==================== wb_rr_arbiter
Fig. 1: wb_rr_arbiter, track usage over the die
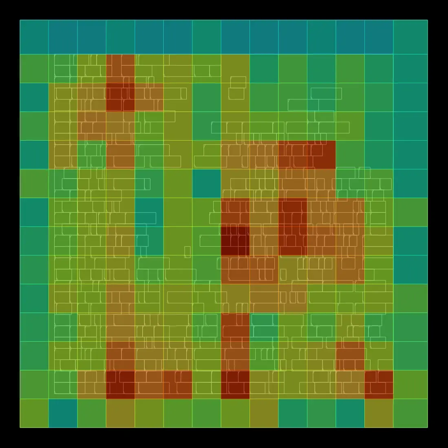

### src/rtl/wb_arb_pkg.sv
// rtl/wb_arb_pkg.sv - shared types and constants for the Wishbone round-robin arbiter
package wb_arb_pkg;

  typedef enum logic [1:0] {
    ARB_IDLE,
    ARB_OWNED,
    ARB_ABORT
  } arb_state_t;

  typedef enum logic {
    OP_READ,
    OP_WRITE
  } op_t;

  typedef enum logic {
    RETURN_ACK,
    RETURN_ERR
  } ret_t;

  localparam int OUTST_W = 3;

endpackage

### src/rtl/wb_rr_picker.sv
// rtl/wb_rr_picker.sv - combinational round-robin picker, scans from last_grant+1 with wrap
module wb_rr_picker
  import wb_arb_pkg::*;
#(
  parameter  int N     = 2,
  localparam int IDX_W = (N > 1) ? $clog2(N) : 1
) (
  input  logic [N-1:0]     req_i,
  input  logic [IDX_W-1:0] last_grant_i,
  output logic [N-1:0]     grant_o,
  output logic             valid_o
);

  logic [IDX_W-1:0] idx;

  always_comb begin
    grant_o = '0;
    valid_o = 1'b0;
    idx     = '0;
    for (int i = 1; i <= N; i++) begin
      idx = IDX_W'((int'(last_grant_i) + i) % N);
      if (!valid_o && req_i[idx]) begin
        grant_o[idx] = 1'b1;
        valid_o      = 1'b1;
      end
    end
  end

endmodule

### src/rtl/wb_rr_arbiter.sv
// rtl/wb_rr_arbiter.sv - round-robin Wishbone arbiter with per-transfer watchdog in front of the WB2APB bridge
module wb_rr_arbiter
  import wb_arb_pkg::*;
#(
  parameter  int NUM_MASTERS    = 2,
  parameter  int ADDR_WIDTH     = 16,
  parameter  int DATA_WIDTH     = 32,
  parameter  int GRANULE        = 8,
  parameter  int TIMEOUT_CYCLES = 16,
  localparam int SEL_WIDTH      = DATA_WIDTH / GRANULE
) (
  input  logic                              clk_i,
  input  logic                              rst_i,
  input  logic [NUM_MASTERS-1:0]            m_cyc_i,
  input  logic [NUM_MASTERS-1:0]            m_stb_i,
  input  logic [NUM_MASTERS-1:0]            m_we_i,
  input  logic [NUM_MASTERS*ADDR_WIDTH-1:0] m_adr_i,
  input  logic [NUM_MASTERS*SEL_WIDTH-1:0]  m_sel_i,
  input  logic [NUM_MASTERS*DATA_WIDTH-1:0] m_dat_i,
  output logic [DATA_WIDTH-1:0]             m_dat_o,
  output logic [NUM_MASTERS-1:0]            m_ack_o,
  output logic [NUM_MASTERS-1:0]            m_err_o,
  output logic                              s_cyc_o,
  output logic                              s_stb_o,
  output logic                              s_we_o,
  output logic [ADDR_WIDTH-1:0]             s_adr_o,
  output logic [SEL_WIDTH-1:0]              s_sel_o,
  output logic [DATA_WIDTH-1:0]             s_dat_o,
  input  logic [DATA_WIDTH-1:0]             s_dat_i,
  input  logic                              s_ack_i,
  input  logic                              s_err_i,
  output logic [NUM_MASTERS-1:0]            grant_o,
  output logic                              timeout_o
);

  localparam int IDX_W = (NUM_MASTERS > 1) ? $clog2(NUM_MASTERS) : 1;
  localparam int WD_W  = $clog2(TIMEOUT_CYCLES + 1);

  arb_state_t             state_q, state_d;
  logic [NUM_MASTERS-1:0] grant_q, grant_d;
  logic [IDX_W-1:0]       last_q, last_d;
  logic [OUTST_W-1:0]     outst_q, outst_d;
  logic [WD_W-1:0]        wd_q, wd_d;
  logic                   timeout_q, timeout_d;

  logic [NUM_MASTERS-1:0] pick;
  logic                   pick_valid;
  logic [IDX_W-1:0]       pick_idx;

  logic                   owner_cyc, owner_stb, owner_we;
  logic [ADDR_WIDTH-1:0]  owner_adr;
  logic [SEL_WIDTH-1:0]   owner_sel;
  logic [DATA_WIDTH-1:0]  owner_dat;
  logic                   owned, resp, wd_active;

  wb_rr_picker #(.N(NUM_MASTERS)) u_picker (
    .req_i        (m_cyc_i),
    .last_grant_i (last_q),
    .grant_o      (pick),
    .valid_o      (pick_valid)
  );

  always_comb begin
    owner_cyc = 1'b0;
    owner_stb = 1'b0;
    owner_we  = 1'b0;
    owner_adr = '0;
    owner_sel = '0;
    owner_dat = '0;
    pick_idx  = '0;
    for (int k = 0; k < NUM_MASTERS; k++) begin
      if (grant_q[k]) begin
        owner_cyc = m_cyc_i[k];
        owner_stb = m_stb_i[k];
        owner_we  = m_we_i[k];
        owner_adr = m_adr_i[k*ADDR_WIDTH +: ADDR_WIDTH];
        owner_sel = m_sel_i[k*SEL_WIDTH +: SEL_WIDTH];
        owner_dat = m_dat_i[k*DATA_WIDTH +: DATA_WIDTH];
      end
      if (pick[k]) pick_idx = IDX_W'(k);
    end
  end

  // Reset gates the bus immediately so a mid-cycle reset never leaks an ACK/ERR.
  assign owned   = (state_q == ARB_OWNED) && !rst_i;
  assign s_cyc_o = owned && owner_cyc;
  assign s_stb_o = owned && owner_cyc && owner_stb;
  assign s_we_o  = owned && owner_we;
  assign s_adr_o = owned ? owner_adr : '0;
  assign s_sel_o = owned ? owner_sel : '0;
  assign s_dat_o = owned ? owner_dat : '0;

  assign resp      = s_ack_i || s_err_i;
  assign wd_active = (outst_q != '0) || s_stb_o;

  assign m_dat_o   = s_dat_i;
  assign m_ack_o   = (owned && s_ack_i) ? grant_q : '0;
  assign m_err_o   = ((owned && s_err_i) ? grant_q : '0)
                   | ((timeout_q && !rst_i) ? grant_q : '0);
  assign grant_o   = grant_q;
  assign timeout_o = timeout_q;

  always_comb begin
    state_d   = state_q;
    grant_d   = grant_q;
    last_d    = last_q;
    outst_d   = outst_q;
    wd_d      = wd_q;
    timeout_d = 1'b0;
    case (state_q)
      ARB_IDLE: begin
        outst_d = '0;
        wd_d    = '0;
        if (pick_valid) begin
          state_d = ARB_OWNED;
          grant_d = pick;
          last_d  = pick_idx;
        end
      end
      ARB_OWNED: begin
        if (!owner_cyc) begin
          state_d = ARB_IDLE;
          grant_d = '0;
          outst_d = '0;
          wd_d    = '0;
        end else begin
          if (s_stb_o && !resp && (outst_q != '1)) begin
            outst_d = outst_q + 1'b1;
          end else if (resp && !s_stb_o && (outst_q != '0)) begin
            outst_d = outst_q - 1'b1;
          end
          // A response in the expiry cycle resets the count, so it beats the abort.
          if (resp) begin
            wd_d = '0;
          end else if (wd_active) begin
            if (wd_q == WD_W'(TIMEOUT_CYCLES - 1)) begin
              state_d   = ARB_ABORT;
              timeout_d = 1'b1;
              wd_d      = '0;
              outst_d   = '0;
            end else begin
              wd_d = wd_q + 1'b1;
            end
          end
        end
      end
      ARB_ABORT: begin
        if (!owner_cyc) begin
          state_d = ARB_IDLE;
          grant_d = '0;
        end
      end
      default: state_d = ARB_IDLE;
    endcase
  end

  always_ff @(posedge clk_i) begin
    if (rst_i) begin
      state_q   <= ARB_IDLE;
      grant_q   <= '0;
      last_q    <= IDX_W'(NUM_MASTERS - 1);
      outst_q   <= '0;
      wd_q      <= '0;
      timeout_q <= 1'b0;
    end else begin
      state_q   <= state_d;
      grant_q   <= grant_d;
      last_q    <= last_d;
      outst_q   <= outst_d;
      wd_q      <= wd_d;
      timeout_q <= timeout_d;
    end
  end

endmodule

### config.mk
export PLATFORM = sky130hd
export DESIGN_NAME = wb_rr_arbiter
export DESIGN_NICKNAME = d
export VERILOG_FILES = /design/src/rtl/wb_arb_pkg.sv /design/src/rtl/wb_rr_picker.sv /design/src/rtl/wb_rr_arbiter.sv
export SDC_FILE = /design/constraint.sdc
export NUM_CORES = 1
export LEC_CHECK = 0
export CORE_MARGIN = 8
export CORE_UTILIZATION = 29
export CTS_BUF_LIST = sky130_fd_sc_hd__clkbuf_8
export CTS_CLUSTER_SIZE = 12
export DETAILED_ROUTE_END_ITERATION = 7
export PLACE_DENSITY = 0.85
export SLEW_MARGIN = 20
export SYNTH_ARGS = -nofsm -noshare
export SYNTH_HDL_FRONTEND = slang
export SYNTH_SLANG_ARGS = --single-unit
### constraint.sdc
create_clock -name clk_i -period 4.5 [get_ports clk_i]
set_clock_uncertainty 0.05 [all_clocks]
set_input_delay 1.125 -clock clk_i [delete_from_list [all_inputs] [get_ports clk_i]]
set_output_delay 1.125 -clock clk_i [all_outputs]
set_load 0.05 [all_outputs]
==================== mpc_bank_req_arb
==> src/rtl/mpc_bank_req_arb.sv <==
`default_nettype none
// ============================================================================
// Module   : mpc_bank_req_arb
// Brief    : Round-robin arbiter for one cache bank. Stores are given a
//            write-buffer slot from a free bitmap.
// Revision : 1.0
// ============================================================================

package mpc_bank_req_arb_pkg;
    localparam logic [1:0] MPC_OP_LOAD  = 2'd0;
    localparam logic [1:0] MPC_OP_STORE = 2'd1;
    localparam logic [1:0] MPC_OP_AMO   = 2'd2;
    localparam logic [1:0] MPC_OP_FENCE = 2'd3;

    typedef struct packed {
        logic [1:0]  op;
        logic [31:0] addr;
        logic [31:0] wdata;
    } channel_req_t;

    typedef struct packed {
        logic [2:0]  channel_1hot_id;
        logic [1:0]  op;
        logic [31:0] addr;
        logic [31:0] wdata;
        logic [4:0]  wbuffer_id;
    } bank_req_t;
endpackage

module mpc_bank_req_arb
    import mpc_bank_req_arb_pkg::*;
#(
    parameter int NUM_CHANNELS = 3,
    parameter int WBUF_SIZE    = 32,
    parameter int WBUF_W       = $clog2(WBUF_SIZE)
) (
    input  logic                                   clk_i,
    input  logic                                   rst_i,
    input  logic         [NUM_CHANNELS-1:0]        ch_valid_i,
    input  channel_req_t [NUM_CHANNELS-1:0]        ch_req_i,
    output logic         [NUM_CHANNELS-1:0]        ch_ready_o,
    output logic                                   bank_valid_o,
    output bank_req_t                              bank_req_o,
    input  logic                                   bank_ready_i,
    input  logic                                   wbuf_free_valid_i,
    input  logic         [WBUF_W-1:0]              wbuf_free_id_i,
    output logic         [WBUF_W:0]                wbuf_count_o,
    output logic                                   wbuf_full_o
);

    localparam logic [WBUF_W:0] c_count_full = WBUF_SIZE[WBUF_W:0];

    logic [1:0]            r_rr_last;
    logic [WBUF_SIZE-1:0]  r_free;
    logic [WBUF_W:0]       r_count;
    logic                  r_full;
    logic                  r_bank_valid;
    bank_req_t             r_bank_req;

    logic [NUM_CHANNELS-1:0] w_elig;
    logic                  w_any_free;
    logic                  w_can_load;
    logic                  w_grant_valid;
    logic [1:0]            w_grant;
    logic [1:0]            w_cand1;
    logic [1:0]            w_cand2;
    channel_req_t          w_grant_req;
    logic                  w_is_store;
    logic                  w_do_grant;
    logic                  w_alloc;
    logic                  w_release;
    logic [WBUF_W-1:0]     w_alloc_id;
    logic [WBUF_SIZE-1:0]  w_free_nxt;
    logic [WBUF_W:0]       w_count_nxt;

    function automatic logic [1:0] f_rr_step(input logic [1:0] base, input logic [1:0] step);
        logic [2:0] s;
        s = {1'b0, base} + {1'b0, step};
        if (s >= 3'd3) s = s - 3'd3;
        return s[1:0];
    endfunction

    assign w_any_free = |r_free;
    assign w_can_load = !r_bank_valid || bank_ready_i;

    always_comb begin
        for (int i = 0; i < NUM_CHANNELS; i++) begin
            w_elig[i] = ch_valid_i[i] && ((ch_req_i[i].op != MPC_OP_STORE) || w_any_free);
        end
    end

    // Search order is rr_last+1, rr_last+2, rr_last (wrapping modulo 3).
    assign w_cand1 = f_rr_step(r_rr_last, 2'd1);
    assign w_cand2 = f_rr_step(r_rr_last, 2'd2);

    always_comb begin
        w_grant_valid = 1'b1;
        w_grant       = w_cand1;
        if (w_elig[w_cand1]) begin
            w_grant = w_cand1;
        end else if (w_elig[w_cand2]) begin
            w_grant = w_cand2;
        end else if (w_elig[r_rr_last]) begin
            w_grant = r_rr_last;
        end else begin
            w_grant_valid = 1'b0;
        end
    end

    assign w_grant_req = ch_req_i[w_grant];
    assign w_is_store  = (w_grant_req.op == MPC_OP_STORE);
    assign w_do_grant  = w_can_load && w_grant_valid && !rst_i;
    assign w_alloc     = w_do_grant && w_is_store;
    // Only a genuinely allocated slot counts as a release; double frees are ignored.
    assign w_release   = wbuf_free_valid_i && !r_free[wbuf_free_id_i];

    always_comb begin
        w_alloc_id = '0;
        for (int i = WBUF_SIZE - 1; i >= 0; i--) begin
            if (r_free[i]) w_alloc_id = WBUF_W'(i);
        end
    end

    always_comb begin
        w_free_nxt = r_free;
        if (wbuf_free_valid_i) w_free_nxt[wbuf_free_id_i] = 1'b1;
        if (w_alloc)           w_free_nxt[w_alloc_id]     = 1'b0;
    end

    assign w_count_nxt = r_count + {{WBUF_W{1'b0}}, w_alloc} - {{WBUF_W{1'b0}}, w_release};

    always_ff @(posedge clk_i) begin
        if (rst_i) begin
            r_rr_last    <= 2'd2;
            r_free       <= '1;
            r_count      <= '0;
            r_full       <= 1'b0;
            r_bank_valid <= 1'b0;
            r_bank_req   <= '0;
        end else begin
            r_free  <= w_free_nxt;
            r_count <= w_count_nxt;
            r_full  <= (w_count_nxt == c_count_full);
            if (w_do_grant) r_rr_last <= w_grant;
            if (w_can_load) begin
                r_bank_valid <= w_grant_valid;
                if (w_grant_valid) begin
                    r_bank_req.channel_1hot_id <= 3'b001 << w_grant;
                    r_bank_req.op              <= w_grant_req.op;
                    r_bank_req.addr            <= w_grant_req.addr;
                    r_bank_req.wdata           <= w_grant_req.wdata;
                    r_bank_req.wbuffer_id      <= w_is_store ? w_alloc_id : '0;
                end
            end
        end
    end

    assign ch_ready_o   = w_do_grant ? (3'b001 << w_grant) : 3'b000;
    assign bank_valid_o = r_bank_valid;
    assign bank_req_o   = r_bank_req;
    assign wbuf_count_o = r_count;
    assign wbuf_full_o  = r_full;

endmodule
`default_nettype wire

==> config.mk <==
export PLATFORM = sky130hd
export DESIGN_NAME = mpc_bank_req_arb
export DESIGN_NICKNAME = d
export VERILOG_FILES = /design/src/rtl/mpc_bank_req_arb.sv
export SDC_FILE = /design/constraint.sdc
export NUM_CORES = 1
export LEC_CHECK = 0
export ABC_AREA = 1
export CORE_MARGIN = 8
export CORE_UTILIZATION = 46
export DETAILED_ROUTE_END_ITERATION = 7
export PLACE_DENSITY = 0.86
export SKIP_LAST_GASP = 1
export SLEW_MARGIN = 20
export SYNTH_ARGS = -nofsm -noshare
export SYNTH_HDL_FRONTEND = slang
export SYNTH_SLANG_ARGS = --single-unit
==> constraint.sdc <==
create_clock -name clk_i -period 9.36 [get_ports clk_i]
set_input_delay 1.404 -clock clk_i [delete_from_list [all_inputs] [get_ports clk_i]]
set_output_delay 1.404 -clock clk_i [all_outputs]
set_load 0.01 [all_outputs]
==================== mem_arbiter
**src/rtl/mem_arbiter_pkg.sv**
```systemverilog
// -----------------------------------------------------------------------------
// mem_arbiter_pkg
// Shared types and constants for the two-port (instruction/data) memory
// arbiter: arbitration state enum, bus widths, default starvation limit and
// the word-alignment helper used by both ports.
// -----------------------------------------------------------------------------
package mem_arbiter_pkg;

    localparam int ADDR_W           = 16;
    localparam int DATA_W           = 32;
    localparam int MAX_WAIT_DEFAULT = 4;

    // PRIO_D: data port wins a collision; PRIO_I: instruction port wins.
    typedef enum logic {
        PRIO_D = 1'b0,
        PRIO_I = 1'b1
    } arb_state_e;

    // Word accesses only: the two byte-offset bits must be zero.
    function automatic logic is_aligned(input logic [ADDR_W-1:0] addr);
        return (addr[1:0] == 2'b00);
    endfunction

endpackage

```
**src/rtl/mem_port_resp.sv**
```systemverilog
// -----------------------------------------------------------------------------
// mem_port_resp
// Per-port response register. On the edge after a grant it raises rvalid for
// one cycle and captures the memory read data (forced to zero for a
// misaligned access) together with the misalignment flag. read_data and err
// hold their values while rvalid is low.
//
// Ports:
//   clock, reset       clock / asynchronous active-high reset
//   gnt                this port owns the memory this cycle
//   aligned            the granted address is word aligned
//   mem_read_data      combinational memory read data for the granted address
//   rvalid             one-cycle response strobe
//   read_data          captured read data
//   err                misaligned-access flag, qualified by rvalid
// -----------------------------------------------------------------------------
module mem_port_resp
    import mem_arbiter_pkg::*;
(
    input  logic              clock,
    input  logic              reset,
    input  logic              gnt,
    input  logic              aligned,
    input  logic [DATA_W-1:0] mem_read_data,
    output logic              rvalid,
    output logic [DATA_W-1:0] read_data,
    output logic              err
);

    logic              rvalid_d, rvalid_q;
    logic [DATA_W-1:0] read_data_d, read_data_q;
    logic              err_d, err_q;

    always_comb begin
        rvalid_d    = gnt;
        read_data_d = read_data_q;
        err_d       = err_q;
        if (gnt) begin
            read_data_d = aligned ? mem_read_data : '0;
            err_d       = ~aligned;
        end
    end

    always_ff @(posedge clock or posedge reset) begin
        if (reset) begin
            rvalid_q    <= 1'b0;
            read_data_q <= '0;
            err_q       <= 1'b0;
        end else begin
            rvalid_q    <= rvalid_d;
            read_data_q <= read_data_d;
            err_q       <= err_d;
        end
    end

    assign rvalid    = rvalid_q;
    assign read_data = read_data_q;
    assign err       = err_q;

endmodule

```
**src/rtl/mem_arbiter.sv**
```systemverilog
// -----------------------------------------------------------------------------
// mem_arbiter
// Arbitrates a single external single-cycle memory between an instruction
// read port and a data read/write port. The data port normally wins; once the
// instruction port has been denied MAX_WAIT consecutive cycles, priority flips
// to the instruction port until it is served once.
//
// Ports:
//   clock, reset                       clock / asynchronous active-high reset
//   i_req, i_address                   instruction read request
//   i_gnt, i_rvalid, i_read_data, i_err instruction grant and response
//   d_req, d_wEn, d_address,
//   d_write_data                       data read/write request
//   d_gnt, d_rvalid, d_read_data, d_err data grant and response
//   mem_wEn, mem_address,
//   mem_write_data, mem_read_data      external memory interface
// -----------------------------------------------------------------------------
module mem_arbiter
    import mem_arbiter_pkg::*;
#(
    parameter int MAX_WAIT = MAX_WAIT_DEFAULT
) (
    input  logic              clock,
    input  logic              reset,

    input  logic              i_req,
    input  logic [ADDR_W-1:0] i_address,
    output logic              i_gnt,
    output logic              i_rvalid,
    output logic [DATA_W-1:0] i_read_data,
    output logic              i_err,

    input  logic              d_req,
    input  logic              d_wEn,
    input  logic [ADDR_W-1:0] d_address,
    input  logic [DATA_W-1:0] d_write_data,
    output logic              d_gnt,
    output logic              d_rvalid,
    output logic [DATA_W-1:0] d_read_data,
    output logic              d_err,

    output logic              mem_wEn,
    output logic [ADDR_W-1:0] mem_address,
    output logic [DATA_W-1:0] mem_write_data,
    input  logic [DATA_W-1:0] mem_read_data
);

    localparam logic [3:0] MAX_WAIT_C = 4'(MAX_WAIT);

    arb_state_e state_d, state_q;
    logic [3:0] wait_cnt_d, wait_cnt_q;
    logic       i_aligned, d_aligned;

    assign i_aligned = is_aligned(i_address);
    assign d_aligned = is_aligned(d_address);

    // Grants are suppressed during reset so an access in flight when reset
    // asserts never reaches memory or produces a response.
    always_comb begin
        i_gnt = 1'b0;
        d_gnt = 1'b0;
        if (!reset) begin
            if (state_q == PRIO_I) begin
                i_gnt = i_req;
                d_gnt = d_req & ~i_req;
            end else begin
                d_gnt = d_req;
                i_gnt = i_req & ~d_req;
            end
        end
    end

    always_comb begin
        mem_address    = '0;
        mem_wEn        = 1'b0;
        mem_write_data = d_write_data;
        if (i_gnt) begin
            mem_address = i_address;
        end else if (d_gnt) begin
            mem_address = d_address;
            mem_wEn     = d_wEn & d_aligned;
        end
    end

    // The counter cannot normally pass MAX_WAIT because priority flips there;
    // it saturates anyway so it can never wrap back below the threshold.
    always_comb begin
        wait_cnt_d = '0;
        if (i_req && !i_gnt) begin
            wait_cnt_d = (wait_cnt_q == 4'hF) ? wait_cnt_q : wait_cnt_q + 4'd1;
        end
    end

    // Flip to PRIO_I on the edge the counter reaches the limit; return to
    // PRIO_D on the edge after the instruction port is served.
    always_comb begin
        state_d = state_q;
        case (state_q)
            PRIO_D:  if (wait_cnt_d == MAX_WAIT_C) state_d = PRIO_I;
            PRIO_I:  if (i_gnt)                    state_d = PRIO_D;
            default: state_d = PRIO_D;
        endcase
    end

    always_ff @(posedge clock or posedge reset) begin
        if (reset) begin
            state_q    <= PRIO_D;
            wait_cnt_q <= '0;
        end else begin
            state_q    <= state_d;
            wait_cnt_q <= wait_cnt_d;
        end
    end

    mem_port_resp u_i_resp (
        .clock         (clock),
        .reset         (reset),
        .gnt           (i_gnt),
        .aligned       (i_aligned),
        .mem_read_data (mem_read_data),
        .rvalid        (i_rvalid),
        .read_data     (i_read_data),
        .err           (i_err)
    );

    mem_port_resp u_d_resp (
        .clock         (clock),
        .reset         (reset),
        .gnt           (d_gnt),
        .aligned       (d_aligned),
        .mem_read_data (mem_read_data),
        .rvalid        (d_rvalid),
        .read_data     (d_read_data),
        .err           (d_err)
    );

endmodule

```
**config.mk**
```make
export PLATFORM = sky130hd
export DESIGN_NAME = mem_arbiter
export DESIGN_NICKNAME = d
export VERILOG_FILES = /design/src/rtl/mem_arbiter_pkg.sv /design/src/rtl/mem_port_resp.sv /design/src/rtl/mem_arbiter.sv
export SDC_FILE = /design/constraint.sdc
export NUM_CORES = 1
export LEC_CHECK = 0
export ABC_AREA = 0
export ABC_CLOCK_PERIOD_IN_PS = 9100
export CAP_MARGIN = 0
export CORE_MARGIN = 2
export CORE_UTILIZATION = 29
export DETAILED_ROUTE_END_ITERATION = 10
export PLACE_DENSITY = 0.7
export SYNTH_ARGS = -nofsm -noshare
export SYNTH_HDL_FRONTEND = slang
export SYNTH_SLANG_ARGS = --single-unit
```
**constraint.sdc**
```tcl
create_clock -name clock -period 9.1 [get_ports clock]
set_input_delay 1.82 -clock clock [delete_from_list [all_inputs] [get_ports clock]]
set_output_delay 1.82 -clock clock [all_outputs]
set_load 0.05 [all_outputs]
```
Fig. 2: mem_arbiter, track usage over the die
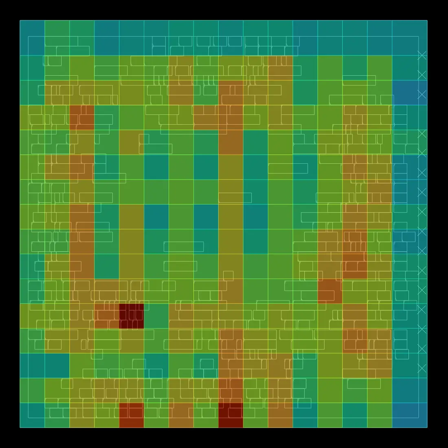
M2 GR Usage: 0.220
WL/cell: 15.4 um

==> results.toml, mem_arbiter <==
# yosys + openroad results
[die]
die_y_um = 113
chip_area_um2 = 12800
well_tap_count = 143

[status]
status = "finished with violations"
violations = "design-rule violations"

[drt]
drc_errors = 16
m1WireLength_um = 3850
antenna_left = 0
dr.pass1.iters = 7
num_vias = 2662
drt_iter0_drc = 187
wl_met3_um = 712
highest_layer = "met4"
totalWireLength_um = 8780

[layout]
seq_area_um2 = 1830
seq_area_frac = 0.354
buffer_area_frac = 0.306
drive_gt1_frac = 0.0654
nNonClkBuffers = 159
diodes = 0
clkbuf_count = 10
largestClassByArea = "sequential cells"

[worst_setup_path]
reg2reg_from = "state_q$_DFF_PP0_"
max_stage_delay_ps = 800
startpoint = "reset"
crit_chain = "clkdlybuf4s50_1 > clkinv_2 > buf_4 > and4_4 > and2_1 > clkdlybuf4s50_1"
crit_end = "mem_wEn"

[logic_synthesis]
adder_share = 0.00361
syn_inst = 302
top_cell_area_share = 0.528
ys_top_cells_by_count = "dfrtp_1, a22o_1, inv_1, mux2i_1, nand2_1"
top_area_cell = "dfrtp_1"
muxShareOfSynthArea = 0.0983
ys_sh_aoi = 0.139
logic_family = "buffers and inverters"
synth-edff-count = 0
postSynthSeqShare = 0.528
yosysWarnings = 0
yosys_area_um2 = 3460
synth.most_common_cell = "dfrtp_1"
syn_area_per_cell_um2 = 11.5

[global_route]
grt_max_degree = 75
gr-usage-met1 = 0.179
grt_util_met3 = 0.0568
grt_pass1_vias = 2773

[place]
place_area_um2 = 4810
hpwlAfterDp_um = 6260
portBuffers = 155
place_inst = 555

[min_path]
holdPathStages = 1

[clock_tree]
cts-resized-gates = 0
cts-root-buf = "clkbuf_16"

[sta]
slew_viol_final = 0
setup_tns_ps = 0
setup_viol = 0
finalHoldViolCount = 0

[flow_run]
drv_cap = 0

[pwr]
ir_drop_uv = 65.8
## mem_arbiter: sequential cells by signal (all words and copies together) (netlist names)
name                count
state_q                 1
u_i_resp.err            1
u_i_resp.read_data     32
u_d_resp.rvalid         1
u_i_resp.rvalid         1
wait_cnt_q              4
u_d_resp.err            1
u_d_resp.read_data     32
## mem_arbiter: report_power, final
| part | internal, W | switching, W | leakage [nW] |
|---|---|---|---|
| logic | 0.000107 | 0.000178 | 1.05 |
| clock network | 0.000276 | 0.000135 | 0.169 |
| registers | 0.000355 | 0.0000188 | 0.976 |
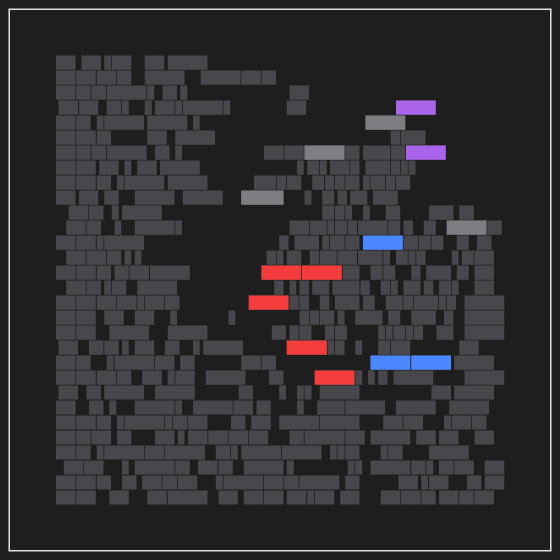
Fig. 3. Where the registers sit (wb_rr_arbiter).
legend:
  purple:
    signal: state_q
    placed_flops: 2
  red:
    signal: wd_q
    placed_flops: 5
    where: center
  blue:
    signal: outst_q
    placed_flops: 3
not colored: 4
flop share of the area: 0.0690
Final Core Density: 0.615

Notes on Fig. 1 above:
WL/cell: 20.2 um
met3 GRT Util: 0.0789
GR Util met1: 0.212
GRT Util Overall: 0.198

==> results.toml, wb_rr_arbiter <==
# yosys + openroad results
[status]
status = "complete, no violations"

[min_path]
hp-start = "wd_q[1]$_SDFFE_PP0P_"

[layout]
nNonClkBuffers = 178
nNonClkInverters = 6
combGateArea_um2 = 1320
lay_top_count = "clkdlybuf4s50_1"
most-common-layout-cells = "clkdlybuf4s50_1, nor2_1, buf_12"
syn_to_final_growth_pct = 110
drive_gt1_frac = 0.178
comb_cells = 214
seq_area_um2 = 282

[pwr]
share_comb_of_total_power = 0.741
p_int_w = 0.000526
power_density_nw_per_um2 = 247
p_clk_w = 0.000109
p_leak_nw = 1.50
power.group.top = "combinational logic"

[sta]
finalHoldViolCount = 0
rsz0062_at_grt = "no"
slew_headroom = 0.575
fmax_ghz = 0.265
slew_viol_final = 0

[clock_tree]
clock_latency_ps = 250
cts-resized-gates = 0
cts.path.max_buffers = 2

[place]
place_inst = 492
place_area_um2 = 4040
post-place-ws_ps = 717

[drt]
wl_met3_um = 960
drc_errors = 0
highest_layer = "met4"
antenna_left = 0

[logic_synthesis]
synth-edff-count = 0
postSynthSeqShare = 0.144
ys_types = 43
area_leaders = "a22oi_1, dfxtp_1, buf_4"
yosysWarnings = 0
synth.ff_latch_count = 14

[global_route]
grt_max_degree = 64
gr-usage-met2 = 0.356
antenna_found_initial = 1

[worst_setup_path]
cp.required_ps = 3320
setup.worst_path.end_class = "primary output"
reg2reg_from = "state_q[1]$_SDFFE_PP0P_"

[die]
core_region_area_um2 = 6640

[flow_run]
drv_cap = 0
==> wb_rr_arbiter: worst register-to-register path: stages, from the launching register on <==
cell	delay [ps]
dfxtp_1	320
inv_1	100
ha_1	390
nand2b_4	400
a21o_4	370
inv_4	110
o22ai_2	130
o21a_1	230
a211oi_1	200
==> wb_rr_arbiter: cells by family (layout without fill, tap and decap cells) <==
family,after synthesis,in the layout,synth area share
multiplexers,1,1,0.00514
buffers and inverters,58,187,0.183
other,0,1,0
AND-OR/OR-AND,95,95,0.350
adder cells (fa/ha/maj),8,8,0.0514
AND/OR/NAND/NOR,110,110,0.266
flip-flops,14,14,0.144
Fig. 4: mpc_bank_req_arb, sizing map
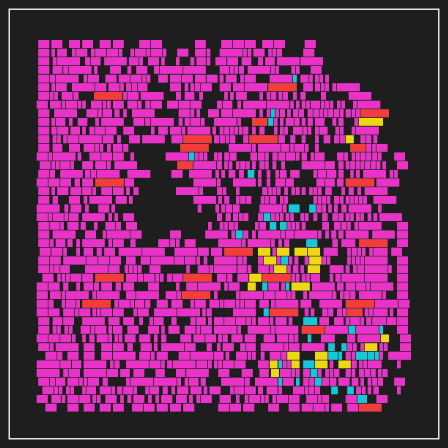
legend:
  cyan:
    size: _2 cells
    cells: 36
    share: 3.0%
  red:
    size: _6 and larger
    cells: 23
    share: 1.9%
  magenta:
    size: _0 and _1 cells
    cells: 1137
    share: 93%
  yellow:
    size: _3 and _4 cells
    cells: 22
    share: 1.8%
count of plain and timing-repair buffers: 299
Setup WS post-layout: 4020 ps
post-route cell area: 10000 um^2

==> results.toml, mpc_bank_req_arb <==
# yosys + openroad results
[pwr]
p_int_w = 0.00157
p_comb_w = 0.00147
p_total_w = 0.00275
seq_power_w = 0.000702
sw_frac_of_total = 0.428

[worst_setup_path]
startpoint = "ch_req_i[131]"
reg2reg_depth = 29
crit_path_top_delay_cell = "buf_4"
setup.worst_path.end_class = "flop"
worst_setup_path_start_kind = "primary input"

[min_path]
holdPathStages = 2

[global_route]
gr-usage-met2 = 0.482
antenna_found_initial = 1
grt_util_met3 = 0.104
track_usage = 0.287

[layout]
most-common-layout-cells = "nand2_1, clkdlybuf4s50_1, dfxtp_1"
drive_gt1_frac = 0.0665

[sta]
tightest_slew_ps = 1060
rsz0062_at_grt = "no"
holdWs_ps = 463
clock_skew_ps = 15.0
fmax_ghz = 0.187

[drt]
antenna_left = 0
wl_met2_um = 12800

[place]
place_congestion = 0.958
hpwlAfterDp_um = 19500
portBuffers = 294
place_area_um2 = 9470

[clock_tree]
cts-resized-gates = 0
cts.hold.buffers_added = 0
clk_pin_slew_worst_paths_ps = 50
cts_buffers = 17
clock_latency_ps = 420

[logic_synthesis]
ys_types = 40
synth.ff_latch_count = 116
xor_share = 0.00679

[die]
fp_util = 0.468

[status]
status = "complete, no violations"
-- mpc_bank_req_arb: state kept, by name, indices dropped and copies added, names as in the netlist --
register      count
r_rr_last         2
r_free           32
wbuf_count_o      6
bank_req_o       74
wbuf_full_o       1
bank_valid_o      1
-- mpc_bank_req_arb: final cells by class --
class                      instances  area (um^2)  area share
tap                              180          225      0.0225
inverter                          82          309      0.0309
timing repair buffer             299         2980       0.298
multi-input combinational        692         3640       0.364
antenna                            1         2.50    0.000250
clock buffer                      24          492      0.0492
clock inverter                     5         27.5     0.00275
sequential                       116         2320       0.232

==> layout pictures side by side <==
Local utilization.
shot_01.png
10 x 10 tiles, from black (low) to pale yellow (high), 0 to 100% covered.
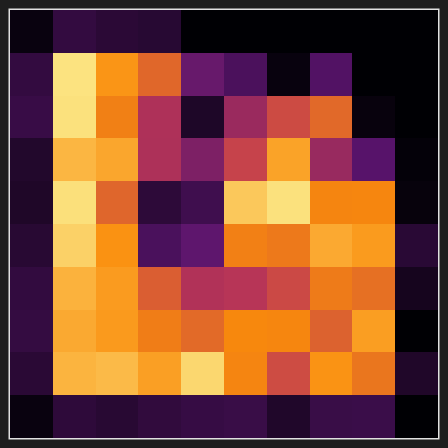
shot_02.png
11 x 11 tiles, from black (low) to pale yellow (high), 0 to 100% covered.
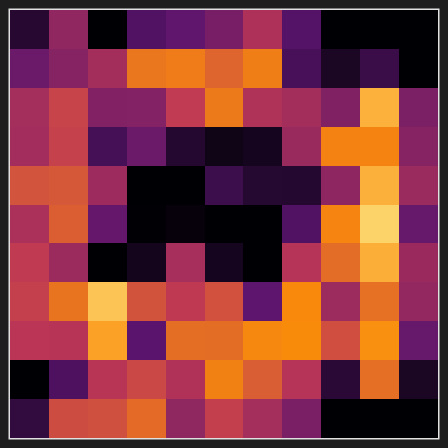
shot_03.png
13 x 13 tiles, from black (low) to pale yellow (high), 0 to 100% covered.
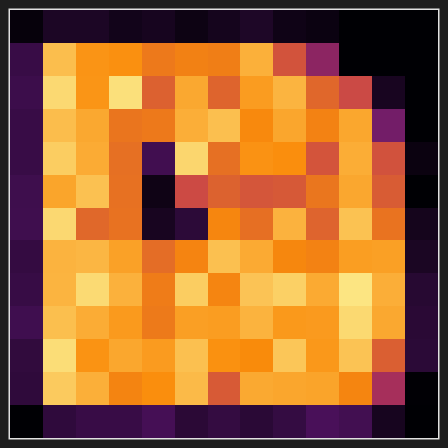
- shot_01.png = wb_rr_arbiter
- shot_02.png = mem_arbiter
- shot_03.png = mpc_bank_req_arb
- highest utilization: shot_03.png

Key to shot_02.png:
fullest tile: 90%
tiles over 75% full: 5.8%
mean over tiles: 39%
emptiest ninth of the die: center


==================== axis_1553_encoder_fifo
Fig. 5: axis_1553_encoder_fifo, sizing map
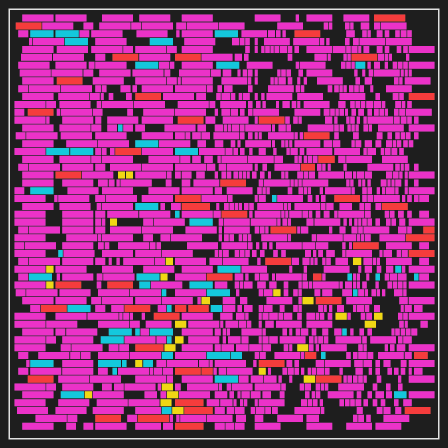

==> src/rtl/axis_1553_pkg.sv <==
// Shared definitions for the MIL-STD-1553 Manchester encoder: line codes,
// sync patterns, word length and encoder states.
package axis_1553_pkg;

    localparam logic [1:0] DIFF_POS  = 2'b10;
    localparam logic [1:0] DIFF_NEG  = 2'b01;
    localparam logic [1:0] DIFF_IDLE = 2'b00;

    // One word on the line: 6 sync + 32 data + 2 parity half-bits
    localparam int WORD_HB = 40;

    // Half-bit patterns, MSB goes out first; 1 = positive, 0 = negative
    localparam logic [5:0] SYNC_CMD  = 6'b111000;
    localparam logic [5:0] SYNC_DATA = 6'b000111;

    typedef enum logic [1:0] {
        ST_IDLE,
        ST_LOAD,
        ST_GAP,
        ST_TX
    } state_e;

    // Expand a payload into its 40 half-bit line pattern (MSB first).
    // Each bit becomes {b, ~b}; parity makes the count of ones odd.
    function automatic logic [WORD_HB-1:0] build_word(input logic [15:0] data,
                                                      input logic        cmd);
        logic [WORD_HB-1:0] w;
        logic               par;
        w        = '0;
        w[39:34] = cmd ? SYNC_CMD : SYNC_DATA;
        for (int i = 0; i < 16; i++) begin
            w[33-2*i] = data[15-i];
            w[32-2*i] = ~data[15-i];
        end
        par  = ~^data;
        w[1] = par;
        w[0] = ~par;
        return w;
    endfunction

endpackage

==> src/rtl/axis_1553_fifo.sv <==
// Word buffer: first-word-fall-through FIFO with occupancy count.
// A push is refused whenever the FIFO is full, even if a pop happens
// in the same cycle.
module axis_1553_fifo #(
    parameter int DEPTH = 8,
    parameter int WIDTH = 24
) (
    input  logic                     clk,
    input  logic                     rst,
    input  logic                     push,
    input  logic                     pop,
    input  logic [WIDTH-1:0]         wdata,
    output logic [WIDTH-1:0]         rdata,
    output logic [$clog2(DEPTH):0]   level,
    output logic                     full,
    output logic                     empty
);
    localparam int AW = $clog2(DEPTH);

    logic [WIDTH-1:0] mem_q [DEPTH];
    logic [AW-1:0]    wptr_q, wptr_d;
    logic [AW-1:0]    rptr_q, rptr_d;
    logic [AW:0]      level_q, level_d;
    logic             push_ok, pop_ok;

    // Pointer / level update; pointers wrap naturally at the power-of-two depth
    always_comb begin
        full    = (level_q == (AW+1)'(DEPTH));
        empty   = (level_q == '0);
        push_ok = push & ~full;
        pop_ok  = pop & ~empty;
        wptr_d  = push_ok ? wptr_q + AW'(1) : wptr_q;
        rptr_d  = pop_ok  ? rptr_q + AW'(1) : rptr_q;
        level_d = level_q;
        case ({push_ok, pop_ok})
            2'b10:   level_d = level_q + (AW+1)'(1);
            2'b01:   level_d = level_q - (AW+1)'(1);
            default: level_d = level_q;
        endcase
        rdata = mem_q[rptr_q];
        level = level_q;
    end

    // Control state; reset flushes the buffer
    always_ff @(posedge clk or posedge rst) begin
        if (rst) begin
            wptr_q  <= '0;
            rptr_q  <= '0;
            level_q <= '0;
        end else begin
            wptr_q  <= wptr_d;
            rptr_q  <= rptr_d;
            level_q <= level_d;
        end
    end

    // Storage array, no reset needed since pointers gate every read
    always_ff @(posedge clk) begin
        if (push_ok) mem_q[wptr_q] <= wdata;
    end

endmodule

==> src/rtl/axis_1553_encoder_fifo.sv <==
// AXI-Stream fed MIL-STD-1553 Manchester encoder with an input word buffer.
// FIFO entry = {tuser, tdata}: tuser[0] selects command sync, tuser[7:1]
// is the idle gap in microseconds before the word.
module axis_1553_encoder_fifo
    import axis_1553_pkg::*;
#(
    parameter int CLOCK_SPEED = 20000000,
    parameter int FIFO_DEPTH  = 8
) (
    input  logic                          aclk,
    input  logic                          arst,
    input  logic [15:0]                   s_axis_tdata,
    input  logic                          s_axis_tvalid,
    input  logic [7:0]                    s_axis_tuser,
    output logic                          s_axis_tready,
    output logic [1:0]                    diff,
    output logic                          en_diff,
    output logic [$clog2(FIFO_DEPTH):0]   fifo_level,
    output logic                          word_done
);
    localparam int H        = CLOCK_SPEED / 2000000;
    localparam int GAP_UNIT = CLOCK_SPEED / 1000000;

    state_e              state_q, state_d;
    logic [WORD_HB-1:0]  shreg_q, shreg_d;
    logic [31:0]         hcnt_q, hcnt_d;
    logic [5:0]          bidx_q, bidx_d;
    logic [31:0]         gcnt_q, gcnt_d;
    logic                ready_q, ready_d;

    logic [23:0]         head;
    logic                fifo_full, fifo_empty, push, pop;
    logic [15:0]         head_data;
    logic                head_cmd;
    logic [6:0]          head_gap;
    logic                half_end;

    assign head_data     = head[15:0];
    assign head_cmd      = head[16];
    assign head_gap      = head[23:17];
    assign s_axis_tready = ready_q & ~fifo_full;
    assign push          = s_axis_tvalid & s_axis_tready;

    axis_1553_fifo #(
        .DEPTH (FIFO_DEPTH),
        .WIDTH (24)
    ) u_fifo (
        .clk   (aclk),
        .rst   (arst),
        .push  (push),
        .pop   (pop),
        .wdata ({s_axis_tuser, s_axis_tdata}),
        .rdata (head),
        .level (fifo_level),
        .full  (fifo_full),
        .empty (fifo_empty)
    );

    // Encoder next-state, shifter and line outputs
    always_comb begin
        state_d   = state_q;
        shreg_d   = shreg_q;
        hcnt_d    = hcnt_q;
        bidx_d    = bidx_q;
        gcnt_d    = gcnt_q;
        ready_d   = 1'b1;
        pop       = 1'b0;
        word_done = 1'b0;
        half_end  = (hcnt_q == 32'(H-1));

        case (state_q)
            ST_IDLE: begin
                if (!fifo_empty) state_d = ST_LOAD;
            end
            ST_LOAD: begin
                pop     = 1'b1;
                shreg_d = build_word(head_data, head_cmd);
                hcnt_d  = '0;
                bidx_d  = '0;
                if (head_gap != 7'd0) begin
                    // LOAD itself is the first idle cycle of the gap, and
                    // GAP lasts gcnt+1 cycles, hence the -2
                    gcnt_d  = 32'(head_gap) * 32'(GAP_UNIT) - 32'd2;
                    state_d = ST_GAP;
                end else begin
                    state_d = ST_TX;
                end
            end
            ST_GAP: begin
                if (gcnt_q == '0) state_d = ST_TX;
                else              gcnt_d  = gcnt_q - 32'd1;
            end
            ST_TX: begin
                if (!half_end) begin
                    hcnt_d = hcnt_q + 32'd1;
                end else begin
                    hcnt_d = '0;
                    if (bidx_q == 6'(WORD_HB-1)) begin
                        word_done = 1'b1;
                        if (!fifo_empty && head_gap == 7'd0) begin
                            // back-to-back word: reload without leaving TX
                            pop     = 1'b1;
                            shreg_d = build_word(head_data, head_cmd);
                            bidx_d  = '0;
                        end else if (!fifo_empty) begin
                            state_d = ST_LOAD;
                        end else begin
                            state_d = ST_IDLE;
                        end
                    end else begin
                        bidx_d  = bidx_q + 6'd1;
                        shreg_d = {shreg_q[WORD_HB-2:0], 1'b0};
                    end
                end
            end
            default: state_d = ST_IDLE;
        endcase

        en_diff = (state_q == ST_TX);
        diff    = en_diff ? (shreg_q[WORD_HB-1] ? DIFF_POS : DIFF_NEG) : DIFF_IDLE;
    end

    // State registers; reset aborts any word in flight
    always_ff @(posedge aclk or posedge arst) begin
        if (arst) begin
            state_q <= ST_IDLE;
            shreg_q <= '0;
            hcnt_q  <= '0;
            bidx_q  <= '0;
            gcnt_q  <= '0;
            ready_q <= 1'b0;
        end else begin
            state_q <= state_d;
            shreg_q <= shreg_d;
            hcnt_q  <= hcnt_d;
            bidx_q  <= bidx_d;
            gcnt_q  <= gcnt_d;
            ready_q <= ready_d;
        end
    end

endmodule

==> config.mk <==
export PLATFORM = sky130hd
export DESIGN_NAME = axis_1553_encoder_fifo
export DESIGN_NICKNAME = d
export VERILOG_FILES = /design/src/rtl/axis_1553_pkg.sv /design/src/rtl/axis_1553_fifo.sv /design/src/rtl/axis_1553_encoder_fifo.sv
export SDC_FILE = /design/constraint.sdc
export NUM_CORES = 1
export LEC_CHECK = 0
export ABC_CLOCK_PERIOD_IN_PS = 13700
export CAP_MARGIN = 20
export CORE_UTILIZATION = 67
export CTS_CLUSTER_DIAMETER = 50
export DETAILED_ROUTE_END_ITERATION = 8
export GPL_TIMING_DRIVEN = 0
export PLACE_DENSITY_LB_ADDON = 0.05
export SLEW_MARGIN = 20
export SYNTH_ARGS = -nofsm -noshare
export SYNTH_HDL_FRONTEND = slang
export SYNTH_SLANG_ARGS = --single-unit
==> constraint.sdc <==
create_clock -name aclk -period 13.7 [get_ports aclk]
set_clock_uncertainty 0.1 [all_clocks]
set_input_delay 1.37 -clock aclk [delete_from_list [all_inputs] [get_ports aclk]]
set_output_delay 1.37 -clock aclk [all_outputs]
set_load 0.1 [all_outputs]
==================== dmem_arbiter
File: src/rtl/dmem_arbiter.sv
// Data-memory port arbiter between the LSU and the AMO unit. AMO reads take
// priority, and the port stays locked to the AMO unit until its write-back.
module dmem_arbiter #(
  parameter int DATA_WIDTH = 32
) (
  input  logic                  i_clk,
  input  logic                  i_rst,
  input  logic [DATA_WIDTH-1:0] i_lsu_addr,
  input  logic                  i_lsu_rd_en,
  input  logic                  i_lsu_wr_en,
  input  logic [DATA_WIDTH-1:0] i_lsu_wdata,
  input  logic [3:0]            i_lsu_mask,
  output logic                  o_lsu_stall,
  output logic                  o_lsu_rvalid,
  output logic [DATA_WIDTH-1:0] o_lsu_rdata,
  input  logic [DATA_WIDTH-1:0] i_amo_addr,
  input  logic                  i_amo_rd_en,
  input  logic                  i_amo_wr_en,
  input  logic [DATA_WIDTH-1:0] i_amo_wdata,
  input  logic [3:0]            i_amo_mask,
  output logic                  o_is_data_loaded,
  output logic [DATA_WIDTH-1:0] o_amo_rdata,
  output logic                  o_amo_misaligned,
  output logic                  o_amo_addr_err,
  output logic [DATA_WIDTH-1:0] o_mem_addr,
  output logic                  o_mem_rd_en,
  output logic                  o_mem_wr_en,
  output logic [DATA_WIDTH-1:0] o_mem_wdata,
  output logic [3:0]            o_mem_mask,
  input  logic                  i_mem_rvalid,
  input  logic [DATA_WIDTH-1:0] i_mem_rdata
);

  // S_LSU_DONE is the lsu_rvalid cycle: the LSU still holds its read request
  // there, so the port must stay busy for one more cycle.
  typedef enum logic [2:0] {
    S_IDLE     = 3'd0,
    S_LSU_WAIT = 3'd1,
    S_LSU_DONE = 3'd2,
    S_AMO_WAIT = 3'd3,
    S_LOCKED   = 3'd4
  } state_t;

  state_t                r_state;
  logic [DATA_WIDTH-1:0] r_lock_addr;

  logic w_lsu_req;
  logic w_amo_aligned;
  logic w_sel_amo_rd;
  logic w_sel_amo_wr;
  logic w_sel_lsu_rd;
  logic w_sel_lsu_wr;

  // Request selection and LSU stall for the current cycle
  always_comb begin
    w_lsu_req     = i_lsu_rd_en | i_lsu_wr_en;
    w_amo_aligned = (i_amo_addr[1:0] == 2'b00);
    w_sel_amo_rd  = 1'b0;
    w_sel_amo_wr  = 1'b0;
    w_sel_lsu_rd  = 1'b0;
    w_sel_lsu_wr  = 1'b0;
    o_lsu_stall   = 1'b0;
    case (r_state)
      S_IDLE: begin
        if (i_amo_rd_en) begin
          w_sel_amo_rd = w_amo_aligned;
          o_lsu_stall  = w_lsu_req;
        end else if (i_lsu_rd_en) begin
          w_sel_lsu_rd = 1'b1;
        end else if (i_lsu_wr_en) begin
          w_sel_lsu_wr = 1'b1;
        end else begin
          o_lsu_stall = 1'b0;
        end
      end
      S_LOCKED: begin
        o_lsu_stall = w_lsu_req;
        if (i_amo_wr_en) begin
          w_sel_amo_wr = 1'b1;
        end else begin
          w_sel_amo_wr = 1'b0;
        end
      end
      default: begin
        o_lsu_stall = w_lsu_req;
      end
    endcase
  end

  // Memory request mux; all fields are zero when nothing is issued
  always_comb begin
    o_mem_rd_en = w_sel_amo_rd | w_sel_lsu_rd;
    o_mem_wr_en = w_sel_lsu_wr | w_sel_amo_wr;
    o_mem_addr  = '0;
    o_mem_wdata = '0;
    o_mem_mask  = 4'b0000;
    if (w_sel_amo_rd) begin
      o_mem_addr = i_amo_addr;
      o_mem_mask = 4'b1111;
    end else if (w_sel_lsu_rd) begin
      o_mem_addr = i_lsu_addr;
      o_mem_mask = i_lsu_mask;
    end else if (w_sel_lsu_wr) begin
      o_mem_addr  = i_lsu_addr;
      o_mem_wdata = i_lsu_wdata;
      o_mem_mask  = i_lsu_mask;
    end else if (w_sel_amo_wr) begin
      o_mem_addr  = i_amo_addr;
      o_mem_wdata = i_amo_wdata;
      o_mem_mask  = i_amo_mask;
    end else begin
      o_mem_addr = '0;
    end
  end

  // Arbitration FSM with registered response data and status pulses
  always_ff @(posedge i_clk) begin
    if (i_rst) begin
      r_state          <= S_IDLE;
      r_lock_addr      <= '0;
      o_lsu_rvalid     <= 1'b0;
      o_lsu_rdata      <= '0;
      o_is_data_loaded <= 1'b0;
      o_amo_rdata      <= '0;
      o_amo_misaligned <= 1'b0;
      o_amo_addr_err   <= 1'b0;
    end else begin
      o_lsu_rvalid     <= 1'b0;
      o_is_data_loaded <= 1'b0;
      o_amo_misaligned <= 1'b0;
      o_amo_addr_err   <= 1'b0;
      case (r_state)
        S_IDLE: begin
          if (w_sel_amo_rd) begin
            r_lock_addr <= i_amo_addr;
            r_state     <= S_AMO_WAIT;
          end else if (i_amo_rd_en) begin
            o_amo_misaligned <= 1'b1;
          end else if (w_sel_lsu_rd) begin
            r_state <= S_LSU_WAIT;
          end else begin
            r_state <= S_IDLE;
          end
        end
        S_LSU_WAIT: begin
          if (i_mem_rvalid) begin
            o_lsu_rdata  <= i_mem_rdata;
            o_lsu_rvalid <= 1'b1;
            r_state      <= S_LSU_DONE;
          end else begin
            r_state <= S_LSU_WAIT;
          end
        end
        S_LSU_DONE: begin
          r_state <= S_IDLE;
        end
        S_AMO_WAIT: begin
          if (i_mem_rvalid) begin
            o_amo_rdata      <= i_mem_rdata;
            o_is_data_loaded <= 1'b1;
            r_state          <= S_LOCKED;
          end else begin
            r_state <= S_AMO_WAIT;
          end
        end
        S_LOCKED: begin
          if (w_sel_amo_wr) begin
            o_amo_addr_err <= (i_amo_addr != r_lock_addr);
            r_state        <= S_IDLE;
          end else begin
            r_state <= S_LOCKED;
          end
        end
        default: begin
          r_state <= S_IDLE;
        end
      endcase
    end
  end

endmodule

File: config.mk
export PLATFORM = sky130hd
export DESIGN_NAME = dmem_arbiter
export DESIGN_NICKNAME = d
export VERILOG_FILES = /design/src/rtl/dmem_arbiter.sv
export SDC_FILE = /design/constraint.sdc
export NUM_CORES = 1
export LEC_CHECK = 0
export ABC_AREA = 1
export CAP_MARGIN = 20
export CORE_AREA = 2 2 123 125
export CTS_BUF_LIST = sky130_fd_sc_hd__clkbuf_4 sky130_fd_sc_hd__clkbuf_8
export DETAILED_ROUTE_END_ITERATION = 12
export DIE_AREA = 0 0 125 127
export PLACE_DENSITY = 0.78
export SLEW_MARGIN = 5
export SYNTH_ARGS = -nofsm -noshare
export SYNTH_HDL_FRONTEND = slang
export SYNTH_SLANG_ARGS = --single-unit
File: constraint.sdc
create_clock -name i_clk -period 4.57 [get_ports i_clk]
set_input_delay 0.914 -clock i_clk [delete_from_list [all_inputs] [get_ports i_clk]]
set_output_delay 0.914 -clock i_clk [all_outputs]
set_load 0.02 [all_outputs]
==================== seq_pattern_tx_flat
===== src/rtl/seq_pattern_tx_if.sv =====
// Launch handshake and serial output bundle for seq_pattern_tx.
// master = controller side, slave = transmitter side.
interface seq_pattern_tx_if #(
    parameter int CNT_W = 8
);
    logic             start;
    logic [CNT_W-1:0] rep_cnt;
    logic             x;
    logic             frame;
    logic             busy;
    logic             done;

    modport master (output start, rep_cnt, input x, frame, busy, done);
    modport slave  (input start, rep_cnt, output x, frame, busy, done);
endinterface


===== src/rtl/seq_pattern_tx.sv =====
// Serial pattern transmitter: sends PATTERN MSB first, repeated rep_cnt times.
// Define SEQ_PATTERN_TX_GAP_EN to insert one idle cycle between repetitions.
module seq_pattern_tx #(
    parameter int             PAT_W   = 4,
    parameter logic [PAT_W-1:0] PATTERN = 4'b1101,
    parameter int             CNT_W   = 8
) (
    input  logic              clk,
    input  logic              rst,
    seq_pattern_tx_if.slave   bus
);
    localparam int BIT_W = $clog2(PAT_W);
    localparam logic [BIT_W-1:0] LAST_BIT = BIT_W'(PAT_W - 1);

`ifdef SEQ_PATTERN_TX_GAP_EN
    typedef enum logic [1:0] {IDLE, SEND, GAP} state_t;
`else
    typedef enum logic [1:0] {IDLE, SEND} state_t;
`endif

    state_t           state;
    logic [PAT_W-1:0] shreg;
    logic [BIT_W-1:0] bit_cnt;
    logic [CNT_W-1:0] remain;

    always_ff @(posedge clk or posedge rst) begin
        if (rst) begin
            state     <= IDLE;
            shreg     <= '0;
            bit_cnt   <= '0;
            remain    <= '0;
            bus.x     <= 1'b0;
            bus.frame <= 1'b0;
            bus.busy  <= 1'b0;
            bus.done  <= 1'b0;
        end else begin
            bus.done <= 1'b0;
            case (state)
                IDLE: begin
                    bus.x     <= 1'b0;
                    bus.frame <= 1'b0;
                    bus.busy  <= 1'b0;
                    if (bus.start) begin
                        // A zero count still sends one repetition.
                        remain    <= (bus.rep_cnt == '0) ? CNT_W'(1) : bus.rep_cnt;
                        shreg     <= PATTERN;
                        bus.x     <= PATTERN[PAT_W-1];
                        bus.frame <= 1'b1;
                        bus.busy  <= 1'b1;
                        bit_cnt   <= '0;
                        state     <= SEND;
                    end
                end
                SEND: begin
                    if (bit_cnt == LAST_BIT) begin
                        remain  <= remain - CNT_W'(1);
                        bit_cnt <= '0;
                        if (remain == CNT_W'(1)) begin
                            bus.x     <= 1'b0;
                            bus.frame <= 1'b0;
                            bus.busy  <= 1'b0;
                            bus.done  <= 1'b1;
                            state     <= IDLE;
                        end else begin
`ifdef SEQ_PATTERN_TX_GAP_EN
                            bus.x     <= 1'b0;
                            bus.frame <= 1'b0;
                            state     <= GAP;
`else
                            shreg     <= PATTERN;
                            bus.x     <= PATTERN[PAT_W-1];
`endif
                        end
                    end else begin
                        // x shows shreg MSB; the next bit sits just below it.
                        shreg   <= shreg << 1;
                        bus.x   <= shreg[PAT_W-2];
                        bit_cnt <= bit_cnt + BIT_W'(1);
                    end
                end
`ifdef SEQ_PATTERN_TX_GAP_EN
                GAP: begin
                    shreg     <= PATTERN;
                    bus.x     <= PATTERN[PAT_W-1];
                    bus.frame <= 1'b1;
                    bit_cnt   <= '0;
                    state     <= SEND;
                end
`endif
                default: begin
                    bus.x     <= 1'b0;
                    bus.frame <= 1'b0;
                    bus.busy  <= 1'b0;
                    state     <= IDLE;
                end
            endcase
        end
    end
endmodule


===== src/flat_wrapper.sv =====
// flat-port wrapper written by rule: the top's interface ports become plain ports
module seq_pattern_tx_flat 
#(
    parameter int             PAT_W   = 4,
    parameter logic [PAT_W-1:0] PATTERN = 4'b1101,
    parameter int             CNT_W   = 8
)
  (clk, rst, bus_start, bus_rep_cnt, bus_x, bus_frame, bus_busy, bus_done);
  seq_pattern_tx_if #(.CNT_W(CNT_W)) bus_i ();
  input  logic clk;
  input  logic rst;
  input wire logic [$bits(bus_i.start)-1:0] bus_start;
  input wire logic [$bits(bus_i.rep_cnt)-1:0] bus_rep_cnt;
  output wire logic [$bits(bus_i.x)-1:0] bus_x;
  output wire logic [$bits(bus_i.frame)-1:0] bus_frame;
  output wire logic [$bits(bus_i.busy)-1:0] bus_busy;
  output wire logic [$bits(bus_i.done)-1:0] bus_done;
  assign bus_i.start = bus_start;
  assign bus_i.rep_cnt = bus_rep_cnt;
  assign bus_x = bus_i.x;
  assign bus_frame = bus_i.frame;
  assign bus_busy = bus_i.busy;
  assign bus_done = bus_i.done;
  seq_pattern_tx #(.PAT_W(PAT_W), .PATTERN(PATTERN), .CNT_W(CNT_W)) u_core (.clk(clk), .rst(rst), .bus(bus_i));
endmodule

===== config.mk =====
export PLATFORM = sky130hd
export DESIGN_NAME = seq_pattern_tx_flat
export DESIGN_NICKNAME = d
export VERILOG_FILES = /design/src/rtl/seq_pattern_tx_if.sv /design/src/rtl/seq_pattern_tx.sv /design/src/flat_wrapper.sv
export SDC_FILE = /design/constraint.sdc
export NUM_CORES = 1
export LEC_CHECK = 0
export CORE_UTILIZATION = 52
export CTS_BUF_LIST = sky130_fd_sc_hd__clkbuf_16
export DETAILED_ROUTE_END_ITERATION = 12
export GPL_TIMING_DRIVEN = 1
export HOLD_SLACK_MARGIN = 0.02
export PLACE_DENSITY = 0.78
export SLEW_MARGIN = 20
export SYNTH_ARGS = -nofsm -noshare
export SYNTH_HDL_FRONTEND = slang
export SYNTH_SLANG_ARGS = --single-unit

===== constraint.sdc =====
create_clock -name clk -period 1.8 [get_ports clk]
set_input_delay 0.18 -clock clk [delete_from_list [all_inputs] [get_ports clk]]
set_output_delay 0.18 -clock clk [all_outputs]
set_load 0.02 [all_outputs]

==================== cache_mem_arbiter
File: src/rtl/cache_mem_arbiter_pkg.sv
`default_nettype none
// ----------------------------------------------------------------------------
// cache_mem_arbiter_pkg : state and side encodings shared by the memory arbiter
// Revision : 1.0
// ----------------------------------------------------------------------------
package cache_mem_arbiter_pkg;

  localparam logic [1:0] ARB_IDLE = 2'd0;
  localparam logic [1:0] ARB_BUSY = 2'd1;
  localparam logic [1:0] ARB_DONE = 2'd2;

  typedef enum logic {
    SIDE_I = 1'b0,
    SIDE_D = 1'b1
  } side_e;

  localparam int LINE_OFFSET_BITS = 2;

  function automatic side_e other_side(input side_e s);
    return (s == SIDE_D) ? SIDE_I : SIDE_D;
  endfunction

endpackage
`default_nettype wire

File: src/rtl/mem_latency_timer.sv
`default_nettype none
// ----------------------------------------------------------------------------
// mem_latency_timer : counts the cycles of a fixed-latency memory access
// Revision : 1.0
// ----------------------------------------------------------------------------
module mem_latency_timer #(
  parameter int MEM_LATENCY = 4,
  parameter int CNT_W       = $clog2(MEM_LATENCY) + 1
) (
  input  logic clk,
  input  logic reset_n,
  input  logic clear_i,
  input  logic run_i,
  output logic last_o
);

  logic [CNT_W-1:0] cnt_q, cnt_d;

  assign last_o = run_i && (cnt_q == CNT_W'(MEM_LATENCY - 1));

  // Saturates at the last count so a stuck run_i can never wrap the counter.
  always_comb begin
    cnt_d = cnt_q;
    if (clear_i) begin
      cnt_d = '0;
    end else if (run_i && !last_o) begin
      cnt_d = cnt_q + 1'b1;
    end
  end

  always_ff @(posedge clk) begin
    if (!reset_n) begin
      cnt_q <= '0;
    end else begin
      cnt_q <= cnt_d;
    end
  end

endmodule
`default_nettype wire

File: src/rtl/cache_mem_arbiter.sv
`default_nettype none
// ----------------------------------------------------------------------------
// cache_mem_arbiter : round-robin sharing of one fixed-latency memory port
//                     between the I-cache and D-cache
// Revision : 1.0
// ----------------------------------------------------------------------------
module cache_mem_arbiter
  import cache_mem_arbiter_pkg::*;
#(
  parameter int WORD_SIZE   = 16,
  parameter int FETCH_SIZE  = 64,
  parameter int LINE_WORDS  = 4,
  parameter int MEM_LATENCY = 4
) (
  input  logic                  clk,
  input  logic                  reset_n,
  input  logic                  i_req,
  input  logic [WORD_SIZE-1:0]  i_addr,
  output logic                  i_ack,
  output logic [FETCH_SIZE-1:0] i_rdata,
  input  logic                  d_req,
  input  logic                  d_we,
  input  logic [WORD_SIZE-1:0]  d_addr,
  input  logic [WORD_SIZE-1:0]  d_wdata,
  output logic                  d_ack,
  output logic [FETCH_SIZE-1:0] d_rdata,
  output logic                  m_read,
  output logic                  m_write,
  output logic [WORD_SIZE-1:0]  m_address,
  output logic [WORD_SIZE-1:0]  m_wdata,
  input  logic [FETCH_SIZE-1:0] m_rdata,
  output logic                  busy
);

  localparam int OFF_BITS = $clog2(LINE_WORDS);

  logic [1:0]            state_q, state_d;
  side_e                 rr_q, rr_d;
  side_e                 side_q, side_d;
  side_e                 w_pick;
  logic                  we_q, we_d;
  logic [WORD_SIZE-1:0]  addr_q, addr_d;
  logic [WORD_SIZE-1:0]  wdata_q, wdata_d;
  logic [FETCH_SIZE-1:0] i_rdata_q, d_rdata_q;
  logic                  w_in_busy;
  logic                  w_last;

  assign w_in_busy = (state_q == ARB_BUSY);

  mem_latency_timer #(
    .MEM_LATENCY (MEM_LATENCY)
  ) u_timer (
    .clk     (clk),
    .reset_n (reset_n),
    .clear_i (!w_in_busy),
    .run_i   (w_in_busy),
    .last_o  (w_last)
  );

  // A tie goes to rr_q; a lone requester wins without touching rr_q.
  always_comb begin
    if (i_req && d_req) begin
      w_pick = rr_q;
    end else if (d_req) begin
      w_pick = SIDE_D;
    end else begin
      w_pick = SIDE_I;
    end
  end

  always_comb begin
    state_d = state_q;
    rr_d    = rr_q;
    side_d  = side_q;
    we_d    = we_q;
    addr_d  = addr_q;
    wdata_d = wdata_q;
    case (state_q)
      ARB_IDLE: begin
        if (i_req || d_req) begin
          if (i_req && d_req) begin
            rr_d = other_side(rr_q);
          end
          side_d  = w_pick;
          we_d    = (w_pick == SIDE_D) && d_we;
          addr_d  = (w_pick == SIDE_D) ? d_addr : i_addr;
          wdata_d = ((w_pick == SIDE_D) && d_we) ? d_wdata : '0;
          state_d = ARB_BUSY;
        end
      end
      ARB_BUSY: begin
        if (w_last) begin
          state_d = ARB_DONE;
        end
      end
      ARB_DONE: state_d = ARB_IDLE;
      default:  state_d = ARB_IDLE;
    endcase
  end

  always_ff @(posedge clk) begin
    if (!reset_n) begin
      state_q   <= ARB_IDLE;
      rr_q      <= SIDE_D;
      side_q    <= SIDE_D;
      we_q      <= 1'b0;
      addr_q    <= '0;
      wdata_q   <= '0;
      i_rdata_q <= '0;
      d_rdata_q <= '0;
    end else begin
      state_q <= state_d;
      rr_q    <= rr_d;
      side_q  <= side_d;
      we_q    <= we_d;
      addr_q  <= addr_d;
      wdata_q <= wdata_d;
      if (w_last && !we_q) begin
        if (side_q == SIDE_I) begin
          i_rdata_q <= m_rdata;
        end else begin
          d_rdata_q <= m_rdata;
        end
      end
    end
  end

  assign m_read    = w_in_busy && !we_q;
  assign m_write   = w_in_busy && we_q;
  assign m_address = !w_in_busy ? '0 :
                     we_q       ? addr_q :
                                  {addr_q[WORD_SIZE-1:OFF_BITS], {OFF_BITS{1'b0}}};
  assign m_wdata   = m_write ? wdata_q : '0;
  assign i_ack     = (state_q == ARB_DONE) && (side_q == SIDE_I);
  assign d_ack     = (state_q == ARB_DONE) && (side_q == SIDE_D);
  assign i_rdata   = i_rdata_q;
  assign d_rdata   = d_rdata_q;
  assign busy      = (state_q != ARB_IDLE);

endmodule
`default_nettype wire

File: config.mk
export PLATFORM = sky130hd
export DESIGN_NAME = cache_mem_arbiter
export DESIGN_NICKNAME = d
export VERILOG_FILES = /design/src/rtl/cache_mem_arbiter_pkg.sv /design/src/rtl/mem_latency_timer.sv /design/src/rtl/cache_mem_arbiter.sv
export SDC_FILE = /design/constraint.sdc
export NUM_CORES = 1
export LEC_CHECK = 0
export CAP_MARGIN = 20
export CORE_MARGIN = 4
export CORE_UTILIZATION = 44
export CTS_BUF_LIST = sky130_fd_sc_hd__clkbuf_2 sky130_fd_sc_hd__clkbuf_4 sky130_fd_sc_hd__clkbuf_8
export DETAILED_ROUTE_END_ITERATION = 8
export PLACE_DENSITY_LB_ADDON = 0.2
export SYNTH_ARGS = -nofsm -noshare
export SYNTH_HDL_FRONTEND = slang
export SYNTH_HIERARCHICAL = 1
export SYNTH_SLANG_ARGS = --single-unit
File: constraint.sdc
create_clock -name clk -period 2.4 [get_ports clk]
set_clock_uncertainty 0.05 [all_clocks]
set_input_delay 0.36 -clock clk [delete_from_list [all_inputs] [get_ports clk]]
set_output_delay 0.36 -clock clk [all_outputs]
set_load 0.02 [all_outputs]
Fig. 6: dmem_arbiter, sizing map
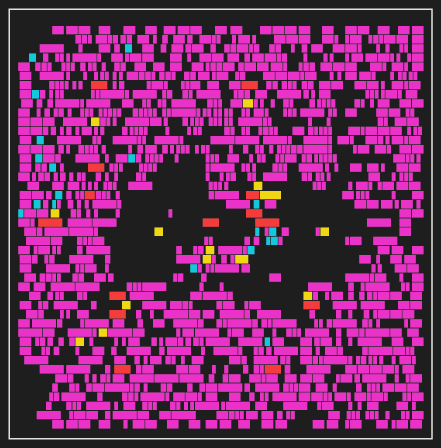
legend:
  yellow:
    size: _3 and _4 cells
    cells: 14
    share: 1.2%
  magenta:
    size: _0 and _1 cells
    cells: 1096
    share: 96%
  red:
    size: _6 and larger
    cells: 14
    share: 1.2%
  cyan:
    size: _2 cells
    cells: 19
    share: 1.7%

==> results.toml, dmem_arbiter <==
# yosys + openroad results
[layout]
combGateArea_um2 = 2740
lay_top_count = "clkdlybuf4s50_1"
stdcell_count = 1327
seq_area_frac = 0.238
utilization = 0.601
nNonClkInverters = 64
clk_share = 0.0215
buffer_area_frac = 0.371
diodes = 0
fillerInstances = 1393
syn_to_final_growth_pct = 63.4
drive_gt1_frac = 0.0411

[clock_tree]
cts.path.max_buffers = 2
clock-sinks = 103
cts.hold.buffers_added = 0
cts_buffers = 9

[status]
status = "complete, no violations"

[drt]
num_vias = 6369
antenna_left = 0
wl_met3_um = 1310
vias_per_cell = 4.80
avgRoutedWirePerCell_um = 15.6

[sta]
fmax_ghz = 0.242
holdWs_ps = 466
setup_viol = 0

[min_path]
holdPathStages = 2
min_to = "o_amo_rdata[12]$_SDFFE_PP0N_"
hp-start = "o_amo_rdata[12]$_SDFFE_PP0N_"

[global_route]
antenna_found_initial = 0

[pwr]
ir_drop_uv = 157
power.group.top = "sequential cells"
p_comb_w = 0.000602
pwr-share-clk = 0.267
p_int_w = 0.00145
p_clk_w = 0.000561

[die]
well_tap_count = 184

[worst_setup_path]
cp.required_ps = 3660
critPathMaxFanout = 32
worst_setup_path_start_kind = "primary input"
crit_path_top_delay_cell = "clkdlybuf4s50_1"
r2r-end = "r_state[1]$_SDFFE_PP0P_"

[flow_run]
tool_warnings = 26

[logic_synthesis]
ys_sh_aoi = 0.152
ys_sh_simple = 0.359
synth_area_um2 = 5310
top_area_cell = "dfxtp_1"
logic_family = "simple AND/OR/NAND/NOR gates"
yosys_area_um2 = 5310
yosysWarnings = 0
xor_share = 0.00495

[place]
hpwlAfterDp_um = 15000
post-place-ws_ps = 419
[dmem_arbiter: cells in the mapped netlist (all sizes together)]
library cell	count
a21oi	97
buf	24
clkbuf	25
clkinv	2
dfxtp	103
inv	62
nand2	279
nand3	40
nand3b	1
nor2	150
nor3	2
nor4	1
o21ai	64
xor2	3
[dmem_arbiter: layer usage]
layer | vias to the layer above | track usage
met5 | - | 0
met4 | 0 | 0.101
met3 | 40 | 0.0507
met2 | 224 | 0.424
met1 | 2856 | 0.315
li1 | 3249 | -
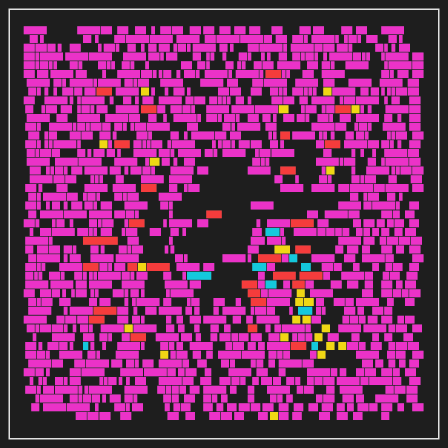
Fig. 7. Sizing map (cache_mem_arbiter).
legend:
  cyan:
    size: _2 cells
    cells: 9
    share: 0.84%
  magenta:
    size: _0 and _1 cells
    cells: 1005
    share: 94%
  yellow:
    size: _3 and _4 cells
    cells: 23
    share: 2.2%
  red:
    size: _6 and larger
    cells: 29
    share: 2.7%

==> results.toml, cache_mem_arbiter <==
# yosys + openroad results
[drt]
highest_layer = "met4"
dr.pass1.iters = 5
wl_met2_um = 9690
wl_met3_um = 1900
num_vias = 6394

[sta]
setup_viol = 0
fmax_ghz = 0.440
setup_tns_ps = 0
slew_viol_final = 0
finalHoldViolCount = 0

[min_path]
min_path_type = "primary input to flop"

[layout]
clkbuf_count = 18
syn_to_final_growth_pct = 48.5
nets = 1172
stdcell_count = 1254
seq_area_um2 = 3360

[worst_setup_path]
max_stage_delay_ps = 360
reg2reg_from = "state_q[1]$_SDFFE_PN0P_"
reg2reg_depth = 8
crit_path_top_delay_cell = "dfxtp_1"
startpoint = "state_q[1]$_SDFFE_PN0P_"

[die]
rows = 45
ioPinCount = 282
die_width_um = 133

[logic_synthesis]
xor_share = 0.00128
syn_area_per_cell_um2 = 8.50
yosys_area_um2 = 6850
postSynthSeqShare = 0.491
ys_sh_aoi = 0.236

[place]
hpwlAfterDp_um = 14000

[status]
status = "complete, no violations"

[pwr]
power.switching_w = 0.00135
power.group.top = "sequential cells"

[clock_tree]
clock_latency_ps = 450
clock-sinks = 168

[global_route]
grt_pass1_vias = 6181
==> cache_mem_arbiter: flip-flops by register name, indices dropped and copies added, names as in the netlist <==
name           flops
wdata_q           16
state_q            2
addr_q            16
we_q               1
rr_q               1
u_timer/cnt_q      3
side_q             1
d_rdata           64
i_rdata           64
==> cache_mem_arbiter: what timing repair did <==
action	4_1_cts	5_1_grt
setup endpoints to repair	33	1
gates cloned	0	0
gates resized	34	3
setup buffers	0	0
==> cache_mem_arbiter: metal layers <==
metal,track usage,up-vias
met4,0.0722,0
met2,0.371,220
met1,0.279,2947
li1,-,3201
met5,0,-
met3,0.0966,26
Fig. 8: axis_1553_encoder_fifo, track usage over the die
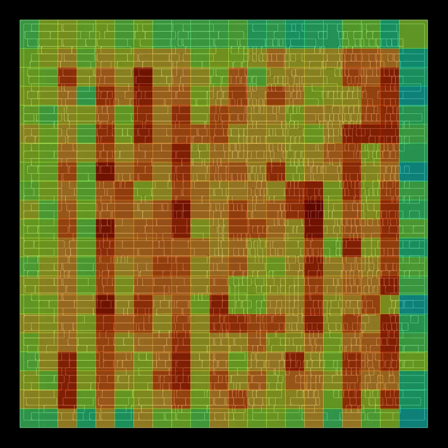
layer with the highest usage: met2
Final Core Density: 0.783
GR Util met1: 0.395

Notes on Fig. 5 above:
legend:
  yellow:
    size: _3 and _4 cells
    cells: 26
    share: 2.0%
  magenta:
    size: _0 and _1 cells
    cells: 1151
    share: 90%
  cyan:
    size: _2 cells
    cells: 53
    share: 4.1%
  red:
    size: _6 and larger
    cells: 53
    share: 4.1%

==> results.toml, axis_1553_encoder_fifo <==
# yosys + openroad results
[die]
die_width_um = 148
ioPinCount = 36
die_y_um = 148
chip_area_um2 = 22000

[worst_setup_path]
rrSetupSlack_ps = 8670
crit_buf_inv = 5
setup.worst_path.end_class = "flop"
reg2reg_depth = 16
r2r-end = "gcnt_q[26]$_DFFE_PP0P_"
crit_cells = 16
max_stage_delay_ps = 560
cp.required_ps = 14030
crit_end = "gcnt_q[26]$_DFFE_PP0P_"
critPathMaxFanout = 10

[layout]
stdcell_area_um2 = 16500
top_register = "u_fifo.mem_q"
reg_top3 = "u_fifo.mem_q: 192 flops, shreg_q: 40 flops"
nets = 1312

[min_path]
hp-start = "shreg_q[18]$_DFFE_PP0P_"

[global_route]
grt_max_degree = 66
grt_pass1_vias = 9685

[sta]
rsz0062_at_grt = "no"
period_needed_ps = 5030
setup_tns_ps = 0
finalWorstSetupSlack_ps = 8670
finalCritPeriodShare = 0.367
slew_headroom = 0.340

[status]
status = "complete, no violations"

[logic_synthesis]
logic_family = "AND-OR/OR-AND gates"
syn_inst = 1171
synth_async_sr_flop_share = 0.390
xor_share = 0.0220
synth-edff-count = 192

[drt]
avgRoutedWirePerCell_um = 20.5
wl_met2_um = 16300

[pwr]
p_leak_nw = 6.40
[axis_1553_encoder_fifo: cell type report]
| type | count | area (um^2) |
|---|---|---|
| well taps | 275 | 344 |
| fillers | 1272 | 4560 |
| clock buffers | 42 | 943 |
| repair buffers | 48 | 588 |
| clock inverters | 22 | 183 |
| inverters | 26 | 105 |
| plain buffers | 64 | 279 |
| multi-input cells | 766 | 5180 |
| flip-flops and latches | 315 | 8840 |
[axis_1553_encoder_fifo: report_power, final]
group,switching [W],leakage (nW),internal (W)
sequential,0.0000952,3.33,0.00117
combinational,0.00111,2.54,0.000707
clock,0.000377,0.541,0.000533
total,0.00158,6.40,0.00241
Fig. 9: seq_pattern_tx_flat, where the registers sit
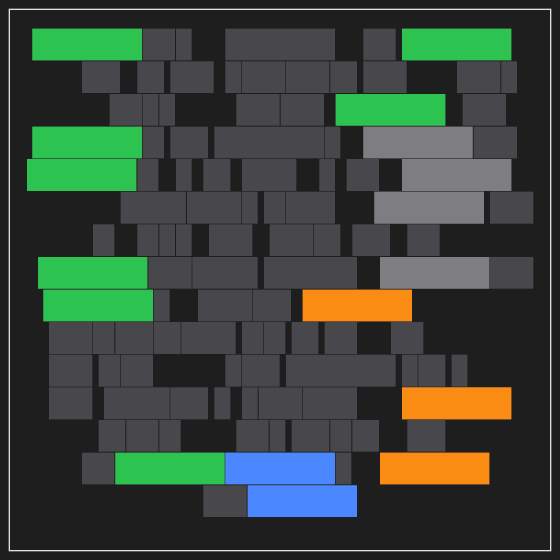
legend:
  orange:
    signal: u_core.shreg
    placed_flops: 3
  blue:
    signal: u_core.bit_cnt
    placed_flops: 2
  green:
    signal: u_core.remain
    placed_flops: 8
not colored: 4

Fig. 10: seq_pattern_tx_flat, placed cells, one color a class
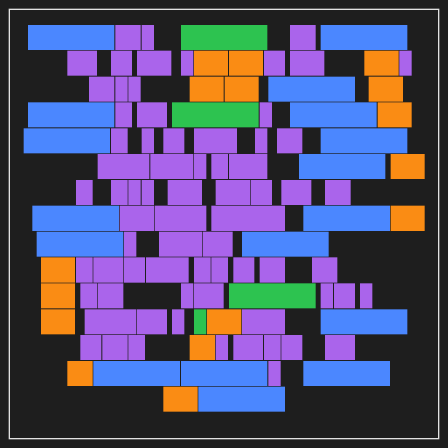
legend:
  purple:
    class: combinational and other logic
    cells: 71
    share_of_their_area: 44%
  orange:
    class: remaining buffers and delay cells
    cells: 16
    share_of_their_area: 13%
  green:
    class: clock drivers and dummy loads
    cells: 4
    share_of_their_area: 6.7%
  blue:
    class: sequential cells
    cells: 17
    share_of_their_area: 36%

==> results.toml, seq_pattern_tx_flat <==
# yosys + openroad results
[logic_synthesis]
syn_inst = 92
ys_top_cells_by_count = "dfrtp_1, inv_1, nand2_1, a211oi_1"
ys_sh_aoi = 0.222
yosysWarnings = 0
synth.ff_latch_count = 17
adder_share = 0.0390
ys_sh_simple = 0.204

[sta]
finalWorstSetupSlack_ps = 233
slew_headroom = 0.588
fmax_ghz = 0.638
setup_viol = 0
setup_tns_ps = 0
rsz0062_at_grt = "no"
clock_skew_ps = 2.53
slew_viol_final = 0
finalCritPeriodShare = 0.871
finalHoldViolCount = 0

[die]
fp_util = 0.558
core_region_area_um2 = 1730
die_y_um = 45.0

[pwr]
sw_frac_of_total = 0.325
ir_drop_uv = 835
seq_power_w = 0.000704
p_comb_w = 0.000416
power.switching_w = 0.000504
p_total_w = 0.00155

[clock_tree]
post_cts_buffers = 0
cts.hold.buffers_added = 0
clk_pin_slew_worst_paths_ps = 50
clock_latency_ps = 250

[flow_run]
tool_warnings = 27
drv_cap = 0

[global_route]
gr-usage-met1 = 0.285
gr-usage-met2 = 0.354

[drt]
wl_met2_um = 968
vias_per_cell = 5.70
num_vias = 758

[layout]
utilization = 0.699
drive_gt1_frac = 0.0833

[place]
place_congestion = 0.831
hpwlAfterDp_um = 1440
portBuffers = 14

[worst_setup_path]
reg2reg_from = "u_core.remain[0]$_DFFE_PP0P_"

[status]
status = "complete, no violations"
==> seq_pattern_tx_flat: sequential cells by signal (all words and copies together), names as in the netlist <==
signal	cells
u_core.state	1
u_core.bus.x	1
u_core.bus.done	1
u_core.remain	8
u_core.bus.frame	1
u_core.bit_cnt	2
u_core.shreg	3
==> seq_pattern_tx_flat: cell type report <==
cell class	count	area (um^2)	share of cell area
multi-input cells	63	485	0.402
flip-flops and latches	17	425	0.353
clock buffers	3	75.1	0.0622
clock inverters	1	3.75	0.00311
repair buffers	16	155	0.129
well taps	25	31.3	0.0259
inverters	8	30.0	0.0249

==> screenshots <==
Local utilization.
panel A
9 x 9 tiles, from black (low) to pale yellow (high), 0 to 100% covered.
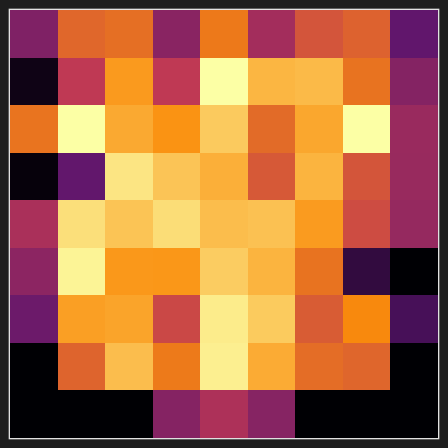
panel B
13 x 13 tiles, from black (low) to pale yellow (high), 0 to 100% covered.
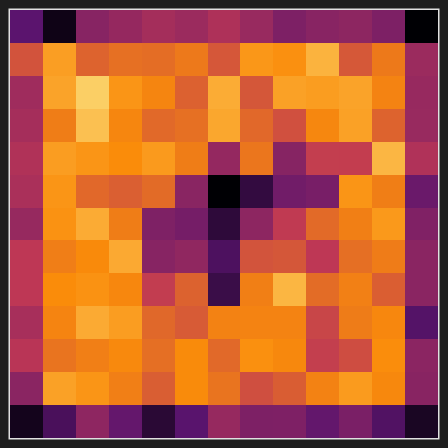
panel C
15 x 15 tiles, from black (low) to pale yellow (high), 0 to 100% covered.
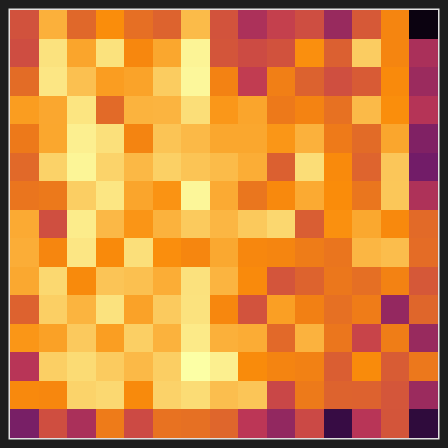
panel D
12 x 13 tiles, from black (low) to pale yellow (high), 0 to 100% covered.
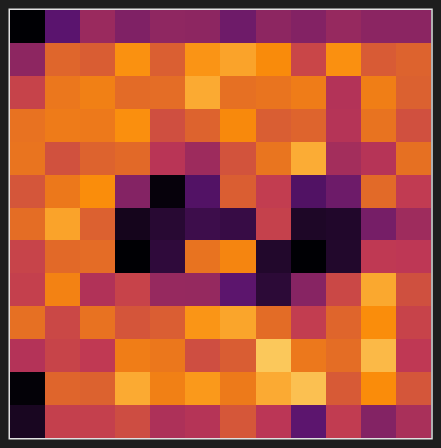
panel B: cache_mem_arbiter
panel D: dmem_arbiter
panel C: axis_1553_encoder_fifo
panel A: seq_pattern_tx_flat

Key to panel B:
fullest tile: 90%
emptiest ninth of the die: center
nearly empty tiles: 1.2%
mean over tiles: 56%



## Gallery

Sizing map.
Plate I
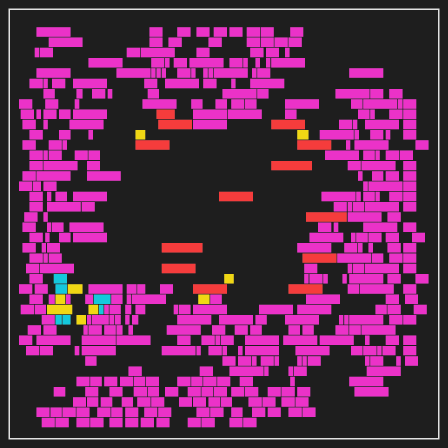
Plate II
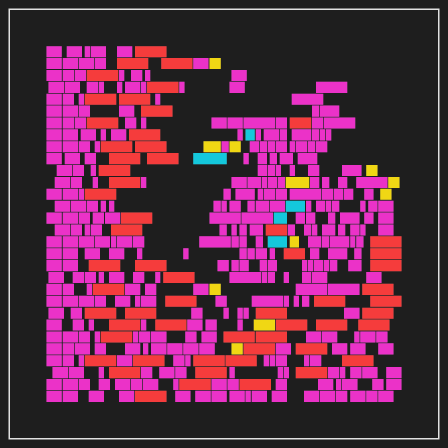
Plate III
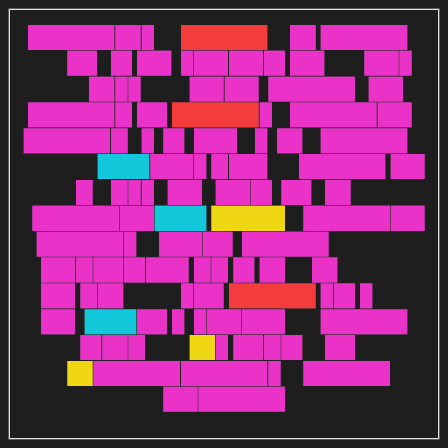
Plate II is wb_rr_arbiter.
Plate III is seq_pattern_tx_flat.
Plate I is mem_arbiter.
- most cells: Plate I


==> gallery <==
Track usage over the die.
(a)
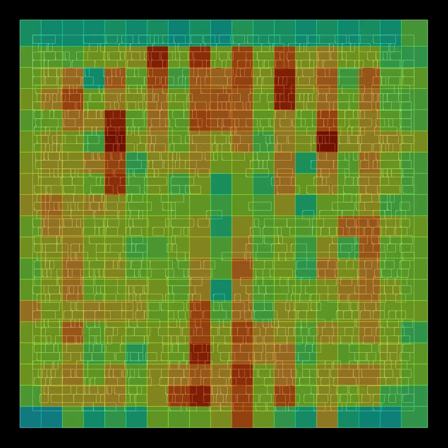
(b)
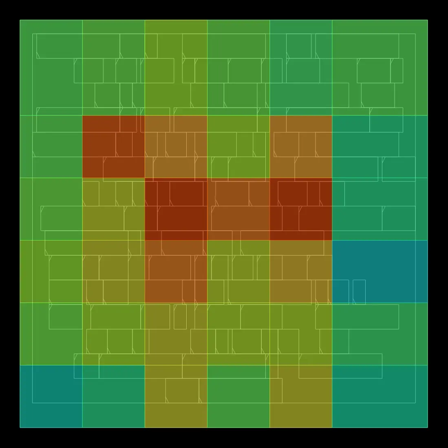
(c)
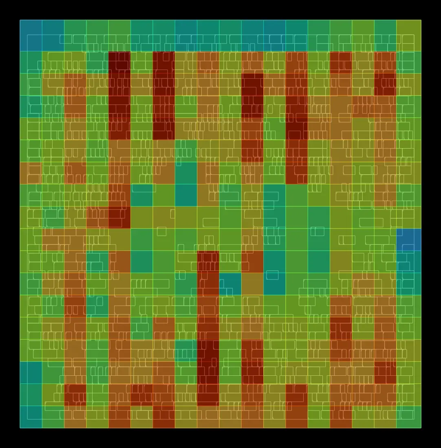
(d)
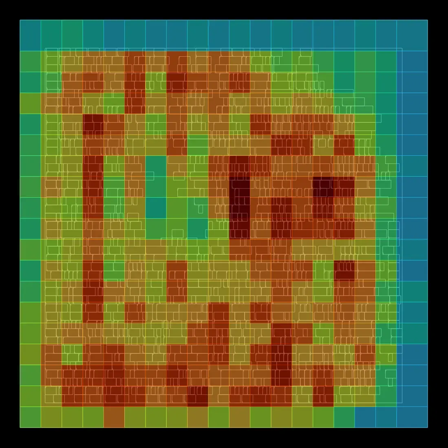
For mpc_bank_req_arb, see (d).
For cache_mem_arbiter, see (a).
For seq_pattern_tx_flat, see (b).
For dmem_arbiter, see (c).

No activity file was given, so power comes from the tool's default toggle rates.
